######## tmp8_control_sequencer ########
Figure 1. Routed clock nets over the placement (tmp8_control_sequencer).
Scale bar: 20 µm.
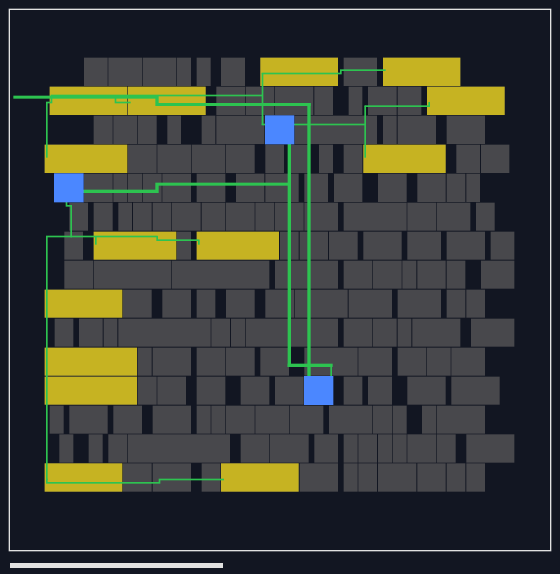

$ cat src/rtl/tmp8_control_sequencer.sv
// tmp8_control_sequencer
//
// Instruction-cycle controller for the TMP8 8-bit datapath. It steps through fetch, decode
// and execute, issuing one-cycle strobes to the PC, IR, MAR, ACC and flag registers. It also
// runs the single-port memory handshake and stops with a bus error if memory stalls too long.
//
// Ports:
//   clk        system clock, rising edge
//   reset      synchronous, active-high
//   run        1 = execute, 0 = pause at the next instruction boundary
//   opcode     IR[7:4]
//   zero_flag  registered Z flag from the datapath
//   mem_ready  the current memory access completes this cycle
//   mar_load   load MAR; mar_sel picks the source (0 = PC, 1 = IR operand)
//   mem_rd     memory read request
//   mem_wr     memory write request (ACC to memory)
//   ir_load    load IR from memory data
//   pc_inc     PC <= PC + 1
//   pc_load    PC <= IR operand
//   acc_load   load ACC and flags from the ALU; alu_op: 00 PASS, 01 ADD, 10 SUB
//   halted     registered, high in HALT
//   bus_error  registered, sticky until reset
//   illegal_op registered one-cycle pulse after decoding an undefined opcode
//   state      current state, for debug
module tmp8_control_sequencer #(
  parameter int unsigned MEM_TIMEOUT = 15
) (
  input  logic       clk,
  input  logic       reset,
  input  logic       run,
  input  logic [3:0] opcode,
  input  logic       zero_flag,
  input  logic       mem_ready,
  output logic       mar_load,
  output logic       mar_sel,
  output logic       mem_rd,
  output logic       mem_wr,
  output logic       ir_load,
  output logic       pc_inc,
  output logic       pc_load,
  output logic       acc_load,
  output logic [1:0] alu_op,
  output logic       halted,
  output logic       bus_error,
  output logic       illegal_op,
  output logic [2:0] state
);

  typedef enum logic [2:0] {
    StFetchAddr = 3'd0,
    StFetchMem  = 3'd1,
    StDecode    = 3'd2,
    StExecMem   = 3'd3,
    StHalt      = 3'd4
  } state_e;

  localparam logic [3:0] OpNop = 4'h0;
  localparam logic [3:0] OpLda = 4'h1;
  localparam logic [3:0] OpSta = 4'h2;
  localparam logic [3:0] OpAdd = 4'h3;
  localparam logic [3:0] OpSub = 4'h4;
  localparam logic [3:0] OpJmp = 4'h5;
  localparam logic [3:0] OpJz  = 4'h6;
  localparam logic [3:0] OpHlt = 4'hF;

  localparam logic [1:0] AluPass = 2'b00;
  localparam logic [1:0] AluAdd  = 2'b01;
  localparam logic [1:0] AluSub  = 2'b10;

  // Last wait cycle in which a memory state may still complete.
  localparam logic [7:0] TmoLast = 8'(MEM_TIMEOUT - 1);

  state_e     state_q, state_d;
  logic [7:0] tmo_q, tmo_d;
  logic       halted_q, bus_error_q, illegal_q;
  logic       timeout, undef_op, is_wr;

  always_comb begin
    state_d  = state_q;
    tmo_d    = tmo_q;
    timeout  = 1'b0;
    undef_op = 1'b0;
    is_wr    = (opcode == OpSta);
    mar_load = 1'b0;
    mar_sel  = 1'b0;
    mem_rd   = 1'b0;
    mem_wr   = 1'b0;
    ir_load  = 1'b0;
    pc_inc   = 1'b0;
    pc_load  = 1'b0;
    acc_load = 1'b0;
    alu_op   = AluPass;

    case (state_q)
      StFetchAddr: begin
        if (run) begin
          mar_load = 1'b1;
          state_d  = StFetchMem;
          tmo_d    = '0;
        end
      end

      StFetchMem: begin
        if (mem_ready) begin
          mem_rd  = 1'b1;
          ir_load = 1'b1;
          pc_inc  = 1'b1;
          state_d = StDecode;
        end else if (tmo_q == TmoLast) begin
          // Request is dropped in the timeout cycle itself.
          timeout = 1'b1;
          state_d = StHalt;
        end else begin
          mem_rd = 1'b1;
          tmo_d  = tmo_q + 8'd1;
        end
      end

      StDecode: begin
        state_d = StFetchAddr;
        case (opcode)
          OpNop: ;
          OpJmp: pc_load = 1'b1;
          OpJz:  pc_load = zero_flag;
          OpHlt: state_d = StHalt;
          OpLda, OpSta, OpAdd, OpSub: begin
            mar_load = 1'b1;
            mar_sel  = 1'b1;
            state_d  = StExecMem;
            tmo_d    = '0;
          end
          default: undef_op = 1'b1;
        endcase
      end

      StExecMem: begin
        if (mem_ready) begin
          mem_rd  = !is_wr;
          mem_wr  = is_wr;
          state_d = StFetchAddr;
          case (opcode)
            OpLda: begin
              acc_load = 1'b1;
              alu_op   = AluPass;
            end
            OpAdd: begin
              acc_load = 1'b1;
              alu_op   = AluAdd;
            end
            OpSub: begin
              acc_load = 1'b1;
              alu_op   = AluSub;
            end
            default: ;
          endcase
        end else if (tmo_q == TmoLast) begin
          timeout = 1'b1;
          state_d = StHalt;
        end else begin
          mem_rd = !is_wr;
          mem_wr = is_wr;
          tmo_d  = tmo_q + 8'd1;
        end
      end

      StHalt: ;

      default: state_d = StFetchAddr;
    endcase

    if (reset) begin
      mar_load = 1'b0;
      mar_sel  = 1'b0;
      mem_rd   = 1'b0;
      mem_wr   = 1'b0;
      ir_load  = 1'b0;
      pc_inc   = 1'b0;
      pc_load  = 1'b0;
      acc_load = 1'b0;
      alu_op   = AluPass;
    end
  end

  always_ff @(posedge clk) begin
    if (reset) begin
      state_q     <= StFetchAddr;
      tmo_q       <= '0;
      halted_q    <= 1'b0;
      bus_error_q <= 1'b0;
      illegal_q   <= 1'b0;
    end else begin
      state_q   <= state_d;
      tmo_q     <= tmo_d;
      halted_q  <= (state_d == StHalt);
      illegal_q <= undef_op;
      if (timeout) begin
        bus_error_q <= 1'b1;
      end
    end
  end

  assign halted     = halted_q;
  assign bus_error  = bus_error_q;
  assign illegal_op = illegal_q;
  assign state      = state_q;

endmodule

$ cat config.mk
export PLATFORM = sky130hd
export DESIGN_NAME = tmp8_control_sequencer
export DESIGN_NICKNAME = d
export VERILOG_FILES = /design/src/rtl/tmp8_control_sequencer.sv
export SDC_FILE = /design/constraint.sdc
export NUM_CORES = 1
export LEC_CHECK = 0
export CAP_MARGIN = 30
export CORE_MARGIN = 3
export CORE_UTILIZATION = 47
export CTS_CLUSTER_SIZE = 14
export DETAILED_ROUTE_END_ITERATION = 12
export GPL_ROUTABILITY_DRIVEN = 0
export PLACE_DENSITY = 0.75
export SLEW_MARGIN = 30
export SYNTH_ARGS = -nofsm -noshare
export SYNTH_HDL_FRONTEND = slang
export SYNTH_SLANG_ARGS = --single-unit
$ cat constraint.sdc
create_clock -name clk -period 2.2 [get_ports clk]
set_clock_uncertainty 0.2 [all_clocks]
set_input_delay 0.44 -clock clk [delete_from_list [all_inputs] [get_ports clk]]
set_output_delay 0.44 -clock clk [all_outputs]
set_load 0.005 [all_outputs]
######## cache_controller ########
==> src/rtl/cache_pkg.sv <==
// -----------------------------------------------------------------------------
// cache_pkg
// Shared types and constants for the direct-mapped cache controller.
//   coherency_t  : per-line state, encoded to match memory_subsystem
//                  (I=2'b00, M=2'b01, S=2'b10)
//   ctrl_state_t : controller FSM states
//   ADDR_W       : word address width on both CPU and memory sides
//   line_valid() : true when a line holds usable data (S or M)
// -----------------------------------------------------------------------------
package cache_pkg;

  localparam int ADDR_W = 14;

  typedef enum logic [1:0] {
    COH_I = 2'b00,
    COH_M = 2'b01,
    COH_S = 2'b10
  } coherency_t;

  // ST_WRITE_THRU is only reachable in the write-through build.
  typedef enum logic [2:0] {
    ST_IDLE       = 3'd0,
    ST_LOOKUP     = 3'd1,
    ST_WRITEBACK  = 3'd2,
    ST_FILL       = 3'd3,
    ST_RESPOND    = 3'd4,
    ST_WRITE_THRU = 3'd5
  } ctrl_state_t;

  function automatic logic line_valid(input coherency_t st);
    return (st == COH_S) || (st == COH_M);
  endfunction

endpackage

==> src/rtl/cache_line_store.sv <==
// -----------------------------------------------------------------------------
// cache_line_store
// Data / tag / coherency-state arrays for a direct-mapped, one-word-per-line
// cache. One combinational read port, one synchronous write port. Reset
// clears only the state array (all lines to I); data and tags are left as-is
// because an I line is never consulted.
// Ports:
//   clk, reset_n             clock, synchronous active-low reset
//   rd_idx                   read index
//   rd_data, rd_tag, rd_state  contents of line rd_idx
//   wr_en, wr_idx            write strobe and index
//   wr_data, wr_tag, wr_state  values written into line wr_idx
// -----------------------------------------------------------------------------
module cache_line_store
  import cache_pkg::*;
#(
  parameter int DATA_SIZE = 2,
  parameter int NUM_LINES = 8,
  parameter int IDX_W     = $clog2(NUM_LINES),
  parameter int TAG_W     = ADDR_W - IDX_W
) (
  input  logic                   clk,
  input  logic                   reset_n,
  input  logic [IDX_W-1:0]       rd_idx,
  output logic [DATA_SIZE*8-1:0] rd_data,
  output logic [TAG_W-1:0]       rd_tag,
  output coherency_t             rd_state,
  input  logic                   wr_en,
  input  logic [IDX_W-1:0]       wr_idx,
  input  logic [DATA_SIZE*8-1:0] wr_data,
  input  logic [TAG_W-1:0]       wr_tag,
  input  coherency_t             wr_state
);

  logic [DATA_SIZE*8-1:0] data_mem  [NUM_LINES];
  logic [TAG_W-1:0]       tag_mem   [NUM_LINES];
  coherency_t             state_mem [NUM_LINES];

  always_ff @(posedge clk) begin
    if (!reset_n) begin
      for (int i = 0; i < NUM_LINES; i++) begin
        state_mem[i] <= COH_I;
      end
    end else if (wr_en) begin
      state_mem[wr_idx] <= wr_state;
    end
  end

  always_ff @(posedge clk) begin
    if (wr_en) begin
      data_mem[wr_idx] <= wr_data;
      tag_mem[wr_idx]  <= wr_tag;
    end
  end

  assign rd_data  = data_mem[rd_idx];
  assign rd_tag   = tag_mem[rd_idx];
  assign rd_state = state_mem[rd_idx];

endmodule

==> src/rtl/cache_controller.sv <==
// -----------------------------------------------------------------------------
// cache_controller
// Direct-mapped, one-word-per-line cache between a CPU port and
// memory_subsystem. Write-back / write-allocate by default.
// Build option: define CACHE_WRITE_THROUGH_EN to make every write also write
// the word to memory before cpu_ready; lines then never become M and the
// WRITEBACK state is never entered.
// Parameters: DATA_SIZE (bytes per word), NUM_LINES (power of two, 2..64).
// Ports:
//   clk, reset_n                       clock, synchronous active-low reset
//   cpu_req, cpu_we, cpu_addr, cpu_wdata  CPU request (captured in IDLE)
//   cpu_rdata, cpu_ready               read data, one-cycle completion pulse
//   processor_req                      memory request, held until processor_resp
//   mem_read_req, mem_write_req        memory op select (mutually exclusive)
//   addr, mem_write_data               memory word address, writeback data
//   mem_read_data, processor_resp      fill data, memory completion
// -----------------------------------------------------------------------------
module cache_controller
  import cache_pkg::*;
#(
  parameter int DATA_SIZE = 2,
  parameter int NUM_LINES = 8
) (
  input  logic                   clk,
  input  logic                   reset_n,
  input  logic                   cpu_req,
  input  logic                   cpu_we,
  input  logic [ADDR_W-1:0]      cpu_addr,
  input  logic [DATA_SIZE*8-1:0] cpu_wdata,
  output logic [DATA_SIZE*8-1:0] cpu_rdata,
  output logic                   cpu_ready,
  output logic                   processor_req,
  output logic                   mem_read_req,
  output logic                   mem_write_req,
  output logic [ADDR_W-1:0]      addr,
  output logic [DATA_SIZE*8-1:0] mem_write_data,
  input  logic [DATA_SIZE*8-1:0] mem_read_data,
  input  logic                   processor_resp
);

  localparam int DW    = DATA_SIZE * 8;
  localparam int IDX_W = $clog2(NUM_LINES);
  localparam int TAG_W = ADDR_W - IDX_W;

  // State a line takes after a write, and where a write goes after the
  // line is updated.
`ifdef CACHE_WRITE_THROUGH_EN
  localparam coherency_t  WRITE_LINE_STATE = COH_S;
  localparam ctrl_state_t AFTER_WRITE      = ST_WRITE_THRU;
`else
  localparam coherency_t  WRITE_LINE_STATE = COH_M;
  localparam ctrl_state_t AFTER_WRITE      = ST_RESPOND;
`endif

  ctrl_state_t state, next_state;

  // Captured request
  logic [ADDR_W-1:0] req_addr;
  logic              req_we;
  logic [DW-1:0]     req_wdata;
  logic [IDX_W-1:0]  req_idx;
  logic [TAG_W-1:0]  req_tag;

  // Line store interface
  logic [DW-1:0]     line_data;
  logic [TAG_W-1:0]  line_tag;
  coherency_t        line_state;
  logic              line_hit;
  logic              st_wr_en;
  logic [DW-1:0]     st_wr_data;
  coherency_t        st_wr_state;

  // Datapath strobes from the FSM
  logic              rdata_load;
  logic [DW-1:0]     rdata_next;
  logic              mem_issue;
  logic              mem_issue_we;
  logic [ADDR_W-1:0] mem_issue_addr;
  logic [DW-1:0]     mem_issue_data;
  logic              mem_clear;

  assign req_idx  = req_addr[IDX_W-1:0];
  assign req_tag  = req_addr[ADDR_W-1:IDX_W];
  assign line_hit = line_valid(line_state) && (line_tag == req_tag);

  cache_line_store #(
    .DATA_SIZE (DATA_SIZE),
    .NUM_LINES (NUM_LINES),
    .IDX_W     (IDX_W),
    .TAG_W     (TAG_W)
  ) u_store (
    .clk      (clk),
    .reset_n  (reset_n),
    .rd_idx   (req_idx),
    .rd_data  (line_data),
    .rd_tag   (line_tag),
    .rd_state (line_state),
    .wr_en    (st_wr_en),
    .wr_idx   (req_idx),
    .wr_data  (st_wr_data),
    .wr_tag   (req_tag),
    .wr_state (st_wr_state)
  );

  always_ff @(posedge clk) begin
    if (!reset_n) begin
      state <= ST_IDLE;
    end else begin
      state <= next_state;
    end
  end

  // Memory states issue their request on the first edge they see
  // processor_req low; since the previous request is cleared on the edge
  // that leaves a memory state, processor_req always idles for at least
  // one cycle between consecutive requests.
  always_comb begin
    next_state     = state;
    st_wr_en       = 1'b0;
    st_wr_data     = line_data;
    st_wr_state    = line_state;
    rdata_load     = 1'b0;
    rdata_next     = line_data;
    mem_issue      = 1'b0;
    mem_issue_we   = 1'b0;
    mem_issue_addr = req_addr;
    mem_issue_data = req_wdata;
    mem_clear      = 1'b0;

    case (state)
      ST_IDLE: begin
        if (cpu_req) next_state = ST_LOOKUP;
      end

      ST_LOOKUP: begin
        if (line_hit) begin
          rdata_load = 1'b1;
          if (req_we) begin
            st_wr_en    = 1'b1;
            st_wr_data  = req_wdata;
            st_wr_state = WRITE_LINE_STATE;
            rdata_next  = req_wdata;
            next_state  = AFTER_WRITE;
          end else begin
            next_state  = ST_RESPOND;
          end
        end else if (line_state == COH_M) begin
          next_state = ST_WRITEBACK;
        end else begin
          next_state = ST_FILL;
        end
      end

      ST_WRITEBACK: begin
        if (!processor_req) begin
          mem_issue      = 1'b1;
          mem_issue_we   = 1'b1;
          mem_issue_addr = {line_tag, req_idx};
          mem_issue_data = line_data;
        end else if (processor_resp) begin
          mem_clear  = 1'b1;
          next_state = ST_FILL;
        end
      end

      ST_FILL: begin
        if (!processor_req) begin
          mem_issue = 1'b1;
        end else if (processor_resp) begin
          mem_clear  = 1'b1;
          st_wr_en   = 1'b1;
          rdata_load = 1'b1;
          if (req_we) begin
            // Write-allocate: the filled word is immediately overwritten.
            st_wr_data  = req_wdata;
            st_wr_state = WRITE_LINE_STATE;
            rdata_next  = req_wdata;
            next_state  = AFTER_WRITE;
          end else begin
            st_wr_data  = mem_read_data;
            st_wr_state = COH_S;
            rdata_next  = mem_read_data;
            next_state  = ST_RESPOND;
          end
        end
      end

      ST_WRITE_THRU: begin
        if (!processor_req) begin
          mem_issue    = 1'b1;
          mem_issue_we = 1'b1;
        end else if (processor_resp) begin
          mem_clear  = 1'b1;
          next_state = ST_RESPOND;
        end
      end

      ST_RESPOND: begin
        next_state = ST_IDLE;
      end

      default: begin
        next_state = ST_IDLE;
      end
    endcase
  end

  always_ff @(posedge clk) begin
    if (state == ST_IDLE && cpu_req) begin
      req_addr  <= cpu_addr;
      req_we    <= cpu_we;
      req_wdata <= cpu_wdata;
    end
  end

  always_ff @(posedge clk) begin
    if (!reset_n) begin
      processor_req  <= 1'b0;
      mem_read_req   <= 1'b0;
      mem_write_req  <= 1'b0;
      addr           <= '0;
      mem_write_data <= '0;
      cpu_rdata      <= '0;
    end else begin
      if (mem_issue) begin
        processor_req <= 1'b1;
        mem_read_req  <= ~mem_issue_we;
        mem_write_req <= mem_issue_we;
        addr          <= mem_issue_addr;
        if (mem_issue_we) mem_write_data <= mem_issue_data;
      end else if (mem_clear) begin
        processor_req <= 1'b0;
        mem_read_req  <= 1'b0;
        mem_write_req <= 1'b0;
      end
      if (rdata_load) cpu_rdata <= rdata_next;
    end
  end

  assign cpu_ready = (state == ST_RESPOND);

endmodule

==> config.mk <==
export PLATFORM = sky130hd
export DESIGN_NAME = cache_controller
export DESIGN_NICKNAME = d
export VERILOG_FILES = /design/src/rtl/cache_pkg.sv /design/src/rtl/cache_line_store.sv /design/src/rtl/cache_controller.sv
export SDC_FILE = /design/constraint.sdc
export NUM_CORES = 1
export LEC_CHECK = 0
export CORE_ASPECT_RATIO = 1.25
export CORE_MARGIN = 4
export CORE_UTILIZATION = 50
export DETAILED_ROUTE_END_ITERATION = 7
export PLACE_DENSITY = 0.75
export REMOVE_ABC_BUFFERS = 1
export SYNTH_ARGS = -nofsm -noshare
export SYNTH_HDL_FRONTEND = slang
export SYNTH_SLANG_ARGS = --single-unit
==> constraint.sdc <==
create_clock -name clk -period 7.8 [get_ports clk]
set_input_delay 0.78 -clock clk [delete_from_list [all_inputs] [get_ports clk]]
set_output_delay 0.78 -clock clk [all_outputs]
set_load 0.02 [all_outputs]
######## spi_cmd_ctrl ########
## src/rtl/spi_cmd_ctrl.sv

```systemverilog
// SPI command sequencer: turns each chip-select frame into register-bus writes or reads.
// Optional macro SPI_CMD_AUTOINC_EN enables address auto-increment with wrap error.
module spi_cmd_ctrl #(
    parameter int ADDR_W = 7,
    parameter int DATA_W = 8
) (
    input  logic              clk_i,
    input  logic              rst_n_i,
    input  logic              spi_cs_i,
    input  logic [DATA_W-1:0] rx_data_i,
    input  logic              rx_valid_i,
    output logic [DATA_W-1:0] tx_data_o,
    output logic [ADDR_W-1:0] reg_addr_o,
    output logic [DATA_W-1:0] reg_wdata_o,
    output logic              reg_we_o,
    output logic              reg_re_o,
    input  logic [DATA_W-1:0] reg_rdata_i,
    output logic              busy_o,
    output logic              err_o,
    input  logic              err_clr_i
);

    typedef enum logic [1:0] {IDLE, CMD, WR, RD} state_t;

    state_t            state, next_state;
    logic              cs_meta, cs_sync;
    logic              rx_valid_q;
    logic              read_capture;
    logic [ADDR_W-1:0] addr;

    logic              octet_edge;
    logic              access_busy;
    logic              load_cmd;
    logic              do_write;
    logic              do_read;
    logic              set_err;
    logic              wrap_err;
    logic [ADDR_W-1:0] access_addr;

    assign octet_edge  = rx_valid_i && !rx_valid_q;
    // An access is in flight from its strobe until read data has landed in tx_data_o.
    assign access_busy = reg_we_o || reg_re_o || read_capture;
    assign busy_o      = (state != IDLE);

    always_ff @(posedge clk_i or negedge rst_n_i) begin
        if (!rst_n_i) begin
            cs_meta    <= 1'b1;
            cs_sync    <= 1'b1;
            rx_valid_q <= 1'b0;
            state      <= IDLE;
        end else begin
            cs_meta    <= spi_cs_i;
            cs_sync    <= cs_meta;
            rx_valid_q <= rx_valid_i;
            state      <= next_state;
        end
    end

    always_comb begin
        next_state  = state;
        load_cmd    = 1'b0;
        do_write    = 1'b0;
        do_read     = 1'b0;
        set_err     = 1'b0;
        case (state)
            IDLE: begin
                if (!cs_sync)
                    next_state = CMD;
            end
            default: begin
                // cs rising while an octet is still being processed means the frame was cut short.
                if (cs_sync) begin
                    next_state = IDLE;
                    set_err    = octet_edge || access_busy;
                end else if (octet_edge && access_busy) begin
                    set_err = 1'b1;
                end else if (octet_edge) begin
                    case (state)
                        CMD: begin
                            load_cmd = 1'b1;
                            if (rx_data_i[DATA_W-1]) begin
                                do_read    = 1'b1;
                                next_state = RD;
                            end else begin
                                next_state = WR;
                            end
                        end
                        WR:      do_write = 1'b1;
                        RD:      do_read  = 1'b1;
                        default: next_state = IDLE;
                    endcase
                end
            end
        endcase
    end

    always_comb begin
        access_addr = load_cmd ? rx_data_i[ADDR_W-1:0] : addr;
`ifdef SPI_CMD_AUTOINC_EN
        wrap_err = (do_write || do_read) && (access_addr == {ADDR_W{1'b1}});
`else
        wrap_err = 1'b0;
`endif
    end

    always_ff @(posedge clk_i or negedge rst_n_i) begin
        if (!rst_n_i) begin
            addr         <= '0;
            reg_addr_o   <= '0;
            reg_wdata_o  <= '0;
            reg_we_o     <= 1'b0;
            reg_re_o     <= 1'b0;
            read_capture <= 1'b0;
            tx_data_o    <= '0;
            err_o        <= 1'b0;
        end else begin
            reg_we_o     <= do_write;
            reg_re_o     <= do_read;
            read_capture <= reg_re_o;
            if (do_write || do_read)
                reg_addr_o <= access_addr;
            if (do_write)
                reg_wdata_o <= rx_data_i;
`ifdef SPI_CMD_AUTOINC_EN
            if (do_write || do_read)
                addr <= ADDR_W'(access_addr + 1'b1);
            else if (load_cmd)
                addr <= access_addr;
`else
            if (load_cmd)
                addr <= access_addr;
`endif
            if (next_state == IDLE)
                tx_data_o <= '0;
            else if (read_capture)
                tx_data_o <= reg_rdata_i;
            if (set_err || wrap_err)
                err_o <= 1'b1;
            else if (err_clr_i)
                err_o <= 1'b0;
        end
    end

endmodule

```

## config.mk

```make
export PLATFORM = sky130hd
export DESIGN_NAME = spi_cmd_ctrl
export DESIGN_NICKNAME = d
export VERILOG_FILES = /design/src/rtl/spi_cmd_ctrl.sv
export SDC_FILE = /design/constraint.sdc
export NUM_CORES = 1
export LEC_CHECK = 0
export ABC_CLOCK_PERIOD_IN_PS = 2200
export CAP_MARGIN = 20
export CORE_AREA = 4 4 63 65
export CTS_BUF_LIST = sky130_fd_sc_hd__clkbuf_4
export DETAILED_ROUTE_END_ITERATION = 7
export DIE_AREA = 0 0 67 69
export PLACE_DENSITY_LB_ADDON = 0.3
export REMOVE_ABC_BUFFERS = 1
export SYNTH_ARGS = -nofsm -noshare
export SYNTH_HDL_FRONTEND = slang
export SYNTH_SLANG_ARGS = --single-unit
```

## constraint.sdc

```tcl
create_clock -name clk_i -period 2.2 [get_ports clk_i]
set_input_delay 0.44 -clock clk_i [delete_from_list [all_inputs] [get_ports clk_i]]
set_output_delay 0.44 -clock clk_i [all_outputs]
set_load 0.005 [all_outputs]
```

Figure 2. Clock routing (spi_cmd_ctrl).
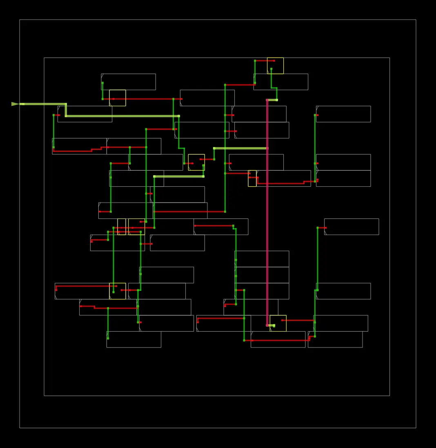
sequential cell count: 39
number of clock buffers inserted by TritonCTS: 5
Worst Skew: 0.0105 ns
Num Clock Sinks: 39

==> results.cfg, spi_cmd_ctrl <==
; flow metrics
[cells_and_area]
largest_registers = reg_wdata_o (8), tx_data_o (8)
num-multi-input-gates = 65
clockNetworkAreaShare_pct = 2.41
fin_cells = 215
final_util_pct = 65.5

[run_status]
status = complete, no violations

[synth]
ys_cells = 110

[grt]
grt_pass1_wl_um = 5150
globalRouteMet2Util_pct = 23.3

[clocking]
worst_setup_hold_path_clk_slew_ns = 0.10
tritoncts = yes

[setup_path]
crit_path_end_kind = primary output

[route]
dr_wl_met2_um = 1570
final_routed_wire_length_divided_by_cell_count_um = 14.7
wl_met1_um = 1400
drc = 0
maxUsedRoutingLayer = met4

[placed_design]
placed_cells = 207

[floorplanning]
floorplanUtilization_pct = 47.2

[pwr]
power.internal_mw = 1.27
powerSeq_mw = 0.909

[final_timing]
achievable-frequency_mhz = 505
[spi_cmd_ctrl: synthesized netlist by cell type]
| library cell | number |
|---|---|
| sky130_fd_sc_hd__dfrtp_1 | 37 |
| sky130_fd_sc_hd__mux2_2 | 29 |
| sky130_fd_sc_hd__nor2_1 | 10 |
| sky130_fd_sc_hd__mux2i_1 | 8 |
| sky130_fd_sc_hd__a21oi_1 | 3 |
| sky130_fd_sc_hd__inv_1 | 3 |
| sky130_fd_sc_hd__nand3_1 | 3 |
| sky130_fd_sc_hd__nor2b_1 | 3 |
| sky130_fd_sc_hd__dfstp_2 | 2 |
| sky130_fd_sc_hd__nor3_1 | 2 |
| sky130_fd_sc_hd__buf_2 | 1 |
| sky130_fd_sc_hd__buf_6 | 1 |
| sky130_fd_sc_hd__clkbuf_1 | 1 |
| sky130_fd_sc_hd__nor3b_1 | 1 |
| sky130_fd_sc_hd__nor3b_4 | 1 |
| sky130_fd_sc_hd__o21ai_0 | 1 |
| sky130_fd_sc_hd__o22ai_1 | 1 |
| sky130_fd_sc_hd__o31a_1 | 1 |
| sky130_fd_sc_hd__or2_2 | 1 |
| sky130_fd_sc_hd__or3_4 | 1 |
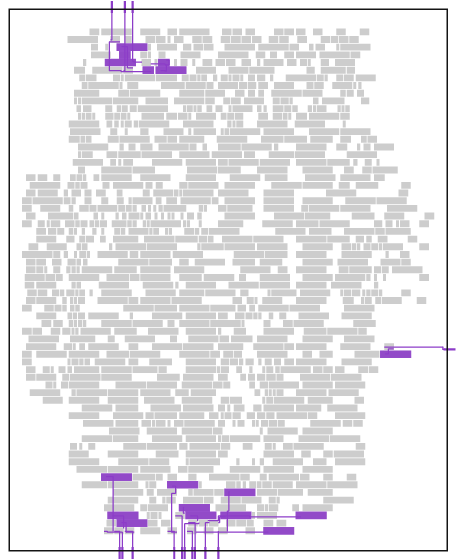
Figure 3: cache_controller, port wiring.
legend:
  purple:
    port: `cpu_addr`
    bits: 14
    direction: input
    end_cells: 17
    buffers: 14
    wire: 384 µm
I/O pin cnt: 101
PortBufs: 100

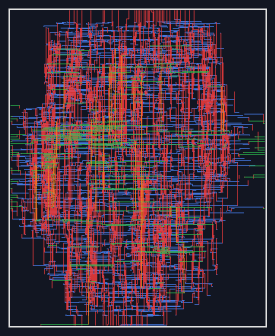
Figure 4: cache_controller, metal layers overlaid.
legend:
  red:
    layer: M2
    wire_length: 17000 µm
  blue:
    layer: M1
    wire_length: 13000 µm
  orange:
    layer: M4
    wire_length: 1060 µm
  green:
    layer: M3
    wire_length: 2430 µm
final WL: 33400 µm
vias after detailed routing: 8536
final routed wire length divided by cell count: 24.5 µm
GRT Total Usage: 22.1%

==> results.cfg, cache_controller <==
; flow metrics
[floorplanning]
tapCellCount = 340
fp-row-count = 66

[clocking]
max_clock_buf_depth = 3
clkSinkCount = 318
post_cts_buffers = 0

[setup_path]
cp_num_buf_inv = 4
rr_worst_depth = 12
req_time_crit_path_ns = 7.99

[route]
viasPerCell = 6.26
antenna_nets_post_route = 0

[pwr]
net-switching-power_mw = 1.13

[final_timing]
maxSlewViolCount = 0
achievable-frequency_mhz = 209
least_margin_pin_slew_ns = 1.26

[run_status]
status = complete, no violations

[job]
log.warning_count = 25

[synth]
top_area_cell = sky130_fd_sc_hd__edfxtp_1
syn_avg_cell_area_um2 = 14.8

[cells_and_area]
comb_area_um2 = 4190
[cache_controller: routing by layer]
metal	wire [µm]	global-route usage, %
met4	1060	7.14
met3	2430	2.79
met2	17000	38.7
met5	0	0
met1	13000	28.7
[cache_controller: cells by family after synthesis]
| group | Yosys count |
|---|---|
| flip-flops | 318 |
| adder cells (fa/ha/maj) | 1 |
| AND-OR/OR-AND | 184 |
| XOR/XNOR | 11 |
| AND/OR/NAND/NOR | 198 |
| buffers and inverters | 74 |
| multiplexers | 120 |
[cache_controller: state kept, by name (all words and copies together) (netlist names), named ones only]
name,count
u_store.state_mem,16
mem_read_req,1
mem_write_data,16
req_wdata,16
processor_req,1
req_we,1
state,3
u_store.data_mem,128
u_store.tag_mem,88
addr,14
mem_write_req,1
req_addr,14
cpu_rdata,16
[cache_controller: power groups by stage]
stage	Sequential, mW	Clock [mW]	Combinational, mW
floorplan	2.09	0	0.372
global placement	2.05	0	0.643
detailed placement	2.05	0	0.658
CTS	2.02	1.51	0.661
global route	2.02	1.59	0.707
finish	2.02	1.50	0.665
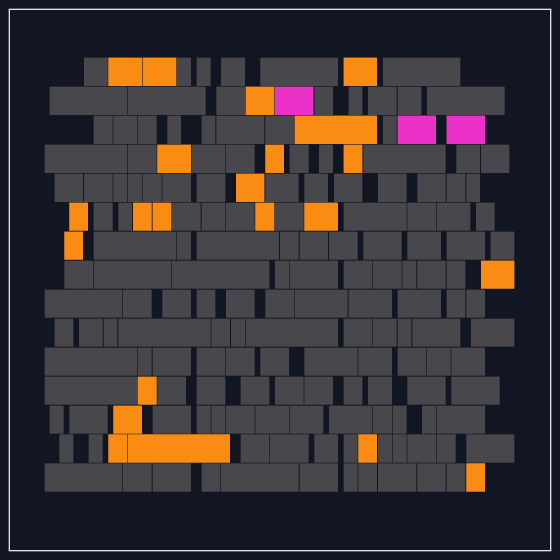
Figure 5: tmp8_control_sequencer, gate families picked out.
legend:
  magenta:
    family: mux cells
    cells: 3
  orange:
    family: aoi and oai cells
    cells: 22
most common cell after layout, fill and taps aside: sky130_fd_sc_hd__buf_4
combinational share of cell area: 44.7%

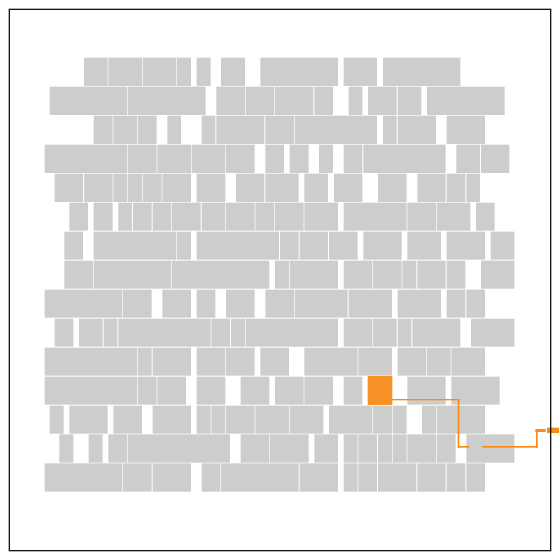
Figure 6: tmp8_control_sequencer, port wiring.
legend:
  orange:
    port: `pc_load`
    bits: 1
    direction: output
    end_cells: 1
    buffers: 1
    wire: 19.1 µm
PortBufs: 24
I/O pin cnt: 25

Notes on Figure 1 above:
legend:
  green:
    item: clock wires
    length: 234 µm
  blue:
    item: clock-net drivers
    count: 3
  yellow:
    item: flip-flops
    count: 14
routed clock nets: 4
flops lie: all over the die
clk ins delay skew pair: 0.29 ns
Clk. pwr: 0.150 mW
clock network power share: 25.7%

==> results.cfg, tmp8_control_sequencer <==
; flow metrics
[clocking]
post_cts_buffers = 2
max_clock_buf_depth = 2
post_cts_resized = 42

[route]
firstDrtPassIters = 4
viasPerCell = 5.91

[run_status]
status = finished with violations
failed_checks = setup timing

[final_timing]
worst_slack_ns = -0.0125
maxSlewViolCount = 0
finalSetupViolations = 2

[pwr]
power_per_cell_area_nw_per_um2 = 372

[grt]
largest_net_degree_at_the_start_of_global_routing = 12
grt.met3_usage_pct = 8.31

[cells_and_area]
nFlopsAndLatches = 14
fill_cell_instance_count_of_the_final_layout = 103

[synth]
post_synthesis_sequential_area_ratio_pct = 29.9
syn-cell-area_um2 = 938

[setup_path]
worstSetupPathDepth = 5
-- tmp8_control_sequencer: cells in the mapped netlist (2+ instances only) --
library cell,number,area [µm²]
sky130_fd_sc_hd__nand3_1,12,60.1
sky130_fd_sc_hd__nor3_1,3,15.0
sky130_fd_sc_hd__o21ai_0,4,20.0
sky130_fd_sc_hd__nor2_1,14,52.6
sky130_fd_sc_hd__mux2i_1,3,30.0
sky130_fd_sc_hd__or3_1,2,12.5
sky130_fd_sc_hd__inv_1,5,18.8
sky130_fd_sc_hd__buf_4,2,15.0
sky130_fd_sc_hd__nand4_1,2,12.5
sky130_fd_sc_hd__a211oi_1,2,15.0
sky130_fd_sc_hd__o2111ai_1,3,26.3
sky130_fd_sc_hd__o21ai_1,2,10.0
sky130_fd_sc_hd__nor2b_1,3,18.8
sky130_fd_sc_hd__dfxtp_1,14,280
sky130_fd_sc_hd__a21oi_1,6,30.0
sky130_fd_sc_hd__ha_1,2,25.0
sky130_fd_sc_hd__nand2_1,12,45.0
sky130_fd_sc_hd__nand2b_1,4,25.0
sky130_fd_sc_hd__and3_1,3,18.8

######## rlc_decoder ########
Figure 7. Gate families picked out (rlc_decoder).
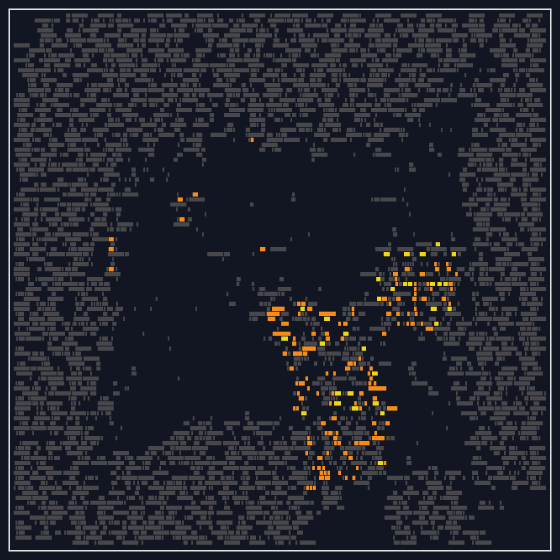

==> src/rtl/rlc_decoder.sv <==
// Run-length decoder for 8x8 quantized JPEG blocks.
// Takes a DC symbol followed by zigzag-ordered AC (run, level) symbols and rebuilds the
// 64 coefficients in raster order. The finished block is presented on a valid/ready port.
module rlc_decoder #(
  parameter int unsigned W       = 11,
  parameter bit          DC_DIFF = 1'b1
) (
  input  logic            clk,
  input  logic            rst_n,
  input  logic            clr_pred,
  input  logic            sym_valid,
  output logic            sym_ready,
  input  logic [3:0]      sym_run,
  input  logic [W-1:0]    sym_level,
  output logic            blk_valid,
  input  logic            blk_ready,
  output logic [64*W-1:0] blk_coef,
  output logic            blk_err
);

  typedef enum logic [1:0] {SDc, SAc, SOut} state_e;

  // Zigzag position -> raster index (standard JPEG order)
  localparam logic [5:0] ZzRaster [64] = '{
    6'd0,  6'd1,  6'd8,  6'd16, 6'd9,  6'd2,  6'd3,  6'd10,
    6'd17, 6'd24, 6'd32, 6'd25, 6'd18, 6'd11, 6'd4,  6'd5,
    6'd12, 6'd19, 6'd26, 6'd33, 6'd40, 6'd48, 6'd41, 6'd34,
    6'd27, 6'd20, 6'd13, 6'd6,  6'd7,  6'd14, 6'd21, 6'd28,
    6'd35, 6'd42, 6'd49, 6'd56, 6'd57, 6'd50, 6'd43, 6'd36,
    6'd29, 6'd22, 6'd15, 6'd23, 6'd30, 6'd37, 6'd44, 6'd51,
    6'd58, 6'd59, 6'd52, 6'd45, 6'd38, 6'd31, 6'd39, 6'd46,
    6'd53, 6'd60, 6'd61, 6'd54, 6'd47, 6'd55, 6'd62, 6'd63
  };

  state_e         state_q, state_d;
  logic           rdy_en_q;
  logic [6:0]     pos_q, pos_d;
  logic           err_q, err_d;
  logic [W-1:0]   dc_pred_q, dc_pred_d;
  logic [W-1:0]   coef_q [64];

  logic           accept;
  logic           is_eob, is_zrl;
  logic [6:0]     pos_zrl, pos_run;
  logic [W-1:0]   dc_base, dc_sat, dc_val;
  logic [W:0]     dc_sum;
  logic           wr_en, clr_buf;
  logic [5:0]     wr_zz;
  logic [W-1:0]   wr_val;

  assign accept  = sym_valid && sym_ready;
  assign is_eob  = (sym_run == 4'd0)  && (sym_level == '0);
  assign is_zrl  = (sym_run == 4'd15) && (sym_level == '0);
  // pos <= 63 and run <= 15, so 7 bits never wrap
  assign pos_zrl = pos_q + 7'd16;
  assign pos_run = pos_q + {3'b000, sym_run};

  // DC reconstruction: predictor + difference, widened by one bit then saturated
  always_comb begin
    dc_base = clr_pred ? '0 : dc_pred_q;
    dc_sum  = {dc_base[W-1], dc_base} + {sym_level[W-1], sym_level};
    if (dc_sum[W] != dc_sum[W-1]) begin
      dc_sat = dc_sum[W] ? {1'b1, {(W-1){1'b0}}} : {1'b0, {(W-1){1'b1}}};
    end else begin
      dc_sat = dc_sum[W-1:0];
    end
    dc_val = DC_DIFF ? dc_sat : sym_level;
  end

  // State register; rdy_en_q holds sym_ready low for the first cycle out of reset
  always_ff @(posedge clk or negedge rst_n) begin
    if (!rst_n) begin
      state_q  <= SDc;
      rdy_en_q <= 1'b0;
    end else begin
      state_q  <= state_d;
      rdy_en_q <= 1'b1;
    end
  end

  // Next-state logic
  always_comb begin
    state_d = state_q;
    unique case (state_q)
      SDc: if (accept) state_d = SAc;
      SAc: begin
        if (accept) begin
          if (is_eob) begin
            state_d = SOut;
          end else if (is_zrl) begin
            if (pos_zrl >= 7'd64) state_d = SOut;
          end else if (pos_run >= 7'd63) begin
            state_d = SOut;
          end
        end
      end
      SOut: if (blk_ready) state_d = SDc;
      default: state_d = SDc;
    endcase
  end

  // FSM outputs
  always_comb begin
    sym_ready = rdy_en_q && (state_q != SOut);
    blk_valid = (state_q == SOut);
    blk_err   = err_q;
  end

  // Datapath next-state: position, error flag, predictor and buffer write
  always_comb begin
    pos_d     = pos_q;
    err_d     = err_q;
    dc_pred_d = clr_pred ? '0 : dc_pred_q;
    wr_en     = 1'b0;
    wr_zz     = 6'd0;
    wr_val    = sym_level;
    clr_buf   = 1'b0;
    unique case (state_q)
      SDc: begin
        if (accept) begin
          wr_en     = 1'b1;
          wr_val    = dc_val;
          pos_d     = 7'd1;
          dc_pred_d = dc_val;
        end
      end
      SAc: begin
        if (accept && !is_eob) begin
          if (is_zrl) begin
            pos_d = pos_zrl;
            if (pos_zrl > 7'd64) err_d = 1'b1;
          end else if (pos_run <= 7'd63) begin
            wr_en = 1'b1;
            wr_zz = pos_run[5:0];
            pos_d = pos_run + 7'd1;
          end else begin
            // Run overflows the block: symbol is dropped
            err_d = 1'b1;
          end
        end
      end
      SOut: begin
        if (blk_ready) begin
          clr_buf = 1'b1;
          pos_d   = 7'd0;
          err_d   = 1'b0;
        end
      end
      default: ;
    endcase
  end

  // Datapath registers
  always_ff @(posedge clk or negedge rst_n) begin
    if (!rst_n) begin
      pos_q     <= 7'd0;
      err_q     <= 1'b0;
      dc_pred_q <= '0;
    end else begin
      pos_q     <= pos_d;
      err_q     <= err_d;
      dc_pred_q <= dc_pred_d;
    end
  end

  // Coefficient buffer in raster order; cleared at handoff so skipped positions read 0
  always_ff @(posedge clk or negedge rst_n) begin
    if (!rst_n) begin
      for (int k = 0; k < 64; k++) coef_q[k] <= '0;
    end else if (clr_buf) begin
      for (int k = 0; k < 64; k++) coef_q[k] <= '0;
    end else if (wr_en) begin
      coef_q[ZzRaster[wr_zz]] <= wr_val;
    end
  end

  // Flatten buffer onto the output bus, coefficient 0 at the MSBs
  always_comb begin
    blk_coef = '0;
    for (int k = 0; k < 64; k++) begin
      blk_coef[64*W-1-W*k -: W] = coef_q[k];
    end
  end

endmodule

==> config.mk <==
export PLATFORM = sky130hd
export DESIGN_NAME = rlc_decoder
export DESIGN_NICKNAME = d
export VERILOG_FILES = /design/src/rtl/rlc_decoder.sv
export SDC_FILE = /design/constraint.sdc
export NUM_CORES = 1
export LEC_CHECK = 0
export CORE_MARGIN = 1.5
export CORE_UTILIZATION = 38
export CTS_BUF_LIST = sky130_fd_sc_hd__clkbuf_4
export DETAILED_ROUTE_END_ITERATION = 12
export DONT_BUFFER_PORTS = 1
export GPL_TIMING_DRIVEN = 0
export PLACE_DENSITY = 0.62
export SYNTH_ARGS = -nofsm -noshare
export SYNTH_HDL_FRONTEND = slang
export SYNTH_SLANG_ARGS = --single-unit
==> constraint.sdc <==
create_clock -name clk -period 7.6 [get_ports clk]
set_input_delay 0.76 -clock clk [delete_from_list [all_inputs] [get_ports clk]]
set_output_delay 0.76 -clock clk [all_outputs]
set_load 0.01 [all_outputs]
######## id_ex_stage ########
## config.mk

```make
export PLATFORM = sky130hd
export DESIGN_NAME = id_ex_stage
export DESIGN_NICKNAME = d
export VERILOG_FILES = /design/src/rtl/id_ex_stage_pkg.sv /design/src/rtl/id_ex_stage_alu_ctl.sv /design/src/rtl/id_ex_stage.sv
export SDC_FILE = /design/constraint.sdc
export NUM_CORES = 1
export LEC_CHECK = 0
export CELL_PAD_IN_SITES_DETAIL_PLACEMENT = 1
export CELL_PAD_IN_SITES_GLOBAL_PLACEMENT = 1
export CORE_MARGIN = 2
export CORE_UTILIZATION = 30
export DETAILED_ROUTE_END_ITERATION = 8
export PLACE_DENSITY = 0.89
export SETUP_SLACK_MARGIN = 0.5
export SYNTH_ARGS = -nofsm -noshare
export SYNTH_HDL_FRONTEND = slang
export SYNTH_SLANG_ARGS = --single-unit
```

## constraint.sdc

```tcl
create_clock -name clk -period 2.7 [get_ports clk]
set_input_delay 0.27 -clock clk [delete_from_list [all_inputs] [get_ports clk]]
set_output_delay 0.27 -clock clk [all_outputs]
set_load 0.02 [all_outputs]
```

## src/rtl/id_ex_stage_pkg.sv

```systemverilog
// Shared encodings for the ID/EX stage: ALU Signal codes, ALUOp values and R-type funct codes.
package id_ex_stage_pkg;

  localparam int DATA_W_DEF = 32;
  localparam int REG_W_DEF  = 5;

  typedef enum logic [2:0] {
    ALU_AND = 3'b000,
    ALU_OR  = 3'b001,
    ALU_ADD = 3'b010,
    ALU_SUB = 3'b110,
    ALU_SLT = 3'b111
  } alu_sig_e;

  typedef enum logic [1:0] {
    ALUOP_MEM   = 2'b00,
    ALUOP_BEQ   = 2'b01,
    ALUOP_RTYPE = 2'b10,
    ALUOP_ORI   = 2'b11
  } aluop_e;

  localparam logic [5:0] FUNCT_ADD = 6'b100000;
  localparam logic [5:0] FUNCT_SUB = 6'b100010;
  localparam logic [5:0] FUNCT_AND = 6'b100100;
  localparam logic [5:0] FUNCT_OR  = 6'b100101;
  localparam logic [5:0] FUNCT_SLT = 6'b101010;

endpackage

```

## src/rtl/id_ex_stage_alu_ctl.sv

```systemverilog
// ALU control decoder: maps the registered ALUOp/funct pair onto the 3-bit ALU Signal.
module id_ex_stage_alu_ctl
  import id_ex_stage_pkg::*;
(
  input  logic [1:0] aluop_i,
  input  logic [5:0] funct_i,
  output logic [2:0] signal_o,
  output logic       illegal_o
);

  always_comb begin
    signal_o  = ALU_ADD;
    illegal_o = 1'b0;
    case (aluop_i)
      ALUOP_MEM: signal_o = ALU_ADD;
      ALUOP_BEQ: signal_o = ALU_SUB;
      ALUOP_ORI: signal_o = ALU_OR;
      ALUOP_RTYPE: begin
        case (funct_i)
          FUNCT_ADD: signal_o = ALU_ADD;
          FUNCT_SUB: signal_o = ALU_SUB;
          FUNCT_AND: signal_o = ALU_AND;
          FUNCT_OR:  signal_o = ALU_OR;
          FUNCT_SLT: signal_o = ALU_SLT;
          // Unsupported funct still drives a harmless ADD
          default: begin
            signal_o  = ALU_ADD;
            illegal_o = 1'b1;
          end
        endcase
      end
      default: signal_o = ALU_ADD;
    endcase
  end

endmodule

```

## src/rtl/id_ex_stage.sv

```systemverilog
// ID/EX pipeline register with ALU control decode, EX/MEM + MEM/WB operand forwarding,
// load-use bubble insertion, external stall and branch flush.
module id_ex_stage
  import id_ex_stage_pkg::*;
#(
  parameter int DATA_W = DATA_W_DEF,
  parameter int REG_W  = REG_W_DEF
) (
  input  logic              clk,
  input  logic              rst,
  input  logic              stall,
  input  logic              flush,
  input  logic              id_valid,
  input  logic [DATA_W-1:0] id_rs_data,
  input  logic [DATA_W-1:0] id_rt_data,
  input  logic [DATA_W-1:0] id_imm,
  input  logic [REG_W-1:0]  id_rs,
  input  logic [REG_W-1:0]  id_rt,
  input  logic [REG_W-1:0]  id_rd,
  input  logic [5:0]        id_funct,
  input  logic [1:0]        id_aluop,
  input  logic              id_alusrc,
  input  logic              id_regdst,
  input  logic              id_memread,
  input  logic              id_memwrite,
  input  logic              id_regwrite,
  input  logic              id_memtoreg,
  input  logic              id_branch,
  input  logic              exmem_regwrite,
  input  logic [REG_W-1:0]  exmem_rd,
  input  logic [DATA_W-1:0] exmem_result,
  input  logic              memwb_regwrite,
  input  logic [REG_W-1:0]  memwb_rd,
  input  logic [DATA_W-1:0] memwb_data,
  output logic              load_use_hazard,
  output logic              ex_valid,
  output logic [DATA_W-1:0] alu_a,
  output logic [DATA_W-1:0] alu_b,
  output logic [2:0]        alu_signal,
  output logic [DATA_W-1:0] ex_store_data,
  output logic [REG_W-1:0]  ex_dest,
  output logic              ex_memread,
  output logic              ex_memwrite,
  output logic              ex_regwrite,
  output logic              ex_memtoreg,
  output logic              ex_branch,
  output logic              ex_illegal
);

  typedef struct packed {
    logic              valid;
    logic [DATA_W-1:0] rs_data;
    logic [DATA_W-1:0] rt_data;
    logic [DATA_W-1:0] imm;
    logic [REG_W-1:0]  rs;
    logic [REG_W-1:0]  rt;
    logic [REG_W-1:0]  rd;
    logic [5:0]        funct;
    logic [1:0]        aluop;
    logic              alusrc;
    logic              regdst;
    logic              memread;
    logic              memwrite;
    logic              regwrite;
    logic              memtoreg;
    logic              branch;
  } idex_t;

  idex_t ex_q, ex_d, id_s;
  logic [DATA_W-1:0] fwd_rs_s, fwd_rt_s;
  logic              illegal_s;

  assign id_s = '{valid: id_valid, rs_data: id_rs_data, rt_data: id_rt_data, imm: id_imm,
                  rs: id_rs, rt: id_rt, rd: id_rd, funct: id_funct, aluop: id_aluop,
                  alusrc: id_alusrc, regdst: id_regdst, memread: id_memread,
                  memwrite: id_memwrite, regwrite: id_regwrite, memtoreg: id_memtoreg,
                  branch: id_branch};

  // A stalled or flushed cycle never also requests a load-use hold
  assign load_use_hazard = id_valid & ex_q.valid & ex_q.memread & (ex_q.rt != '0)
                         & ((ex_q.rt == id_rs) | (ex_q.rt == id_rt)) & ~stall & ~flush;

  always_comb begin
    ex_d = ex_q;
    if (flush) begin
      ex_d = '0;
    end else if (stall) begin
      ex_d = ex_q;
    end else if (load_use_hazard) begin
      ex_d = '0;
    end else begin
      ex_d = id_s;
    end
  end

  always_ff @(posedge clk) begin
    if (rst) begin
      ex_q <= '0;
    end else begin
      ex_q <= ex_d;
    end
  end

  function automatic logic [DATA_W-1:0] fwd_sel(
    input logic [REG_W-1:0]  src,
    input logic [DATA_W-1:0] reg_val,
    input logic              em_we,
    input logic [REG_W-1:0]  em_rd,
    input logic [DATA_W-1:0] em_val,
    input logic              mw_we,
    input logic [REG_W-1:0]  mw_rd,
    input logic [DATA_W-1:0] mw_val
  );
    if (em_we && (em_rd != '0) && (em_rd == src)) begin
      return em_val;
    end else if (mw_we && (mw_rd != '0) && (mw_rd == src)) begin
      return mw_val;
    end else begin
      return reg_val;
    end
  endfunction

  assign fwd_rs_s = fwd_sel(ex_q.rs, ex_q.rs_data, exmem_regwrite, exmem_rd, exmem_result,
                            memwb_regwrite, memwb_rd, memwb_data);
  assign fwd_rt_s = fwd_sel(ex_q.rt, ex_q.rt_data, exmem_regwrite, exmem_rd, exmem_result,
                            memwb_regwrite, memwb_rd, memwb_data);

  id_ex_stage_alu_ctl u_alu_ctl (
    .aluop_i   (ex_q.aluop),
    .funct_i   (ex_q.funct),
    .signal_o  (alu_signal),
    .illegal_o (illegal_s)
  );

  assign alu_a         = fwd_rs_s;
  assign alu_b         = ex_q.alusrc ? ex_q.imm : fwd_rt_s;
  assign ex_store_data = fwd_rt_s;
  assign ex_dest       = ex_q.regdst ? ex_q.rd : ex_q.rt;
  assign ex_valid      = ex_q.valid;
  assign ex_memread    = ex_q.memread;
  assign ex_memwrite   = ex_q.memwrite;
  assign ex_regwrite   = ex_q.regwrite;
  assign ex_memtoreg   = ex_q.memtoreg;
  assign ex_branch     = ex_q.branch;
  assign ex_illegal    = ex_q.valid & illegal_s;

endmodule

```

######## sha256_sched_ctrl ########
### config.mk
export PLATFORM = sky130hd
export DESIGN_NAME = sha256_sched_ctrl
export DESIGN_NICKNAME = d
export VERILOG_FILES = /design/src/rtl/sha256_sched_ctrl.sv
export SDC_FILE = /design/constraint.sdc
export NUM_CORES = 1
export LEC_CHECK = 0
export CORE_ASPECT_RATIO = 1.5
export CORE_MARGIN = 2
export CORE_UTILIZATION = 33
export CTS_BUF_LIST = sky130_fd_sc_hd__clkbuf_8
export DETAILED_ROUTE_END_ITERATION = 12
export SETUP_SLACK_MARGIN = 0.5
export SYNTH_ARGS = -nofsm -noshare
export SYNTH_HDL_FRONTEND = slang
export SYNTH_SLANG_ARGS = --single-unit
### constraint.sdc
create_clock -name clk -period 5.41 [get_ports clk]
set_input_delay 0.541 -clock clk [delete_from_list [all_inputs] [get_ports clk]]
set_output_delay 0.541 -clock clk [all_outputs]
set_load 0.1 [all_outputs]
### src/rtl/sha256_sched_ctrl.sv
// ----------------------------------------------------------------------------
// sha256_sched_ctrl
//
// Front-end controller for a SHA-256 message scheduler. It gathers 16
// message words into a staging buffer, streams them to the scheduler with a
// 16-cycle load burst, and then sequences the 64 compression rounds. The
// next block may be collected while the current block is in its rounds, so
// blocks can run back-to-back at 80 cycles each.
//
// Ports
//   clk           rising-edge clock
//   rst_n         synchronous active-low reset
//   word_valid_i  message word valid
//   word_i        message word (word 0 first, big-endian word order)
//   first_i       block is the first of a message (sampled with word 0)
//   word_ready_o  word_i is accepted this cycle when word_valid_i is high
//   abort_i       synchronous flush, overrides everything else
//   ld_o          load strobe to the scheduler
//   M_o           word presented to the scheduler during load
//   rnd_valid_o   scheduler output W[t] is valid this cycle
//   rnd_idx_o     round index t
//   rnd_first_o   round t == 0
//   rnd_last_o    round t == 63
//   blk_first_o   block in its rounds is the first of its message
//   done_o        one-cycle pulse after the last round
//   busy_o        controller is not idle
// ----------------------------------------------------------------------------
module sha256_sched_ctrl (
   input  logic        clk,
   input  logic        rst_n,
   input  logic        word_valid_i,
   input  logic [31:0] word_i,
   input  logic        first_i,
   output logic        word_ready_o,
   input  logic        abort_i,
   output logic        ld_o,
   output logic [31:0] M_o,
   output logic        rnd_valid_o,
   output logic [5:0]  rnd_idx_o,
   output logic        rnd_first_o,
   output logic        rnd_last_o,
   output logic        blk_first_o,
   output logic        done_o,
   output logic        busy_o
);

   typedef enum logic [1:0] {
      IDLE  = 2'd0,
      LOAD  = 2'd1,
      ROUND = 2'd2
   } state_e;

   localparam logic [5:0] LOAD_LAST  = 6'd15;
   localparam logic [5:0] ROUND_LAST = 6'd63;

   state_e      state_q, state_d;
   logic [5:0]  cnt_q, cnt_d;          // load index c in LOAD, round index t in ROUND
   logic [4:0]  wr_cnt_q, wr_cnt_d;    // words held in the staging buffer, 0..16
   logic        pend_first_q, pend_first_d;
   logic        blk_first_q, blk_first_d;
   logic        done_q, done_d;
   logic [31:0] stage_q [16];
   logic [31:0] stage_d [16];

   logic full;
   logic accept;

   assign full   = (wr_cnt_q == 5'd16);
   assign accept = word_valid_i && !full && !abort_i;

   // -------------------------------------------------------------------------
   // State register
   // -------------------------------------------------------------------------
   // NOTE: sequential state is written only with non-blocking assignments so
   // every flop samples the values that existed before this edge.
   always_ff @(posedge clk) begin
      if (!rst_n) begin
         state_q      <= IDLE;
         cnt_q        <= '0;
         wr_cnt_q     <= '0;
         pend_first_q <= 1'b0;
         blk_first_q  <= 1'b0;
         done_q       <= 1'b0;
      end else begin
         state_q      <= state_d;
         cnt_q        <= cnt_d;
         wr_cnt_q     <= wr_cnt_d;
         pend_first_q <= pend_first_d;
         blk_first_q  <= blk_first_d;
         done_q       <= done_d;
      end
   end

   // NOTE: the staging buffer has no reset. Its contents only reach M_o
   // during LOAD, and LOAD requires all 16 entries to have been rewritten
   // since the last reset or abort, so stale data is never observable.
   always_ff @(posedge clk) begin
      stage_q <= stage_d;
   end

   // -------------------------------------------------------------------------
   // Next-state and datapath update
   // -------------------------------------------------------------------------
   // NOTE: every signal assigned here gets a default at the top so no path
   // leaves it unassigned, which would otherwise infer a latch.
   always_comb begin
      state_d      = state_q;
      cnt_d        = cnt_q;
      wr_cnt_d     = wr_cnt_q;
      pend_first_d = pend_first_q;
      blk_first_d  = blk_first_q;
      done_d       = 1'b0;
      stage_d      = stage_q;

      // Word intake runs independently of the sequencer; it stalls only
      // when the buffer is full, which also holds it off during LOAD.
      if (accept) begin
         stage_d[wr_cnt_q[3:0]] = word_i;
         wr_cnt_d               = wr_cnt_q + 5'd1;
         if (wr_cnt_q == 5'd0) begin
            pend_first_d = first_i;
         end
      end

      case (state_q)
         IDLE: begin
            if (full) begin
               state_d = LOAD;
               cnt_d   = '0;
            end
         end
         LOAD: begin
            if (cnt_q == LOAD_LAST) begin
               // Buffer has been handed to the scheduler: free it for the
               // next block and latch this block's first flag for the rounds.
               state_d     = ROUND;
               cnt_d       = '0;
               wr_cnt_d    = '0;
               blk_first_d = pend_first_q;
            end else begin
               cnt_d = cnt_q + 6'd1;
            end
         end
         ROUND: begin
            if (cnt_q == ROUND_LAST) begin
               done_d  = 1'b1;
               cnt_d   = '0;
               state_d = full ? LOAD : IDLE;
            end else begin
               cnt_d = cnt_q + 6'd1;
            end
         end
         default: begin
            state_d = IDLE;
            cnt_d   = '0;
         end
      endcase

      // Flush wins over intake, sequencing and the done pulse.
      if (abort_i) begin
         state_d      = IDLE;
         cnt_d        = '0;
         wr_cnt_d     = '0;
         pend_first_d = 1'b0;
         blk_first_d  = 1'b0;
         done_d       = 1'b0;
      end
   end

   // -------------------------------------------------------------------------
   // Outputs
   // -------------------------------------------------------------------------
   always_comb begin
      word_ready_o = !full && !abort_i;
      ld_o         = 1'b0;
      M_o          = '0;
      rnd_valid_o  = 1'b0;
      rnd_idx_o    = '0;
      rnd_first_o  = 1'b0;
      rnd_last_o   = 1'b0;
      blk_first_o  = 1'b0;
      done_o       = done_q;
      busy_o       = (state_q != IDLE);

      case (state_q)
         LOAD: begin
            ld_o = 1'b1;
            M_o  = stage_q[cnt_q[3:0]];
         end
         ROUND: begin
            rnd_valid_o = 1'b1;
            rnd_idx_o   = cnt_q;
            rnd_first_o = (cnt_q == 6'd0);
            rnd_last_o  = (cnt_q == ROUND_LAST);
            blk_first_o = blk_first_q;
         end
         default: ;
      endcase
   end

endmodule

Figure 8. Routed clock nets over the placement (id_ex_stage).
Scale bar: 50 µm.
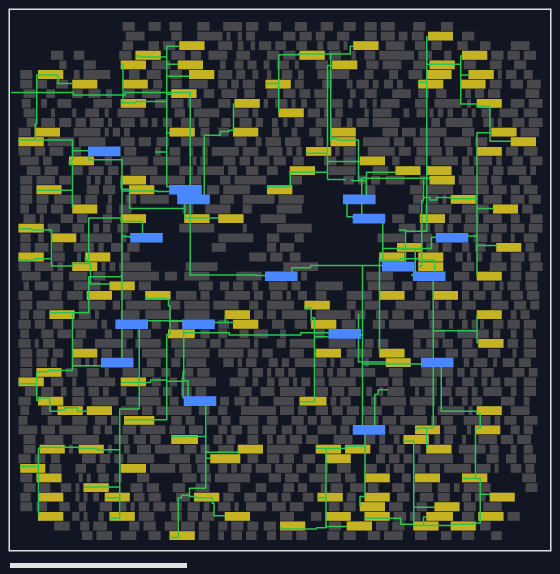
legend:
  yellow:
    item: flip-flops
    count: 127
  blue:
    item: clock-net drivers
    count: 17
  green:
    item: clock wires
    length: 2160 µm
routed clock nets: 18
Worst Skew: 0.00966 ns
clock network power share: 39.6%
clk ins delay skew pair: 0.43 ns
Clk. pwr: 2.33 mW

==> results.cfg, id_ex_stage <==
; flow metrics
[grt]
largest_net_degree_at_the_start_of_global_routing = 110

[placed_design]
hpwlAfterDp_um = 23400
gp_routability_congestion = 0.881
post_placement_cell_area_um2 = 11400

[route]
final_routed_wire_length_divided_by_cell_count_um = 29.7
first_iter_violations = 528

[setup_path]
capture_point_of_the_worst_reg_to_reg_path = ex_q[38]$_SDFFE_PP0N_
path_delay_family = buffers and inverters

[synth]
yosysTopAreaCellShare_pct = 38.2
synthDistinctLibCells = 37
post_synth_edffs = 0

[run_status]
failed_checks = setup timing
status = finished with violations

[cells_and_area]
non_clock_inverter_count = 2
num-nets-final = 1353

[final_timing]
finalSetupViolations = 63
worst_slack_ns = -0.344

[min_path]
timing.hold.worst_path_depth = 2
-- id_ex_stage: synthesized netlist by cell type (3+ instances only) --
cell and n:
sky130_fd_sc_hd__nor2_1 40, sky130_fd_sc_hd__a21oi_1 32, sky130_fd_sc_hd__or4_1 3, sky130_fd_sc_hd__clkbuf_1 76, sky130_fd_sc_hd__mux2_2 37, sky130_fd_sc_hd__buf_2 7, sky130_fd_sc_hd__nor3_1 35, sky130_fd_sc_hd__o31ai_1 32
sky130_fd_sc_hd__buf_4 3, sky130_fd_sc_hd__nand3_1 34, sky130_fd_sc_hd__dfxtp_1 127, sky130_fd_sc_hd__a31oi_1 31, sky130_fd_sc_hd__nand2_1 37, sky130_fd_sc_hd__xor2_1 9, sky130_fd_sc_hd__xnor2_1 21, sky130_fd_sc_hd__a22o_1 127
sky130_fd_sc_hd__mux2i_1 32, sky130_fd_sc_hd__nor4_1 32
-- id_ex_stage: kinds of logic (layout without fill, tap and decap cells) --
group | Yosys count | after routing
other | 0 | 8
multiplexers | 69 | 69
flip-flops | 127 | 127
buffers and inverters | 90 | 506
AND/OR/NAND/NOR | 195 | 195
AND-OR/OR-AND | 232 | 232
XOR/XNOR | 30 | 30
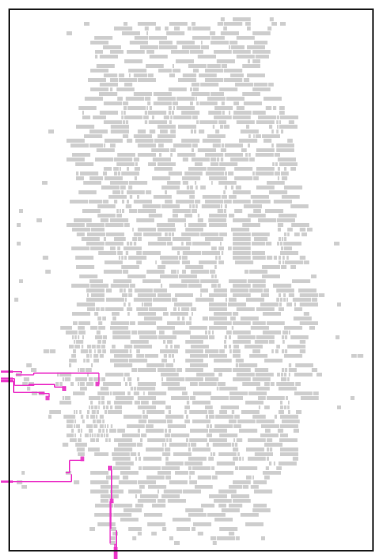
Figure 9: sha256_sched_ctrl, port wiring.
legend:
  magenta:
    port: `rnd_idx_o`
    bits: 6
    direction: output
    end_cells: 6
    buffers: 6
    wire: 270 µm
I/O pin cnt: 83
PortBufs: 82

==> results.cfg, sha256_sched_ctrl <==
; flow metrics
[setup_path]
req_time_crit_path_ns = 4.87
cp_num_buf_inv = 2
timing.reg2reg.setup_slack_ns = 2.65
critPathKind = reg -> out

[cells_and_area]
layout-drive-gt1-share_pct = 17.9

[grt]
grt_usage_pct = 14.7
largest_net_degree_at_the_start_of_global_routing = 75
grt_pass1_vias = 11600
antenna_found_initial = 2

[placed_design]
hpwlAfterDp_um = 26500
post_placement_cell_area_um2 = 22700

[route]
final_routed_wire_length_divided_by_cell_count_um = 22.7
antenna_nets_post_route = 0

[pwr]
design_power_total_mw = 7.56

[floorplanning]
floorplanUtilization_pct = 33.4
die.size.x_um = 211

[job]
drv_cap = 0
log.warning_count = 33

[run_status]
status = complete, no violations

[synth]
synthDistinctLibCells = 44
synth-async-reset-ratio_pct = 0
synth_top_flop_cell = sky130_fd_sc_hd__edfxtp_1
synthesis.instances = 1174

[clocking]
worst_setup_hold_path_clk_slew_ns = 0.07

[final_timing]
tns_ns = 0
sha256_sched_ctrl: logic make-up after synthesis:
logic type      after synthesis  share of synthesized area (%)
flops                       528                           74.2
mux                         228                           14.6
compound gates              212                           5.34
simple gates                112                           2.68
buf+inv                      80                           2.44
fa+ha+maj                    10                          0.592
xor+xnor                      4                          0.166
sha256_sched_ctrl: registers in the layout, indices dropped and copies added, names as in the netlist:
signal and flops:
stage_q 512, wr_cnt_q 5, done_o 1, cnt_q 6, pend_first_q 1, blk_first_q 1
state_q 2
sha256_sched_ctrl: area by class of cell:
cell class / instances / area (µm²) / area share, %
diodes: 2 / 5.00 / 0.0208
clock buffers: 75 / 1030 / 4.29
clock inverters: 52 / 330 / 1.37
inverters: 11 / 42.5 / 0.177
multi-input cells: 566 / 4990 / 20.7
flip-flops and latches: 528 / 15700 / 65.2
well taps: 805 / 1010 / 4.18
repair buffers: 108 / 971 / 4.03
sha256_sched_ctrl: power by group:
group          switching, mW  internal, mW  total [mW]  leakage, nW
combinational         0.0764        0.0403       0.117         2.04
sequential           0.00365          4.50        4.50         4.74
clock                   1.46          1.48        2.94        0.746
total                   1.54          6.02        7.56         7.53
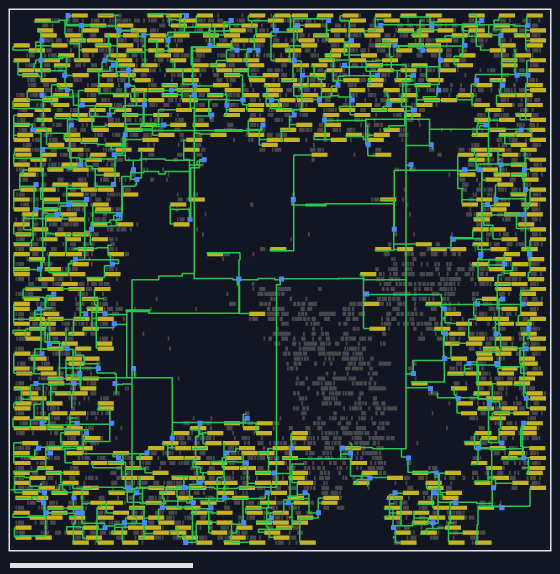
Figure 10: rlc_decoder, routed clock nets over the placement.
Scale bar: 100 µm.
legend:
  green:
    item: clock wires
    length: 11300 µm
  yellow:
    item: flip-flops
    count: 726
  blue:
    item: clock-net drivers
    count: 190
routed clock nets: 191
flops lie: all over the die
clock network power share: 33.3%
Clk. pwr: 3.38 mW
clk ins delay skew pair: 1.07 ns
Worst Skew: 0.100 ns

About Figure 7:
legend:
  yellow:
    family: non-inverting ao/oa cells
    cells: 31
  orange:
    family: aoi and oai cells
    cells: 135
fin cells: 4364
most common cell after layout, fill and taps aside: sky130_fd_sc_hd__nand2_1

==> results.cfg, rlc_decoder <==
; flow metrics
[final_timing]
hold-worst-slack_ns = -0.554
hold_viol = 210
worst_rel_slew_slack_pct = -245
maxSlewViolCount = 615

[setup_path]
crit_path_end_kind = register
path_delay_family = simple AND/OR/NAND/NOR gates
req_time_crit_path_ns = 8.51

[synth]
post_synth_edffs = 0
post_synthesis_sequential_area_ratio_pct = 55.9
syn-cell-area_um2 = 32500
synth-xor-area-share_pct = 0.578
synthesis.nets = 2941
synth-async-reset-ratio_pct = 100

[run_status]
failed_checks = hold timing, slew limit
status = finished with violations

[placed_design]
post_placement_cell_area_um2 = 34100
hpwlAfterDp_um = 80500

[floorplanning]
dieArea_um2 = 87300
floorplanUtilization_pct = 38.3
placeableCoreArea_um2 = 84900

[job]
drv_cap = 0

[clocking]
max_clock_buf_depth = 3

[route]
maxUsedRoutingLayer = met5
final_routed_wire_length_divided_by_cell_count_um = 26.6

[grt]
grt_pass1_vias = 23500

[pwr]
total_leakage_power_nw = 17.6

[cells_and_area]
lay_top_cells = sky130_fd_sc_hd__nand2_1 (785), sky130_fd_sc_hd__dfrtp_1 (726), sky130_fd_sc_hd__mux2i_1 (698)
num-nets-final = 3145
[rlc_decoder: cells by family after synthesis]
group           Yosys count
other cells               1
mux                     704
compound gates          166
simple gates            972
fa+ha+maj                38
buf+inv                 258
xor+xnor                 18
flops                   726
[rlc_decoder: through the flow]
step           TNS [ns]  cells
4_1_cts               0   4363
2_1_floorplan         0   2883
5_1_grt               0   4364
6_report              0   4364
3_3_place_gp      -6.69   4027
3_5_place_dp          0   4037
[rlc_decoder: where the power goes]
part / total (mW) / internal (mW) / switching, mW
registers: 4.25 / 4.02 / 0.230
logic: 2.52 / 0.656 / 1.86
clock network: 3.38 / 1.64 / 1.73
total: 10.1 / 6.32 / 3.83
[rlc_decoder: layout make-up]
type                       count  area, µm²
inverter                      18       67.6
clock buffer                 270       2030
multi-input combinational   1899      13200
sequential                   726      18200
buffer                       240       1110
clock inverter                54        289
antenna                        1       2.50
fill                        8236      48500
tap                         1144       1430
timing repair buffer          12        134
[rlc_decoder: registers in the layout, summed over array words and instances (netlist names)]
signal / flops
blk_coef: 704
blk_err: 1
dc_pred_q: 11
pos_q: 7
rdy_en_q: 1
state_q: 2

######## traffic_light_monitor ########
Figure 11. Clock routing (traffic_light_monitor).
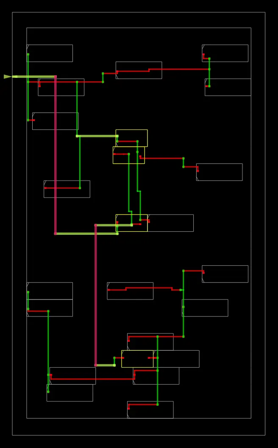

File: src/rtl/traffic_light_pkg.sv
`default_nettype none
// +-----------------------------------------------------------------------+
// | traffic_light_pkg: shared light codes, phase encoding, monitor states |
// | Rev 1.0                                                               |
// +-----------------------------------------------------------------------+
package traffic_light_pkg;

   localparam logic [2:0] RED    = 3'b100;
   localparam logic [2:0] GREEN  = 3'b010;
   localparam logic [2:0] YELLOW = 3'b001;

   localparam logic [1:0] PH_NONE   = 2'd0;
   localparam logic [1:0] PH_RED    = 2'd1;
   localparam logic [1:0] PH_GREEN  = 2'd2;
   localparam logic [1:0] PH_YELLOW = 2'd3;

   typedef enum logic [1:0] {
      ST_SYNC  = 2'd0,
      ST_TRACK = 2'd1,
      ST_FAULT = 2'd2
   } mon_state_t;

   // Next colour in the red->green->yellow->red ring; non-codes map to zero.
   function automatic logic [2:0] successor(input logic [2:0] code);
      case (code)
         RED:     successor = GREEN;
         GREEN:   successor = YELLOW;
         YELLOW:  successor = RED;
         default: successor = 3'b000;
      endcase
   endfunction

endpackage
`default_nettype wire

File: src/rtl/light_decode.sv
`default_nettype none
// +-----------------------------------------------------------------------+
// | light_decode: one-hot light code -> {valid, phase}                    |
// | Rev 1.0                                                               |
// +-----------------------------------------------------------------------+
module light_decode
   import traffic_light_pkg::*;
(
   input  logic [2:0] code,
   output logic       valid,
   output logic [1:0] phase
);

   always_comb begin
      valid = 1'b1;
      phase = PH_NONE;
      case (code)
         RED:     phase = PH_RED;
         GREEN:   phase = PH_GREEN;
         YELLOW:  phase = PH_YELLOW;
         default: valid = 1'b0;
      endcase
   end

endmodule
`default_nettype wire

File: src/rtl/traffic_light_monitor.sv
`default_nettype none
// +-----------------------------------------------------------------------+
// | traffic_light_monitor: code/order/dwell checker for the light bus.    |
// | Optional FAULT recovery on red: TRAFFIC_LIGHT_MONITOR_RECOVER_EN.     |
// | Rev 1.0                                                               |
// +-----------------------------------------------------------------------+
module traffic_light_monitor
   import traffic_light_pkg::*;
#(
   parameter int MIN_DWELL = 1,
   parameter int MAX_DWELL = 1,
   parameter int CNT_W     = 8
) (
   input  logic             clock,
   input  logic             reset,
   input  logic [2:0]       light,
   output logic [1:0]       phase,
   output logic             in_sync,
   output logic             err_code,
   output logic             err_seq,
   output logic             err_dwell,
   output logic             fault,
   output logic [CNT_W-1:0] cycles
);

   localparam int c_DW_W = $clog2(MAX_DWELL + 1) + 1;
   localparam logic [c_DW_W-1:0] c_MIN   = c_DW_W'(MIN_DWELL);
   localparam logic [c_DW_W-1:0] c_MAX   = c_DW_W'(MAX_DWELL);
   localparam logic [c_DW_W-1:0] c_ONE   = c_DW_W'(1);
   localparam logic [CNT_W-1:0]  c_CSAT  = {CNT_W{1'b1}};

   if (MIN_DWELL < 1 || MIN_DWELL > MAX_DWELL) begin : g_param_check
      $error("traffic_light_monitor: need 1 <= MIN_DWELL <= MAX_DWELL");
   end

   mon_state_t        r_state, w_nxt_state;
   logic [2:0]        r_prev, w_nxt_prev;
   logic [c_DW_W-1:0] r_dwell, w_nxt_dwell;
   logic [1:0]        r_phase, w_nxt_phase;
   logic [CNT_W-1:0]  r_cycles, w_nxt_cycles;
   logic              r_err_code, r_err_seq, r_err_dwell;
   logic              w_err_code, w_err_seq, w_err_dwell;
   logic              w_valid;
   logic [1:0]        w_dec_phase;

   light_decode u_decode (
      .code  (light),
      .valid (w_valid),
      .phase (w_dec_phase)
   );

   always_ff @(posedge clock) begin
      if (reset) begin
         r_state     <= ST_SYNC;
         r_prev      <= 3'b000;
         r_dwell     <= '0;
         r_phase     <= PH_NONE;
         r_cycles    <= '0;
         r_err_code  <= 1'b0;
         r_err_seq   <= 1'b0;
         r_err_dwell <= 1'b0;
      end else begin
         r_state     <= w_nxt_state;
         r_prev      <= w_nxt_prev;
         r_dwell     <= w_nxt_dwell;
         r_phase     <= w_nxt_phase;
         r_cycles    <= w_nxt_cycles;
         r_err_code  <= w_err_code;
         r_err_seq   <= w_err_seq;
         r_err_dwell <= w_err_dwell;
      end
   end

   always_comb begin
      w_nxt_state  = r_state;
      w_nxt_prev   = r_prev;
      w_nxt_dwell  = r_dwell;
      w_nxt_phase  = r_phase;
      w_nxt_cycles = r_cycles;
      w_err_code   = 1'b0;
      w_err_seq    = 1'b0;
      w_err_dwell  = 1'b0;
      case (r_state)
         ST_SYNC: begin
            if (w_valid) begin
               w_nxt_prev  = light;
               w_nxt_dwell = c_ONE;
               w_nxt_phase = w_dec_phase;
               w_nxt_state = ST_TRACK;
            end
         end
         ST_TRACK: begin
            if (!w_valid) begin
               w_err_code  = 1'b1;
               w_nxt_state = ST_FAULT;
            end else if (light == r_prev) begin
               if (r_dwell == c_MAX) begin
                  w_err_dwell = 1'b1;
                  w_nxt_state = ST_FAULT;
               end else begin
                  w_nxt_dwell = r_dwell + c_ONE;
               end
            end else if (light == successor(r_prev)) begin
               if (r_dwell < c_MIN) begin
                  w_err_dwell = 1'b1;
                  w_nxt_state = ST_FAULT;
               end else begin
                  w_nxt_prev  = light;
                  w_nxt_dwell = c_ONE;
                  w_nxt_phase = w_dec_phase;
                  // A completed cycle is the yellow->red edge.
                  if (r_prev == YELLOW && r_cycles != c_CSAT)
                     w_nxt_cycles = r_cycles + CNT_W'(1);
               end
            end else begin
               w_err_seq   = 1'b1;
               w_nxt_state = ST_FAULT;
            end
         end
         ST_FAULT: begin
`ifdef TRAFFIC_LIGHT_MONITOR_RECOVER_EN
            if (light == RED) begin
               w_nxt_prev  = RED;
               w_nxt_dwell = c_ONE;
               w_nxt_phase = PH_RED;
               w_nxt_state = ST_TRACK;
            end
`else
            w_nxt_state = ST_FAULT;
`endif
         end
         default: w_nxt_state = ST_SYNC;
      endcase
   end

   assign phase     = r_phase;
   assign in_sync   = (r_state == ST_TRACK);
   assign fault     = (r_state == ST_FAULT);
   assign err_code  = r_err_code;
   assign err_seq   = r_err_seq;
   assign err_dwell = r_err_dwell;
   assign cycles    = r_cycles;

endmodule
`default_nettype wire

File: config.mk
export PLATFORM = sky130hd
export DESIGN_NAME = traffic_light_monitor
export DESIGN_NICKNAME = d
export VERILOG_FILES = /design/src/rtl/traffic_light_pkg.sv /design/src/rtl/light_decode.sv /design/src/rtl/traffic_light_monitor.sv
export SDC_FILE = /design/constraint.sdc
export NUM_CORES = 1
export LEC_CHECK = 0
export CORE_ASPECT_RATIO = 1.75
export CORE_MARGIN = 2
export CORE_UTILIZATION = 56
export CTS_CLUSTER_SIZE = 28
export DETAILED_ROUTE_END_ITERATION = 6
export HOLD_SLACK_MARGIN = 0.05
export PLACE_DENSITY = 0.82
export SYNTH_ARGS = -nofsm -noshare
export SYNTH_HDL_FRONTEND = slang
export SYNTH_SLANG_ARGS = --single-unit
File: constraint.sdc
create_clock -name clock -period 4.45 [get_ports clock]
set_clock_uncertainty 0.1 [all_clocks]
set_input_delay 0.445 -clock clock [delete_from_list [all_inputs] [get_ports clock]]
set_output_delay 0.445 -clock clock [all_outputs]
set_load 0.1 [all_outputs]
######## mips_dmem_responder_flat ########
`config.mk`:
```
export PLATFORM = sky130hd
export DESIGN_NAME = mips_dmem_responder_flat
export DESIGN_NICKNAME = d
export VERILOG_FILES = /design/src/rtl/mips_dmem_responder_pkg.sv /design/src/rtl/mips_dmem_responder_if.sv /design/src/rtl/mips_dmem_responder_mmio_timer.sv /design/src/rtl/mips_dmem_responder.sv /design/src/flat_wrapper.sv
export SDC_FILE = /design/constraint.sdc
export NUM_CORES = 2
export LEC_CHECK = 0
export ABC_AREA = 1
export CAP_MARGIN = 0
export CORE_ASPECT_RATIO = 1.4
export CORE_UTILIZATION = 63
export DETAILED_ROUTE_END_ITERATION = 8
export HOLD_SLACK_MARGIN = 0.06
export PLACE_DENSITY = 0.78
export SLEW_MARGIN = 0
export SYNTH_ARGS = -nofsm -noshare
export SYNTH_HDL_FRONTEND = slang
export SYNTH_SLANG_ARGS = --single-unit
```
`constraint.sdc`:
```
create_clock -name clk -period 3.7 [get_ports clk]
set_clock_uncertainty 0.15 [all_clocks]
set_input_delay 0.74 -clock clk [delete_from_list [all_inputs] [get_ports clk]]
set_output_delay 0.74 -clock clk [all_outputs]
set_load 0.03 [all_outputs]
```
`src/rtl/mips_dmem_responder_pkg.sv`:
```
// Shared constants and types for the MIPS data-memory responder.
// Address map, timer register select and CTRL layout live here so the top and timer agree.
package mips_dmem_responder_pkg;

  localparam logic [31:0] LED_ADDR  = 32'hFFFF_0000;
  localparam logic [31:0] SW_ADDR   = 32'hFFFF_0004;
  localparam logic [31:0] CNT_ADDR  = 32'hFFFF_0010;
  localparam logic [31:0] CMP_ADDR  = 32'hFFFF_0014;
  localparam logic [31:0] CTRL_ADDR = 32'hFFFF_0018;
  localparam logic [31:0] STAT_ADDR = 32'hFFFF_001C;
  localparam logic [31:0] CMP_RST   = 32'hFFFF_FFFF;

  localparam int CTRL_EN  = 0;
  localparam int CTRL_AR  = 1;
  localparam int CTRL_IRQ = 2;

  // Timer register picked by addr[3:2] inside the 0xFFFF_001x window
  typedef enum logic [1:0] {
    TR_CNT  = 2'd0,
    TR_CMP  = 2'd1,
    TR_CTRL = 2'd2,
    TR_STAT = 2'd3
  } tmr_reg_e;

  typedef struct packed {
    logic irq_en;
    logic auto_reload;
    logic enable;
  } tmr_ctrl_t;

endpackage

```
`src/rtl/mips_dmem_responder_if.sv`:
```
// CPU data-memory port: write strobe, byte address, write data, zero-latency read data.
interface mips_dmem_responder_if;
  logic        memwrite;
  logic [31:0] memaddr;
  logic [31:0] memwritedata;
  logic [31:0] memreaddata;

  modport master (output memwrite, memaddr, memwritedata, input memreaddata);
  modport slave  (input memwrite, memaddr, memwritedata, output memreaddata);
endinterface

```
`src/rtl/mips_dmem_responder_mmio_timer.sv`:
```
// 32-bit compare timer: CNT/CMP/CTRL/STAT with W1C match flag and level irq.
// Write port commits on posedge; read port is combinational from registered state.
module mips_dmem_responder_mmio_timer
  import mips_dmem_responder_pkg::*;
(
  input  logic        clk,
  input  logic        reset,
  input  logic        sel,
  input  logic        we,
  input  tmr_reg_e    addr,
  input  logic [31:0] wdata,
  output logic [31:0] rdata,
  output logic        irq
);

  logic [31:0] cnt, cmp;
  tmr_ctrl_t   ctrl;
  logic        match;
  logic        hit, wr;

  // Compare always uses registered CMP, so a same-cycle CMP write only affects the next edge
  assign hit = ctrl.enable && (cnt == cmp);
  assign wr  = sel && we;

  always_ff @(posedge clk or posedge reset) begin
    if (reset) begin
      cnt   <= '0;
      cmp   <= CMP_RST;
      ctrl  <= '0;
      match <= 1'b0;
    end else begin
      if (ctrl.enable)
        cnt <= (hit && ctrl.auto_reload) ? 32'd0 : cnt + 32'd1;
      if (wr && addr == TR_CNT)  cnt  <= wdata;
      if (wr && addr == TR_CMP)  cmp  <= wdata;
      if (wr && addr == TR_CTRL) ctrl <= tmr_ctrl_t'(wdata[2:0]);
      // A new match beats a simultaneous clear
      if (hit)
        match <= 1'b1;
      else if (wr && addr == TR_STAT && wdata[0])
        match <= 1'b0;
    end
  end

  always_comb begin
    rdata = '0;
    case (addr)
      TR_CNT:  rdata = cnt;
      TR_CMP:  rdata = cmp;
      TR_CTRL: rdata = {29'd0, ctrl};
      TR_STAT: rdata = {31'd0, match};
      default: rdata = '0;
    endcase
  end

  assign irq = match && ctrl.irq_en;

endmodule

```
`src/rtl/mips_dmem_responder.sv`:
```
// Data-memory responder for the single-cycle MIPS core: word RAM, LED register,
// synchronised switches and compare timer behind a zero-latency read mux.
module mips_dmem_responder
  import mips_dmem_responder_pkg::*;
#(
  parameter int RAM_AW = 6,
  parameter int LED_W  = 8,
  parameter int SW_W   = 8
) (
  input  logic                 clk,
  input  logic                 reset,
  mips_dmem_responder_if.slave bus,
  input  logic [SW_W-1:0]      switches,
  output logic [LED_W-1:0]     leds,
  output logic                 timer_irq
);

  logic [31:0]       ram [2**RAM_AW];
  logic [RAM_AW-1:0] widx;
  logic [29:0]       waddr;
  logic              ram_hit, tmr_sel, led_hit, sw_hit;
  logic [SW_W-1:0]   sw_sync [2];
  logic [31:0]       tmr_rdata, rd;
  logic              unused_addr;

  assign unused_addr = ^bus.memaddr[1:0];
  assign waddr       = bus.memaddr[31:2];
  assign widx        = bus.memaddr[RAM_AW+1:2];
  // Only the low 2**RAM_AW words decode as RAM; anything above reads 0 instead of aliasing
  assign ram_hit = (bus.memaddr[31:28] == 4'h0) && ((bus.memaddr[27:2] >> RAM_AW) == 26'd0);
  assign tmr_sel = (bus.memaddr[31:4] == CNT_ADDR[31:4]);
  assign led_hit = (waddr == LED_ADDR[31:2]);
  assign sw_hit  = (waddr == SW_ADDR[31:2]);

  // RAM has no reset so its contents survive a mid-run reset
  always_ff @(posedge clk) begin
    if (bus.memwrite && ram_hit)
      ram[widx] <= bus.memwritedata;
  end

  always_ff @(posedge clk or posedge reset) begin
    if (reset) begin
      leds       <= '0;
      sw_sync[0] <= '0;
      sw_sync[1] <= '0;
    end else begin
      if (bus.memwrite && led_hit)
        leds <= bus.memwritedata[LED_W-1:0];
      sw_sync[0] <= switches;
      sw_sync[1] <= sw_sync[0];
    end
  end

  mips_dmem_responder_mmio_timer u_timer (
    .clk   (clk),
    .reset (reset),
    .sel   (tmr_sel),
    .we    (bus.memwrite),
    .addr  (tmr_reg_e'(bus.memaddr[3:2])),
    .wdata (bus.memwritedata),
    .rdata (tmr_rdata),
    .irq   (timer_irq)
  );

  always_comb begin
    rd = '0;
    if (ram_hit)      rd = ram[widx];
    else if (tmr_sel) rd = tmr_rdata;
    else if (led_hit) rd = 32'(leds);
    else if (sw_hit)  rd = 32'(sw_sync[1]);
  end

  assign bus.memreaddata = rd;

endmodule

```
`src/flat_wrapper.sv`:
```
// flat-port wrapper written by rule: the top's interface ports become plain ports
module mips_dmem_responder_flat import mips_dmem_responder_pkg::*;
#(
  parameter int RAM_AW = 6,
  parameter int LED_W  = 8,
  parameter int SW_W   = 8
)
  (clk, reset, switches, leds, timer_irq, bus_memwrite, bus_memaddr, bus_memwritedata, bus_memreaddata);
  mips_dmem_responder_if bus_i ();
  input  logic clk;
  input  logic reset;
  input  logic [SW_W-1:0] switches;
  output logic [LED_W-1:0] leds;
  output logic timer_irq;
  input wire logic [$bits(bus_i.memwrite)-1:0] bus_memwrite;
  input wire logic [$bits(bus_i.memaddr)-1:0] bus_memaddr;
  input wire logic [$bits(bus_i.memwritedata)-1:0] bus_memwritedata;
  output wire logic [$bits(bus_i.memreaddata)-1:0] bus_memreaddata;
  assign bus_i.memwrite = bus_memwrite;
  assign bus_i.memaddr = bus_memaddr;
  assign bus_i.memwritedata = bus_memwritedata;
  assign bus_memreaddata = bus_i.memreaddata;
  mips_dmem_responder #(.RAM_AW(RAM_AW), .LED_W(LED_W), .SW_W(SW_W)) u_core (.clk(clk), .reset(reset), .bus(bus_i), .switches(switches), .leds(leds), .timer_irq(timer_irq));
endmodule
```

## Gallery

Metal layers overlaid.
(a)
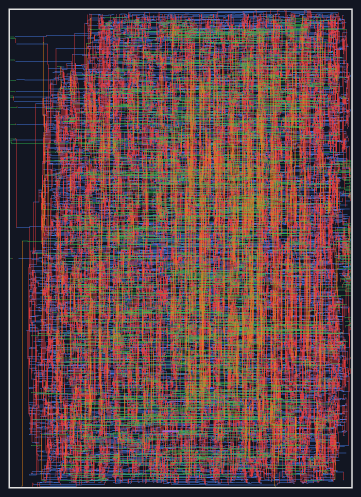
(b)
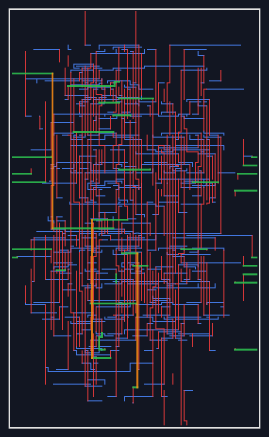
| from | picture |
|---|---|
| traffic_light_monitor | (b) |
| mips_dmem_responder_flat | (a) |
Of these, most wire: (a)

Figure 12. Port wiring (mips_dmem_responder_flat).
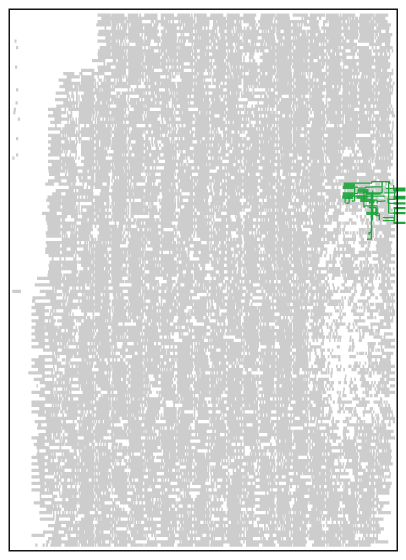
legend:
  green:
    port: `leds`
    bits: 8
    direction: output
    end_cells: 8
    buffers: 8
    wire: 463 µm
I/O pin cnt: 116
PortBufs: 113

==> results.cfg, mips_dmem_responder_flat <==
; flow metrics
[run_status]
status = finished with violations
failed_checks = setup timing

[route]
detailroute.via_count = 68800
viasPerCell = 6.06
firstDrtPassIters = 9
final_routed_wire_length_divided_by_cell_count_um = 25.4

[placed_design]
placed_cells = 10900

[grt]
antenna_found_initial = 12

[synth]
synth-async-reset-ratio_pct = 4.30
muxShareOfSynthArea_pct = 0
post_synth_edffs = 2048
top_logic_kind = simple AND/OR/NAND/NOR gates

[final_timing]
tns_ns = -0.816
worst_slack_ns = -0.0930
finalSetupViolations = 20

[cells_and_area]
nFlopsAndLatches = 2140
layout-drive-gt1-share_pct = 14.2
comb_area_um2 = 25300
## mips_dmem_responder_flat: metrics by stage
stage / area [µm²] / setup WS [ns] / total power [mW]
after floorplan: 91000 / -0.0865 / 28.6
after global placement: 98900 / -0.316 / 30.3
after detailed placement: 98900 / -0.343 / 30.4
after CTS: 105000 / -0.0892 / 48.8
after global routing: 107000 / -0.120 / 50.3
final: 107000 / -0.0930 / 49.3
## mips_dmem_responder_flat: worst max path at each step
stage / from / to / slack (ns) / cells after the start
after floorplan: bus_memaddr[4] / u_core.ram[0][0]$_DFFE_PP_ / -0.09 / 6
after global placement: bus_memaddr[2] / bus_memreaddata[16] / -0.32 / 18
after detailed placement: bus_memaddr[2] / bus_memreaddata[16] / -0.34 / 18
after CTS: bus_memaddr[2] / bus_memreaddata[14] / -0.09 / 18
after global routing: bus_memaddr[2] / bus_memreaddata[4] / -0.12 / 16
final: bus_memaddr[2] / bus_memreaddata[29] / -0.09 / 15
## mips_dmem_responder_flat: per-layer routing
metal	vias to the layer above	share of wire (%)	global-route usage, %
met4	2	7.0	24.5
li1	30000	-	-
met2	5487	45	58.5
met3	989	14	9.38
met5	-	0.0045	0
met1	32300	33	49.5
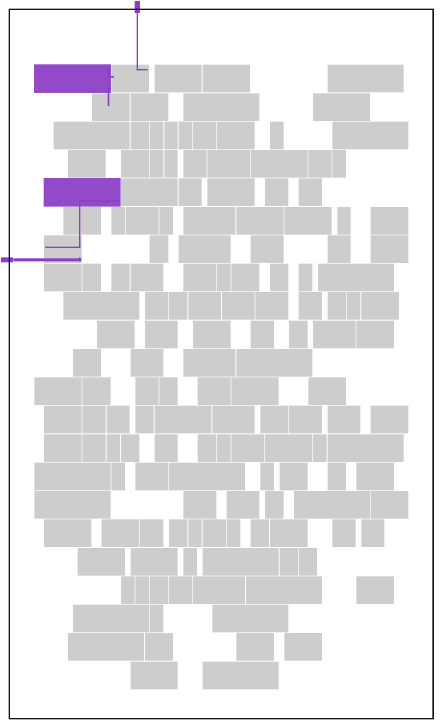
Figure 13: traffic_light_monitor, port wiring.
legend:
  purple:
    port: `phase`
    bits: 2
    direction: output
    end_cells: 2
    buffers: 2
    wire: 26.9 µm
PortBufs: 19
I/O pin cnt: 20

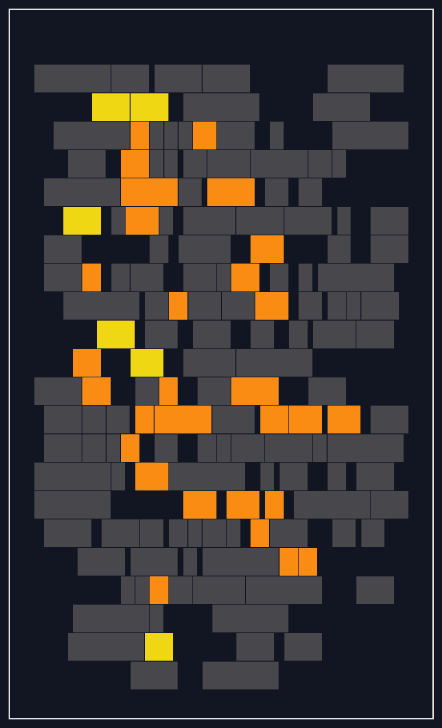
Figure 14: traffic_light_monitor, gate families picked out.
legend:
  yellow:
    family: non-inverting ao/oa cells
    cells: 6
  orange:
    family: aoi and oai cells
    cells: 29
most common cell after layout, fill and taps aside: sky130_fd_sc_hd__dfxtp_1
combinational share of cell area: 52.6%
fin cells: 179

## Picture notes: Figure 11
Layout clock buffers: 4
sequential cell count: 20

==> results.cfg, traffic_light_monitor <==
; flow metrics
[clocking]
maximum_level_of_the_cts_h_tree = 1
post_cts_resized = 0
post_cts_buffers = 0
clkSinkCount = 20

[setup_path]
cp_data_arrival_time_ns = 2.20
critical-path-slowest-cell = sky130_fd_sc_hd__clkdlybuf4s50_1
worstSetupPathDepth = 3

[run_status]
status = complete, no violations

[route]
drc = 0
final_routed_wire_length_divided_by_cell_count_um = 16.3

[floorplanning]
placeableCoreArea_um2 = 2240

[synth]
top_area_cell = sky130_fd_sc_hd__dfxtp_1
synth-warning-count = 0
synth-xor-area-share_pct = 3.37
muxShareOfSynthArea_pct = 3.94
syn_avg_cell_area_um2 = 9.10
post_synthesis_sequential_area_ratio_pct = 30.8

[cells_and_area]
layout.area.seq_um2 = 400

[final_timing]
worst_rel_slew_slack_pct = 34.9
least_margin_pin_slew_ns = 0.974

[placed_design]
preCtsSetupSlack_ns = 1.57
traffic_light_monitor: routing by layer:
layer	part of all wire (%)	routed length, µm	track usage (%)	up-vias
met1	37	1080	26.4	551
met3	4.4	127	4.61	6
met2	56	1640	43.1	47
met5	0	0	0	-
met4	2.4	69	16.7	0
li1	-	-	-	548
traffic_light_monitor: sequential cells by signal, summed over array words and instances (netlist names):
signal	count
r_dwell	2
r_prev	3
r_state	2
cycles	8
phase	2
err_dwell	1
err_code	1
err_seq	1
traffic_light_monitor: cell usage in the layout (no fill, tap or decap), drive strengths merged, types with 3 or more instances in the layout:
cell / n
nor3: 3
nand3: 6
mux2: 3
or2: 3
clkbuf: 4
nor2: 9
o21ai: 6
nand2: 9
clkdlybuf4s50: 19
nor2b: 3
xnor2: 3
inv: 7
ha: 6
dfxtp: 20
o211ai: 3
o311ai: 3
nor4: 4
a21oi: 7
nand4: 6
traffic_light_monitor: layout make-up:
| type | count | area share, % |
|---|---|---|
| tap | 25 | 2.11 |
| timing repair buffer | 19 | 12.8 |
| sequential | 20 | 27.0 |
| clock buffer | 4 | 3.71 |
| inverter | 7 | 1.77 |
| multi-input combinational | 104 | 52.6 |

######## alu_ctrl_arbiter ########
<file path="src/rtl/alu_ctrl_arbiter_pkg.sv">
// Shared definitions for the ALU command scheduler: FSM states and the
// unit-select encoding carried in ALU_FUN[3:2].
package alu_ctrl_arbiter_pkg;

  typedef enum logic [1:0] {
    ST_IDLE = 2'd0,
    ST_EXEC = 2'd1,
    ST_RESP = 2'd2
  } state_e;

  localparam logic [1:0] UNIT_ARITH = 2'b00;
  localparam logic [1:0] UNIT_LOGIC = 2'b01;
  localparam logic [1:0] UNIT_CMP   = 2'b10;
  localparam logic [1:0] UNIT_SHIFT = 2'b11;

  // Unit selected by a function code.
  function automatic logic [1:0] unit_of(input logic [3:0] fun);
    return fun[3:2];
  endfunction

endpackage

</file>
<file path="src/rtl/alu_rr_arb2.sv">
// Two-way round-robin arbiter.
// Ports:
//   clk, rst_n        clock / async active-low reset
//   en_i              arbitration enabled (scheduler idle)
//   req_valid_i[1:0]  request valids
//   grant_c_o[1:0]    combinational one-hot (or zero) grant
//   accept_c_o        granted requester is valid this cycle
//   grant_idx_c_o     index of the granted requester
module alu_rr_arb2 (
  input  logic       clk,
  input  logic       rst_n,
  input  logic       en_i,
  input  logic [1:0] req_valid_i,
  output logic [1:0] grant_c_o,
  output logic       accept_c_o,
  output logic       grant_idx_c_o
);

  // prio_q = 1 means requester 1 wins a tie; reset favours requester 0.
  logic prio_q, prio_d;

  // Grant: a lone valid always wins; a tie goes to the priority holder.
  always_comb begin
    grant_c_o = 2'b00;
    if (en_i) begin
      if (&req_valid_i) begin
        grant_c_o = prio_q ? 2'b10 : 2'b01;
      end else begin
        grant_c_o = req_valid_i;
      end
    end
  end

  assign accept_c_o    = |(grant_c_o & req_valid_i);
  assign grant_idx_c_o = grant_c_o[1];

  // Pointer moves only on a real accept, so a dropped request costs nothing.
  always_comb begin
    prio_d = prio_q;
    if (accept_c_o) begin
      prio_d = ~grant_idx_c_o;
    end
  end

  always_ff @(posedge clk or negedge rst_n) begin
    if (!rst_n) begin
      prio_q <= 1'b0;
    end else begin
      prio_q <= prio_d;
    end
  end

endmodule

</file>
<file path="src/rtl/alu_ctrl_arbiter.sv">
// Two-requester command scheduler for the shared ALU datapath.
// One command in flight: arbitrate, drive ALU_A/ALU_B/ALU_FUN, wait the unit
// latency, capture the unit result picked by ALU_FUN[3:2], return it tagged.
// Ports:
//   CLK, RST                       clock / async active-low reset
//   req_valid/req_ready[1:0]       command handshake per requester
//   req_a*/req_b*/req_fun*         operands and function code per requester
//   rsp_valid/rsp_ready            response handshake
//   rsp_id/rsp_data/rsp_carry/rsp_err  response payload
//   ALU_A/ALU_B/ALU_FUN            operands and function to the ALU
//   Arith/Logic/Shift/CMP_OUT, *_FLAG, Carry_OUT  ALU results and flags
// Build option: ALU_CTRL_FLAGCHK_EN enables the selected-unit flag check.
module alu_ctrl_arbiter
  import alu_ctrl_arbiter_pkg::*;
#(
  parameter int unsigned INDATA_WIDTH = 16,
  parameter int unsigned ALU_LAT      = 1
) (
  input  logic                      CLK,
  input  logic                      RST,
  input  logic [1:0]                req_valid,
  output logic [1:0]                req_ready,
  input  logic [INDATA_WIDTH-1:0]   req_a0,
  input  logic [INDATA_WIDTH-1:0]   req_b0,
  input  logic [INDATA_WIDTH-1:0]   req_a1,
  input  logic [INDATA_WIDTH-1:0]   req_b1,
  input  logic [3:0]                req_fun0,
  input  logic [3:0]                req_fun1,
  output logic                      rsp_valid,
  input  logic                      rsp_ready,
  output logic                      rsp_id,
  output logic [2*INDATA_WIDTH-1:0] rsp_data,
  output logic                      rsp_carry,
  output logic                      rsp_err,
  output logic [INDATA_WIDTH-1:0]   ALU_A,
  output logic [INDATA_WIDTH-1:0]   ALU_B,
  output logic [3:0]                ALU_FUN,
  input  logic [2*INDATA_WIDTH-1:0] Arith_OUT,
  input  logic [INDATA_WIDTH-1:0]   Logic_OUT,
  input  logic [INDATA_WIDTH-1:0]   Shift_OUT,
  input  logic [2:0]                CMP_OUT,
  input  logic                      Arith_FLAG,
  input  logic                      Logic_FLAG,
  input  logic                      Shift_FLAG,
  input  logic                      CMP_FLAG,
  input  logic                      Carry_OUT
);

  localparam int unsigned RW    = 2 * INDATA_WIDTH;
  localparam int unsigned CNT_W = (ALU_LAT > 1) ? $clog2(ALU_LAT + 1) : 1;

  state_e                  state_q, state_d;
  logic [CNT_W-1:0]        cnt_q, cnt_d;
  logic [INDATA_WIDTH-1:0] alu_a_q, alu_a_d;
  logic [INDATA_WIDTH-1:0] alu_b_q, alu_b_d;
  logic [3:0]              alu_fun_q, alu_fun_d;
  logic                    rsp_valid_q, rsp_valid_d;
  logic                    rsp_id_q, rsp_id_d;
  logic [RW-1:0]           rsp_data_q, rsp_data_d;
  logic                    rsp_carry_q, rsp_carry_d;
  logic                    rsp_err_q, rsp_err_d;

  logic [1:0]              grant_c;
  logic                    accept_c;
  logic                    grant_idx_c;
  logic [RW-1:0]           sel_data_c;
  logic                    sel_carry_c;
  logic                    err_c;

  // Arbitration only runs while idle; outside IDLE both readies are low.
  alu_rr_arb2 u_arb (
    .clk           (CLK),
    .rst_n         (RST),
    .en_i          (state_q == ST_IDLE),
    .req_valid_i   (req_valid),
    .grant_c_o     (grant_c),
    .accept_c_o    (accept_c),
    .grant_idx_c_o (grant_idx_c)
  );

  assign req_ready = grant_c;

  // Result select by unit; narrower results are zero-extended.
  always_comb begin
    sel_data_c  = '0;
    sel_carry_c = 1'b0;
    case (unit_of(alu_fun_q))
      UNIT_ARITH: begin
        sel_data_c  = Arith_OUT;
        sel_carry_c = Carry_OUT;
      end
      UNIT_LOGIC: sel_data_c = RW'(Logic_OUT);
      UNIT_CMP:   sel_data_c = RW'(CMP_OUT);
      default:    sel_data_c = RW'(Shift_OUT);
    endcase
  end

`ifdef ALU_CTRL_FLAGCHK_EN
  logic sel_flag_c;

  // The selected unit must report its flag set, otherwise the result is void.
  always_comb begin
    sel_flag_c = 1'b1;
    case (unit_of(alu_fun_q))
      UNIT_ARITH: sel_flag_c = Arith_FLAG;
      UNIT_LOGIC: sel_flag_c = Logic_FLAG;
      UNIT_CMP:   sel_flag_c = CMP_FLAG;
      default:    sel_flag_c = Shift_FLAG;
    endcase
  end

  assign err_c = ~sel_flag_c;
`else
  logic unused_flags;

  assign unused_flags = ^{Arith_FLAG, Logic_FLAG, Shift_FLAG, CMP_FLAG};
  assign err_c        = 1'b0;
`endif

  // Scheduler FSM: IDLE -> EXEC (ALU_LAT+1 cycles) -> RESP -> IDLE.
  always_comb begin
    state_d     = state_q;
    cnt_d       = cnt_q;
    alu_a_d     = alu_a_q;
    alu_b_d     = alu_b_q;
    alu_fun_d   = alu_fun_q;
    rsp_valid_d = rsp_valid_q;
    rsp_id_d    = rsp_id_q;
    rsp_data_d  = rsp_data_q;
    rsp_carry_d = rsp_carry_q;
    rsp_err_d   = rsp_err_q;
    case (state_q)
      ST_IDLE: begin
        if (accept_c) begin
          alu_a_d   = grant_idx_c ? req_a1   : req_a0;
          alu_b_d   = grant_idx_c ? req_b1   : req_b0;
          alu_fun_d = grant_idx_c ? req_fun1 : req_fun0;
          rsp_id_d  = grant_idx_c;
          cnt_d     = '0;
          state_d   = ST_EXEC;
        end
      end
      ST_EXEC: begin
        if (cnt_q == CNT_W'(ALU_LAT)) begin
          rsp_data_d  = err_c ? '0 : sel_data_c;
          rsp_carry_d = sel_carry_c;
          rsp_err_d   = err_c;
          rsp_valid_d = 1'b1;
          state_d     = ST_RESP;
        end else begin
          cnt_d = cnt_q + CNT_W'(1);
        end
      end
      ST_RESP: begin
        if (rsp_ready) begin
          rsp_valid_d = 1'b0;
          state_d     = ST_IDLE;
        end
      end
      default: state_d = ST_IDLE;
    endcase
  end

  always_ff @(posedge CLK or negedge RST) begin
    if (!RST) begin
      state_q     <= ST_IDLE;
      cnt_q       <= '0;
      alu_a_q     <= '0;
      alu_b_q     <= '0;
      alu_fun_q   <= '0;
      rsp_valid_q <= 1'b0;
      rsp_id_q    <= 1'b0;
      rsp_data_q  <= '0;
      rsp_carry_q <= 1'b0;
      rsp_err_q   <= 1'b0;
    end else begin
      state_q     <= state_d;
      cnt_q       <= cnt_d;
      alu_a_q     <= alu_a_d;
      alu_b_q     <= alu_b_d;
      alu_fun_q   <= alu_fun_d;
      rsp_valid_q <= rsp_valid_d;
      rsp_id_q    <= rsp_id_d;
      rsp_data_q  <= rsp_data_d;
      rsp_carry_q <= rsp_carry_d;
      rsp_err_q   <= rsp_err_d;
    end
  end

  assign ALU_A     = alu_a_q;
  assign ALU_B     = alu_b_q;
  assign ALU_FUN   = alu_fun_q;
  assign rsp_valid = rsp_valid_q;
  assign rsp_id    = rsp_id_q;
  assign rsp_data  = rsp_data_q;
  assign rsp_carry = rsp_carry_q;
  assign rsp_err   = rsp_err_q;

endmodule

</file>
<file path="config.mk">
export PLATFORM = sky130hd
export DESIGN_NAME = alu_ctrl_arbiter
export DESIGN_NICKNAME = d
export VERILOG_FILES = /design/src/rtl/alu_ctrl_arbiter_pkg.sv /design/src/rtl/alu_rr_arb2.sv /design/src/rtl/alu_ctrl_arbiter.sv
export SDC_FILE = /design/constraint.sdc
export NUM_CORES = 1
export LEC_CHECK = 0
export ABC_CLOCK_PERIOD_IN_PS = 1800
export CAP_MARGIN = 40
export CORE_ASPECT_RATIO = 0.7
export CORE_MARGIN = 5
export CORE_UTILIZATION = 34
export DETAILED_ROUTE_END_ITERATION = 12
export GPL_TIMING_DRIVEN = 1
export PLACE_DENSITY = 0.78
export SLEW_MARGIN = 10
export SYNTH_ARGS = -nofsm -noshare
export SYNTH_HDL_FRONTEND = slang
export SYNTH_HIERARCHICAL = 1
export SYNTH_SLANG_ARGS = --single-unit
</file>
<file path="constraint.sdc">
create_clock -name CLK -period 1.8 [get_ports CLK]
set_input_delay 0.45 -clock CLK [delete_from_list [all_inputs] [get_ports CLK]]
set_output_delay 0.45 -clock CLK [all_outputs]
set_load 0.01 [all_outputs]
</file>
######## booth_mult_seq ########
$ cat src/rtl/booth_mult_seq_pkg.sv
//------------------------------------------------------------------------------
// Module   : booth_mult_seq_pkg
// Purpose  : Shared definitions for the sequential radix-2 Booth multiplier:
//            controller state encoding and Booth pair codes.
// Contents : state_t          - ST_IDLE / ST_RUN / ST_DONE (2 bits)
//            BOOTH_ADD/SUB    - {Q[0],Q_1} pair codes selecting add/subtract
//            booth_uses_addend- true when the pair code calls for +/-M
// Revision : 1.0 - initial release
//------------------------------------------------------------------------------
`default_nettype none

package booth_mult_seq_pkg;

    typedef enum logic [1:0] {
        ST_IDLE = 2'd0,
        ST_RUN  = 2'd1,
        ST_DONE = 2'd2
    } state_t;

    localparam logic [1:0] BOOTH_ADD = 2'b01;
    localparam logic [1:0] BOOTH_SUB = 2'b10;

    // Pairs 00 and 11 leave the accumulator unchanged.
    function automatic logic booth_uses_addend(input logic [1:0] pair);
        return (pair == BOOTH_ADD) || (pair == BOOTH_SUB);
    endfunction

endpackage

`default_nettype wire

$ cat src/rtl/booth_addsub.sv
//------------------------------------------------------------------------------
// Module   : booth_addsub
// Purpose  : N-bit generalised adder/subtractor. The addend passes through an
//            XOR array controlled by sub, and sub is also the carry-in, so the
//            result is a+b when sub=0 and a-b when sub=1. Carry-out is dropped.
// Ports    : a   [N-1:0] in   first operand
//            b   [N-1:0] in   second operand
//            sub         in   1 = subtract
//            y   [N-1:0] out  a + (b ^ {N{sub}}) + sub
// Revision : 1.0 - initial release
//------------------------------------------------------------------------------
`default_nettype none

module booth_addsub #(
    parameter int N = 9
) (
    input  logic [N-1:0] a,
    input  logic [N-1:0] b,
    input  logic         sub,
    output logic [N-1:0] y
);

    logic [N-1:0] w_b_inv;
    logic [N-1:0] w_cin;

    assign w_b_inv = b ^ {N{sub}};
    assign w_cin   = {{(N-1){1'b0}}, sub};
    assign y       = a + w_b_inv + w_cin;

endmodule

`default_nettype wire

$ cat src/rtl/booth_mult_seq.sv
//------------------------------------------------------------------------------
// Module   : booth_mult_seq
// Purpose  : Sequential radix-2 Booth multiplier for signed two's-complement
//            operands, one Booth iteration per clock, start/busy/done handshake.
// Ports    : clk                   in   rising-edge clock
//            rst                   in   synchronous active-high reset
//            start                 in   request, sampled only in IDLE
//            multiplicand [W-1:0]  in   signed M, captured on accepted start
//            multiplier   [W-1:0]  in   signed Q, captured on accepted start
//            busy                  out  high while iterating
//            done                  out  one-cycle pulse, product valid
//            product    [2W-1:0]   out  signed M*Q, held until next completion
// Revision : 1.0 - initial release
//------------------------------------------------------------------------------
`default_nettype none

module booth_mult_seq
    import booth_mult_seq_pkg::*;
#(
    parameter int WIDTH = 8
) (
    input  logic                 clk,
    input  logic                 rst,
    input  logic                 start,
    input  logic [WIDTH-1:0]     multiplicand,
    input  logic [WIDTH-1:0]     multiplier,
    output logic                 busy,
    output logic                 done,
    output logic [2*WIDTH-1:0]   product
);

    localparam int c_cnt_w = $clog2(WIDTH + 1);

    state_t               r_state;
    logic [WIDTH:0]       r_m;      // sign-extended multiplicand
    logic [WIDTH:0]       r_a;      // accumulator, one guard bit wide
    logic [WIDTH-1:0]     r_q;
    logic                 r_q1;
    logic [c_cnt_w-1:0]   r_cnt;

    logic [1:0]           w_pair;
    logic                 w_sub;
    logic [WIDTH:0]       w_addend;
    logic [WIDTH:0]       w_sum;
    logic [WIDTH:0]       w_a_sh;
    logic [WIDTH-1:0]     w_q_sh;

    assign w_pair   = {r_q[0], r_q1};
    assign w_sub    = (w_pair == BOOTH_SUB);
    // A zero addend with sub=0 turns the adder into a pass-through for 00/11.
    assign w_addend = booth_uses_addend(w_pair) ? r_m : '0;

    booth_addsub #(
        .N   (WIDTH + 1)
    ) u_addsub (
        .a   (r_a),
        .b   (w_addend),
        .sub (w_sub),
        .y   (w_sum)
    );

    // Arithmetic right shift of {A,Q,Q_1}; the outgoing Q[0] becomes Q_1.
    assign w_a_sh = {w_sum[WIDTH], w_sum[WIDTH:1]};
    assign w_q_sh = {w_sum[0], r_q[WIDTH-1:1]};

    always_ff @(posedge clk) begin
        if (rst) begin
            r_state <= ST_IDLE;
            r_m     <= '0;
            r_a     <= '0;
            r_q     <= '0;
            r_q1    <= 1'b0;
            r_cnt   <= '0;
            busy    <= 1'b0;
            done    <= 1'b0;
            product <= '0;
        end else begin
            case (r_state)
                ST_IDLE: begin
                    done <= 1'b0;
                    if (start) begin
                        r_m     <= {multiplicand[WIDTH-1], multiplicand};
                        r_a     <= '0;
                        r_q     <= multiplier;
                        r_q1    <= 1'b0;
                        r_cnt   <= c_cnt_w'(WIDTH);
                        busy    <= 1'b1;
                        r_state <= ST_RUN;
                    end
                end
                ST_RUN: begin
                    r_a   <= w_a_sh;
                    r_q   <= w_q_sh;
                    r_q1  <= r_q[0];
                    r_cnt <= r_cnt - 1'b1;
                    if (r_cnt == c_cnt_w'(1)) begin
                        // Product is registered from the final shift so it is
                        // valid in the same cycle done is high.
                        product <= {w_a_sh[WIDTH-1:0], w_q_sh};
                        busy    <= 1'b0;
                        done    <= 1'b1;
                        r_state <= ST_DONE;
                    end
                end
                ST_DONE: begin
                    done    <= 1'b0;
                    r_state <= ST_IDLE;
                end
                default: begin
                    busy    <= 1'b0;
                    done    <= 1'b0;
                    r_state <= ST_IDLE;
                end
            endcase
        end
    end

endmodule

`default_nettype wire

$ cat config.mk
export PLATFORM = sky130hd
export DESIGN_NAME = booth_mult_seq
export DESIGN_NICKNAME = d
export VERILOG_FILES = /design/src/rtl/booth_mult_seq_pkg.sv /design/src/rtl/booth_addsub.sv /design/src/rtl/booth_mult_seq.sv
export SDC_FILE = /design/constraint.sdc
export NUM_CORES = 1
export LEC_CHECK = 0
export CAP_MARGIN = 20
export CELL_PAD_IN_SITES_DETAIL_PLACEMENT = 1
export CELL_PAD_IN_SITES_GLOBAL_PLACEMENT = 2
export CORE_UTILIZATION = 28
export DETAILED_ROUTE_END_ITERATION = 8
export HOLD_SLACK_MARGIN = 0.03
export PLACE_DENSITY = 0.83
export SLEW_MARGIN = 25
export SYNTH_ARGS = -nofsm -noshare
export SYNTH_HDL_FRONTEND = slang
export SYNTH_SLANG_ARGS = --single-unit
$ cat constraint.sdc
create_clock -name clk -period 2.4 [get_ports clk]
set_input_delay 0.6 -clock clk [delete_from_list [all_inputs] [get_ports clk]]
set_output_delay 0.6 -clock clk [all_outputs]
set_load 0.05 [all_outputs]

==> gallery <==
Routed clock nets over the placement.
image #1
Scale bar: 50 µm.
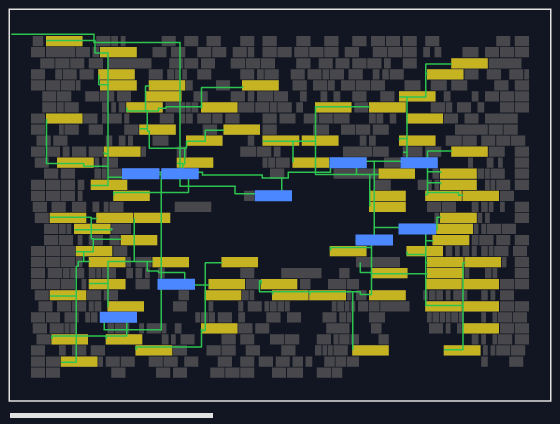
image #2
Scale bar: 20 µm.
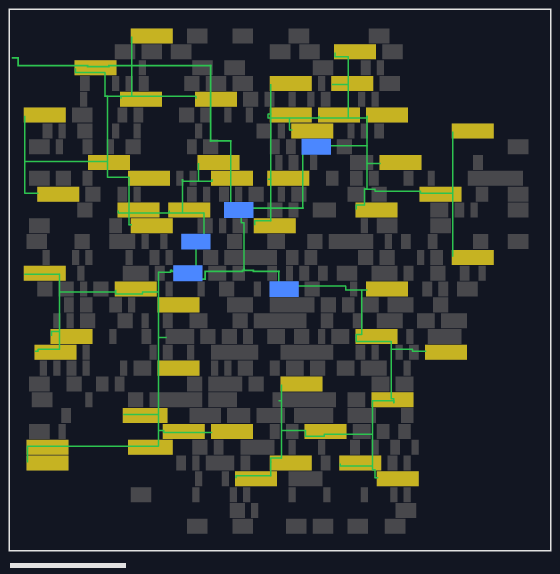
Image #1 comes from alu_ctrl_arbiter.
Image #2 comes from booth_mult_seq.

Key to image #1:
legend:
  green:
    item: clock wires
    length: 990 µm
  yellow:
    item: flip-flops
    count: 75
  blue:
    item: clock-net drivers
    count: 9
routed clock nets: 10

Figure 15. Metal layers overlaid (booth_mult_seq).
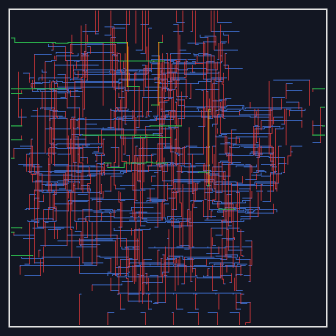
legend:
  red:
    layer: M2
    wire_length: 3370 µm
  green:
    layer: M3
    wire_length: 172 µm
  blue:
    layer: M1
    wire_length: 2860 µm
  orange:
    layer: M4
    wire_length: 53.0 µm
final routed wire length divided by cell count: 14.4 µm
GRT Total Usage: 15.7%
vias after detailed routing: 2207
final WL: 6460 µm

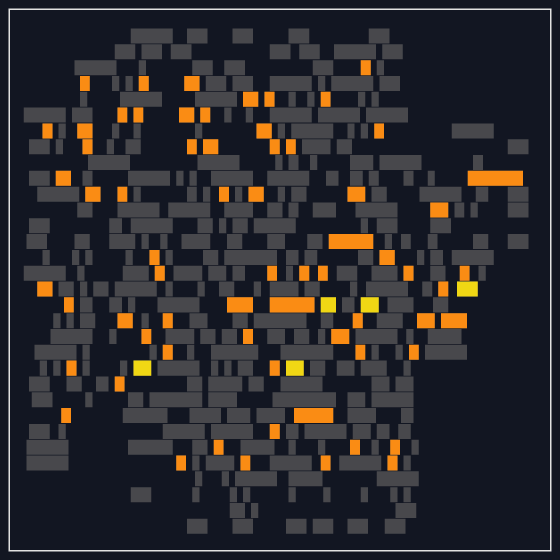
Figure 16: booth_mult_seq, gate families picked out.
legend:
  yellow:
    family: non-inverting ao/oa cells
    cells: 5
  orange:
    family: aoi and oai cells
    cells: 66
    where: all over the die
fin cells: 449
most common cell after layout, fill and taps aside: sky130_fd_sc_hd__nand2_1
combinational share of cell area: 43.4%

==> results.cfg, booth_mult_seq <==
; flow metrics
[run_status]
status = finished with violations
failed_checks = setup timing

[synth]
simple_gate_area_share_pct = 22.2
synth-xor-area-share_pct = 4.55
synthesis.nets = 314

[floorplanning]
die_height_um = 92.9

[setup_path]
worstPathCellList = inv_2 > ha_4 > nand2b_4 > mux2_4 > inv_2 > fa_2 > and2b_2 > o31ai_4 > a21boi_4 > buf_6 > nand2_2 > a21oi_2
critPathLaunchType = register
timing.critical_path.fanout_max = 3
capture_point_of_the_worst_reg_to_reg_path = product[11]$_SDFFE_PP0P_

[clocking]
worst_setup_hold_path_clk_slew_ns = 0.09

[pwr]
total_leakage_power_nw = 1.25

[placed_design]
placed_cells = 433
hpwlAfterDp_um = 4530
gp_routability_congestion = 0.738

[grt]
grt_remaining_overflow = 0
globalRouteMet2Util_pct = 27.8

[final_timing]
worst_slack_ns = -0.0415
tns_ns = -0.0990
achievable-frequency_mhz = 410
finalSetupViolations = 4
-- booth_mult_seq: Yosys cell counts, drive strengths merged --
master,count,share of area [%]
a32oi,1,0.38
mux2,1,0.65
dfxtp,49,42
nor2,23,3.7
buf,5,1.0
mux2i,2,0.87
nand4,2,0.54
a21oi,29,6.4
o311ai,1,0.38
a211oi,3,0.97
xnor2,10,3.8
o21ai,18,3.9
xor2,2,0.76
nor4,2,0.54
inv,9,1.5
a22oi,9,2.9
nand2,61,9.9
fa,1,0.87
and2,2,0.54
nand3,5,1.1
o31ai,1,0.92
a31oi,3,1.1
ha,10,5.4
nor3,7,1.5
nand2b,9,2.8
or4,2,0.65
o21a,1,0.32
clkbuf,8,1.3
and2b,2,0.65
a311o,1,0.43
a21boi,1,0.32
nor3b,1,0.32
a22o,3,1.1
-- booth_mult_seq: power breakdown --
group          internal, mW  leakage, nW  switching [mW]
registers             0.853        0.400          0.0340
logic                 0.177        0.795           0.204
clock network         0.340       0.0585           0.273
-- booth_mult_seq: layout make-up --
type                    count  share of cell area, %
clock buffers               7                   2.62
clock inverters             1                  0.910
inverters                   9                   1.02
multi-input cells         213                   43.4
flip-flops and latches     49                   29.8
well taps                 102                   3.87
repair buffers             68                   18.4
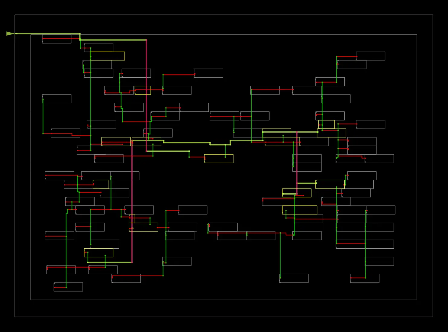
Figure 17: alu_ctrl_arbiter, clock routing.
number of clock buffers inserted by TritonCTS: 9
Num Clock Sinks: 75
sequential cell count: 75

==> results.cfg, alu_ctrl_arbiter <==
; flow metrics
[run_status]
status = complete, no violations

[cells_and_area]
seq_area_share_pct = 29.5
layout-drive-gt1-share_pct = 10.9
largestClassByArea = buffers

[route]
first_iter_violations = 88
final_routed_wire_length_divided_by_cell_count_um = 15.7

[synth]
synth.top_cells.by_area = sky130_fd_sc_hd__dfrtp_1 (52%), sky130_fd_sc_hd__mux2i_1 (14%), sky130_fd_sc_hd__a21oi_1 (5.6%)
muxShareOfSynthArea_pct = 20.8

[grt]
global_route.usage.met1_pct = 19.5

[clocking]
post_cts_buffers = 0
post_cts_resized = 9
ctsHoldBuffers = 0

[pwr]
total_leakage_power_nw = 2.63
net-switching-power_mw = 3.47
p_sw_share_pct = 33.6

[floorplanning]
die.size.x_um = 133

[setup_path]
cp_data_arrival_time_ns = 1.30
==> alu_ctrl_arbiter: per-stage QoR <==
stage / setup WS [ns] / cells
6_report: 0.0535 / 701
2_1_floorplan: 0.0686 / 344
3_3_place_gp: -0.376 / 684
4_1_cts: 0.0275 / 700
5_1_grt: 0.00188 / 701
3_5_place_dp: -0.381 / 684
==> alu_ctrl_arbiter: power by group through the flow <==
stage | logic (mW) | clock network (mW) | registers [mW]
final | 5.23 | 2.12 | 2.98
after global routing | 5.72 | 2.26 | 3.10
after floorplan | 2.28 | 0 | 3.34
after global placement | 5.09 | 0 | 2.95
after CTS | 5.22 | 2.18 | 2.99
after detailed placement | 5.22 | 0 | 3.00
==> alu_ctrl_arbiter: worst min path at each step <==
stage	endpoint	slack, ns	cells after the start
finish	ALU_A[13]$_DFFE_PN0P_	0.10	2
global route	ALU_A[13]$_DFFE_PN0P_	0.13	2
CTS	ALU_A[13]$_DFFE_PN0P_	0.15	2
detailed placement	rsp_data[16]$_DFFE_PN0P_	0.48	2
global placement	rsp_data[25]$_DFFE_PN0P_	0.46	2
floorplan	ALU_A[0]$_DFFE_PN0P_	0.15	0

######## pwm_capture ########
### config.mk
export PLATFORM = sky130hd
export DESIGN_NAME = pwm_capture
export DESIGN_NICKNAME = d
export VERILOG_FILES = /design/src/rtl/pwm_capture.sv
export SDC_FILE = /design/constraint.sdc
export NUM_CORES = 1
export LEC_CHECK = 0
export CAP_MARGIN = 20
export CORE_MARGIN = 2
export CORE_UTILIZATION = 35
export DETAILED_ROUTE_END_ITERATION = 16
export PLACE_DENSITY = 0.63
export SLEW_MARGIN = 5
export SYNTH_ARGS = -nofsm -noshare
export SYNTH_HDL_FRONTEND = slang
export SYNTH_SLANG_ARGS = --single-unit
### constraint.sdc
create_clock -name clk -period 3.4 [get_ports clk]
set_input_delay 0.51 -clock clk [delete_from_list [all_inputs] [get_ports clk]]
set_output_delay 0.51 -clock clk [all_outputs]
set_load 0.005 [all_outputs]
### src/rtl/pwm_capture.sv
// Measures period and high time of an asynchronous PWM input and reports them with direction and timeout.
// Latency: valid strobes SYNC_STAGES+FILTER_LEN+1 clks after the completing rising edge is first sampled.
// Backpressure: none; results are held between valid strobes and each strobe lasts one cycle.
module pwm_capture #(
    parameter int unsigned WIDTH       = 16,
    parameter int unsigned SYNC_STAGES = 2,
    parameter int unsigned FILTER_LEN  = 4,
    parameter int unsigned TIMEOUT     = 16'hFFFF
) (
    input  logic             clk,
    input  logic             reset_n,
    input  logic             enable,
    input  logic             pwm_in,
    output logic [WIDTH-1:0] period,
    output logic [WIDTH-1:0] duty_cycle,
    output logic             dir,
    output logic             valid,
    output logic             timeout
);

    localparam int unsigned     FW       = (FILTER_LEN > 1) ? $clog2(FILTER_LEN) : 1;
    localparam logic [FW-1:0]   RUN_LAST = FW'(FILTER_LEN - 1);
    localparam logic [WIDTH-1:0] TMO     = WIDTH'(TIMEOUT);

    typedef enum logic [1:0] {
        IDLE = 2'd0,
        HIGH = 2'd1,
        LOW  = 2'd2
    } state_t;

    logic [SYNC_STAGES-1:0] sync_q;
    logic                   sync_lvl;
    logic [FW-1:0]          run;
    logic                   filt;
    logic                   filt_q;
    logic                   rise;
    logic                   fall;

    state_t                 state;
    logic [WIDTH-1:0]       cnt_per;
    logic [WIDTH-1:0]       cnt_hi;
    logic [WIDTH-1:0]       per_m1;
    logic                   per_done;

    assign sync_lvl = sync_q[SYNC_STAGES-1];

    always_ff @(posedge clk or negedge reset_n) begin
        if (!reset_n) begin
            sync_q <= '0;
        end else begin
            sync_q <= {sync_q[SYNC_STAGES-2:0], pwm_in};
        end
    end

    // Any sample agreeing with the current level restarts the run, so only a
    // clean stretch of FILTER_LEN differing samples moves the filtered level.
    always_ff @(posedge clk or negedge reset_n) begin
        if (!reset_n) begin
            filt <= 1'b0;
            run  <= '0;
        end else if (sync_lvl != filt) begin
            if (run == RUN_LAST) begin
                filt <= sync_lvl;
                run  <= '0;
            end else begin
                run <= run + 1'b1;
            end
        end else begin
            run <= '0;
        end
    end

    always_ff @(posedge clk or negedge reset_n) begin
        if (!reset_n) begin
            filt_q <= 1'b0;
            rise   <= 1'b0;
            fall   <= 1'b0;
        end else begin
            filt_q <= filt;
            rise   <= filt & ~filt_q;
            fall   <= ~filt & filt_q;
        end
    end

    assign per_m1   = cnt_per - 1'b1;
    assign per_done = (cnt_per == TMO);

    always_ff @(posedge clk or negedge reset_n) begin
        if (!reset_n) begin
            state      <= IDLE;
            cnt_per    <= '0;
            cnt_hi     <= '0;
            period     <= '0;
            duty_cycle <= '0;
            dir        <= 1'b0;
            valid      <= 1'b0;
            timeout    <= 1'b0;
        end else begin
            valid <= 1'b0;
            if (!enable) begin
                state   <= IDLE;
                cnt_per <= '0;
                cnt_hi  <= '0;
            end else begin
                case (state)
                    IDLE: begin
                        cnt_per <= '0;
                        cnt_hi  <= '0;
                        if (rise) begin
                            state   <= HIGH;
                            cnt_per <= WIDTH'(1);
                            cnt_hi  <= WIDTH'(1);
                        end
                    end
                    HIGH: begin
                        if (per_done) begin
                            timeout <= 1'b1;
                            state   <= IDLE;
                            cnt_per <= '0;
                            cnt_hi  <= '0;
                        end else begin
                            cnt_per <= cnt_per + 1'b1;
                            // The falling-edge cycle already belongs to the low phase.
                            if (fall) begin
                                state <= LOW;
                            end else begin
                                cnt_hi <= cnt_hi + 1'b1;
                            end
                        end
                    end
                    LOW: begin
                        if (rise) begin
                            period     <= per_m1;
                            duty_cycle <= cnt_hi;
                            dir        <= (cnt_hi >= (per_m1 >> 1));
                            valid      <= 1'b1;
                            timeout    <= 1'b0;
                            state      <= HIGH;
                            cnt_per    <= WIDTH'(1);
                            cnt_hi     <= WIDTH'(1);
                        end else if (per_done) begin
                            timeout <= 1'b1;
                            state   <= IDLE;
                            cnt_per <= '0;
                            cnt_hi  <= '0;
                        end else begin
                            cnt_per <= cnt_per + 1'b1;
                        end
                    end
                    default: begin
                        state   <= IDLE;
                        cnt_per <= '0;
                        cnt_hi  <= '0;
                    end
                endcase
            end
        end
    end

endmodule

==> results.cfg <==
; flow metrics
[setup_path]
rr_worst_depth = 8
cp_data_arrival_time_ns = 3.17
path_delay_family = simple AND/OR/NAND/NOR gates

[route]
viasPerCell = 5.15
first_iter_violations = 215

[cells_and_area]
synthToLayoutAreaGrowth_pct = 21.0
fin_cells = 613

[final_timing]
finalWorstPathRequiredPeriod_ns = 2.98
finalSetupViolations = 0
worst_rel_slew_slack_pct = 49.4

[clocking]
tritoncts = yes
maximum_level_of_the_cts_h_tree = 3

[synth]
synth_top_flop_cell = sky130_fd_sc_hd__dfrtp_1
post_synth_most_frequent_cells = sky130_fd_sc_hd__nand2_1 (81), sky130_fd_sc_hd__dfrtp_1 (77), sky130_fd_sc_hd__o21ai_0 (42)

[run_status]
status = complete, no violations
==> per-layer routing <==
metal	track usage [%]	share of wire, %	routed length (µm)	vias up
li1	-	-	-	1566
met1	20.5	47	4290	1526
met2	24.3	48	4390	45
met3	1.80	2.2	204	17
met4	8.48	2.7	246	0
met5	0	0	0	-
==> power groups by stage <==
stage / sequential (mW) / clock (mW) / combinational, mW
after floorplan: 1.14 / 0 / 0.476
after global placement: 1.16 / 0 / 0.760
after detailed placement: 1.17 / 0 / 0.778
after CTS: 1.15 / 1.01 / 0.783
after global routing: 1.17 / 1.05 / 0.882
final: 1.15 / 1.00 / 0.781
==> cells by family after synthesis <==
family | Yosys count
adder cells (fa/ha/maj) | 23
AND/OR/NAND/NOR | 195
multiplexers | 4
AND-OR/OR-AND | 74
flip-flops | 77
XOR/XNOR | 27
buffers and inverters | 30
==> layout make-up <==
type	instances	area (µm²)
fillers	1115	6470
multi-input cells	323	1960
flip-flops and latches	77	1930
repair buffers	45	443
clock buffers	13	270
well taps	143	179
clock inverters	3	42.5
inverters	9	33.8
==> flip-flops by register name, indices dropped and copies added, names as in the netlist, 2 cells and up <==
signal,cells
period,16
cnt_per,16
run,2
sync_q,2
cnt_hi,16
state,2
duty_cycle,16
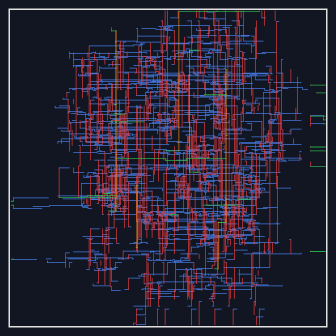
Figure 18: pwm_capture, metal layers overlaid.
legend:
  orange:
    layer: M4
    wire_length: 247 µm
  blue:
    layer: M1
    wire_length: 4290 µm
  green:
    layer: M3
    wire_length: 204 µm
  red:
    layer: M2
    wire_length: 4390 µm
final WL: 9120 µm
GRT Total Usage: 15.3%
final routed wire length divided by cell count: 14.9 µm
vias after detailed routing: 3154



==> notes/layouts.md <==
Pictures saved along the way, in no particular order.

Metal layers overlaid.
picture 1
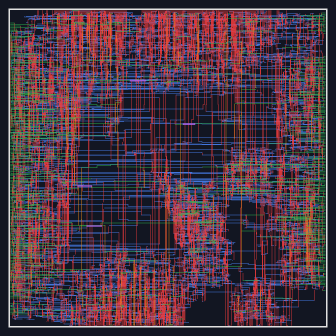
picture 2
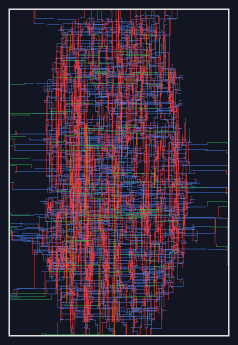
picture 3
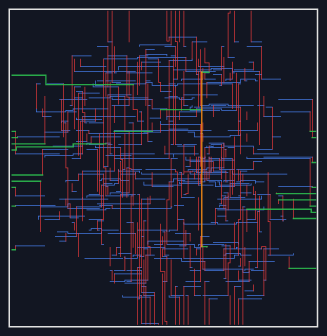
picture 4
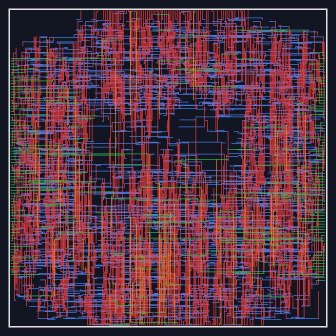
picture 5
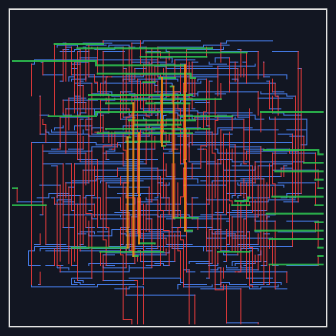
picture 6
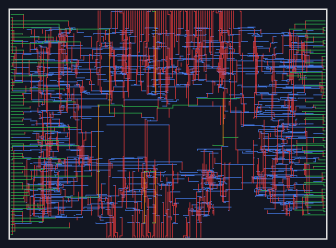
The one with the most wire is picture 1.
The one with the least wire is picture 3.
picture 1 -> rlc_decoder
picture 6 -> alu_ctrl_arbiter
picture 3 -> spi_cmd_ctrl
picture 2 -> sha256_sched_ctrl
picture 5 -> tmp8_control_sequencer
picture 4 -> id_ex_stage


==> gallery <==
Gate families picked out.
panel A
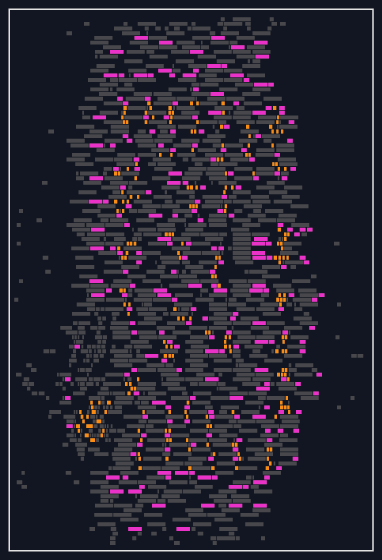
panel B
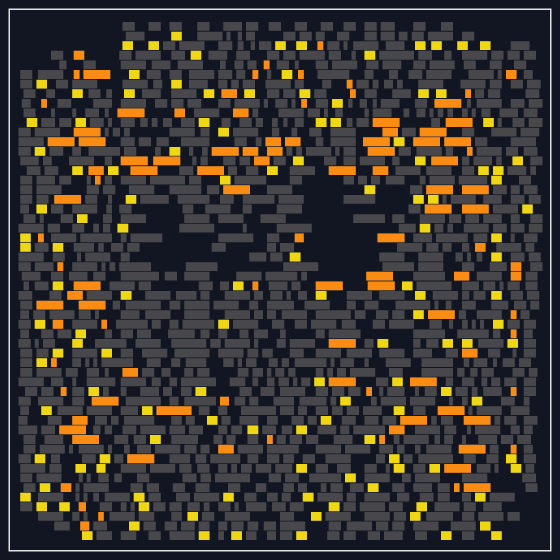
panel C
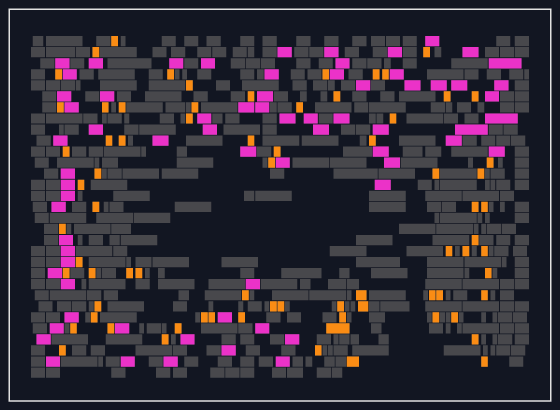
panel D
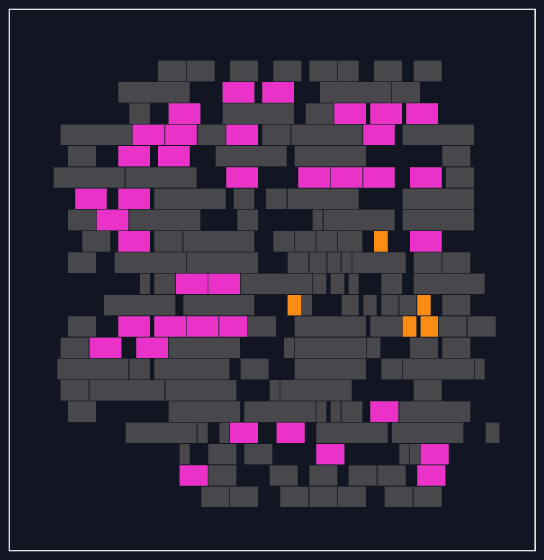
panel E
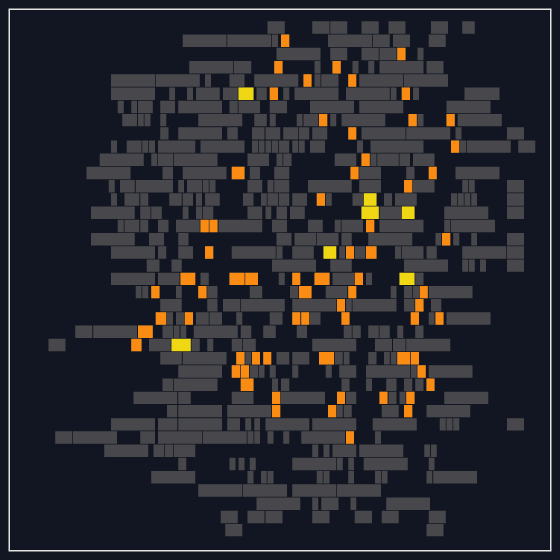
panel F
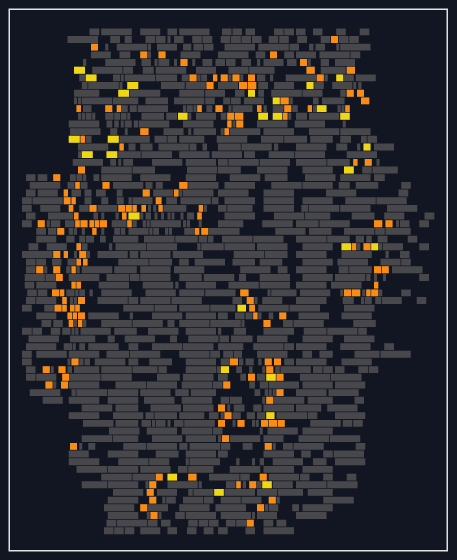
- fewest cells: panel D
Panel E comes from pwm_capture.
Panel A comes from sha256_sched_ctrl.
Panel C comes from alu_ctrl_arbiter.
Panel D comes from spi_cmd_ctrl.
Panel F comes from cache_controller.
Panel B comes from id_ex_stage.

Power and IR drop assume default switching activity.
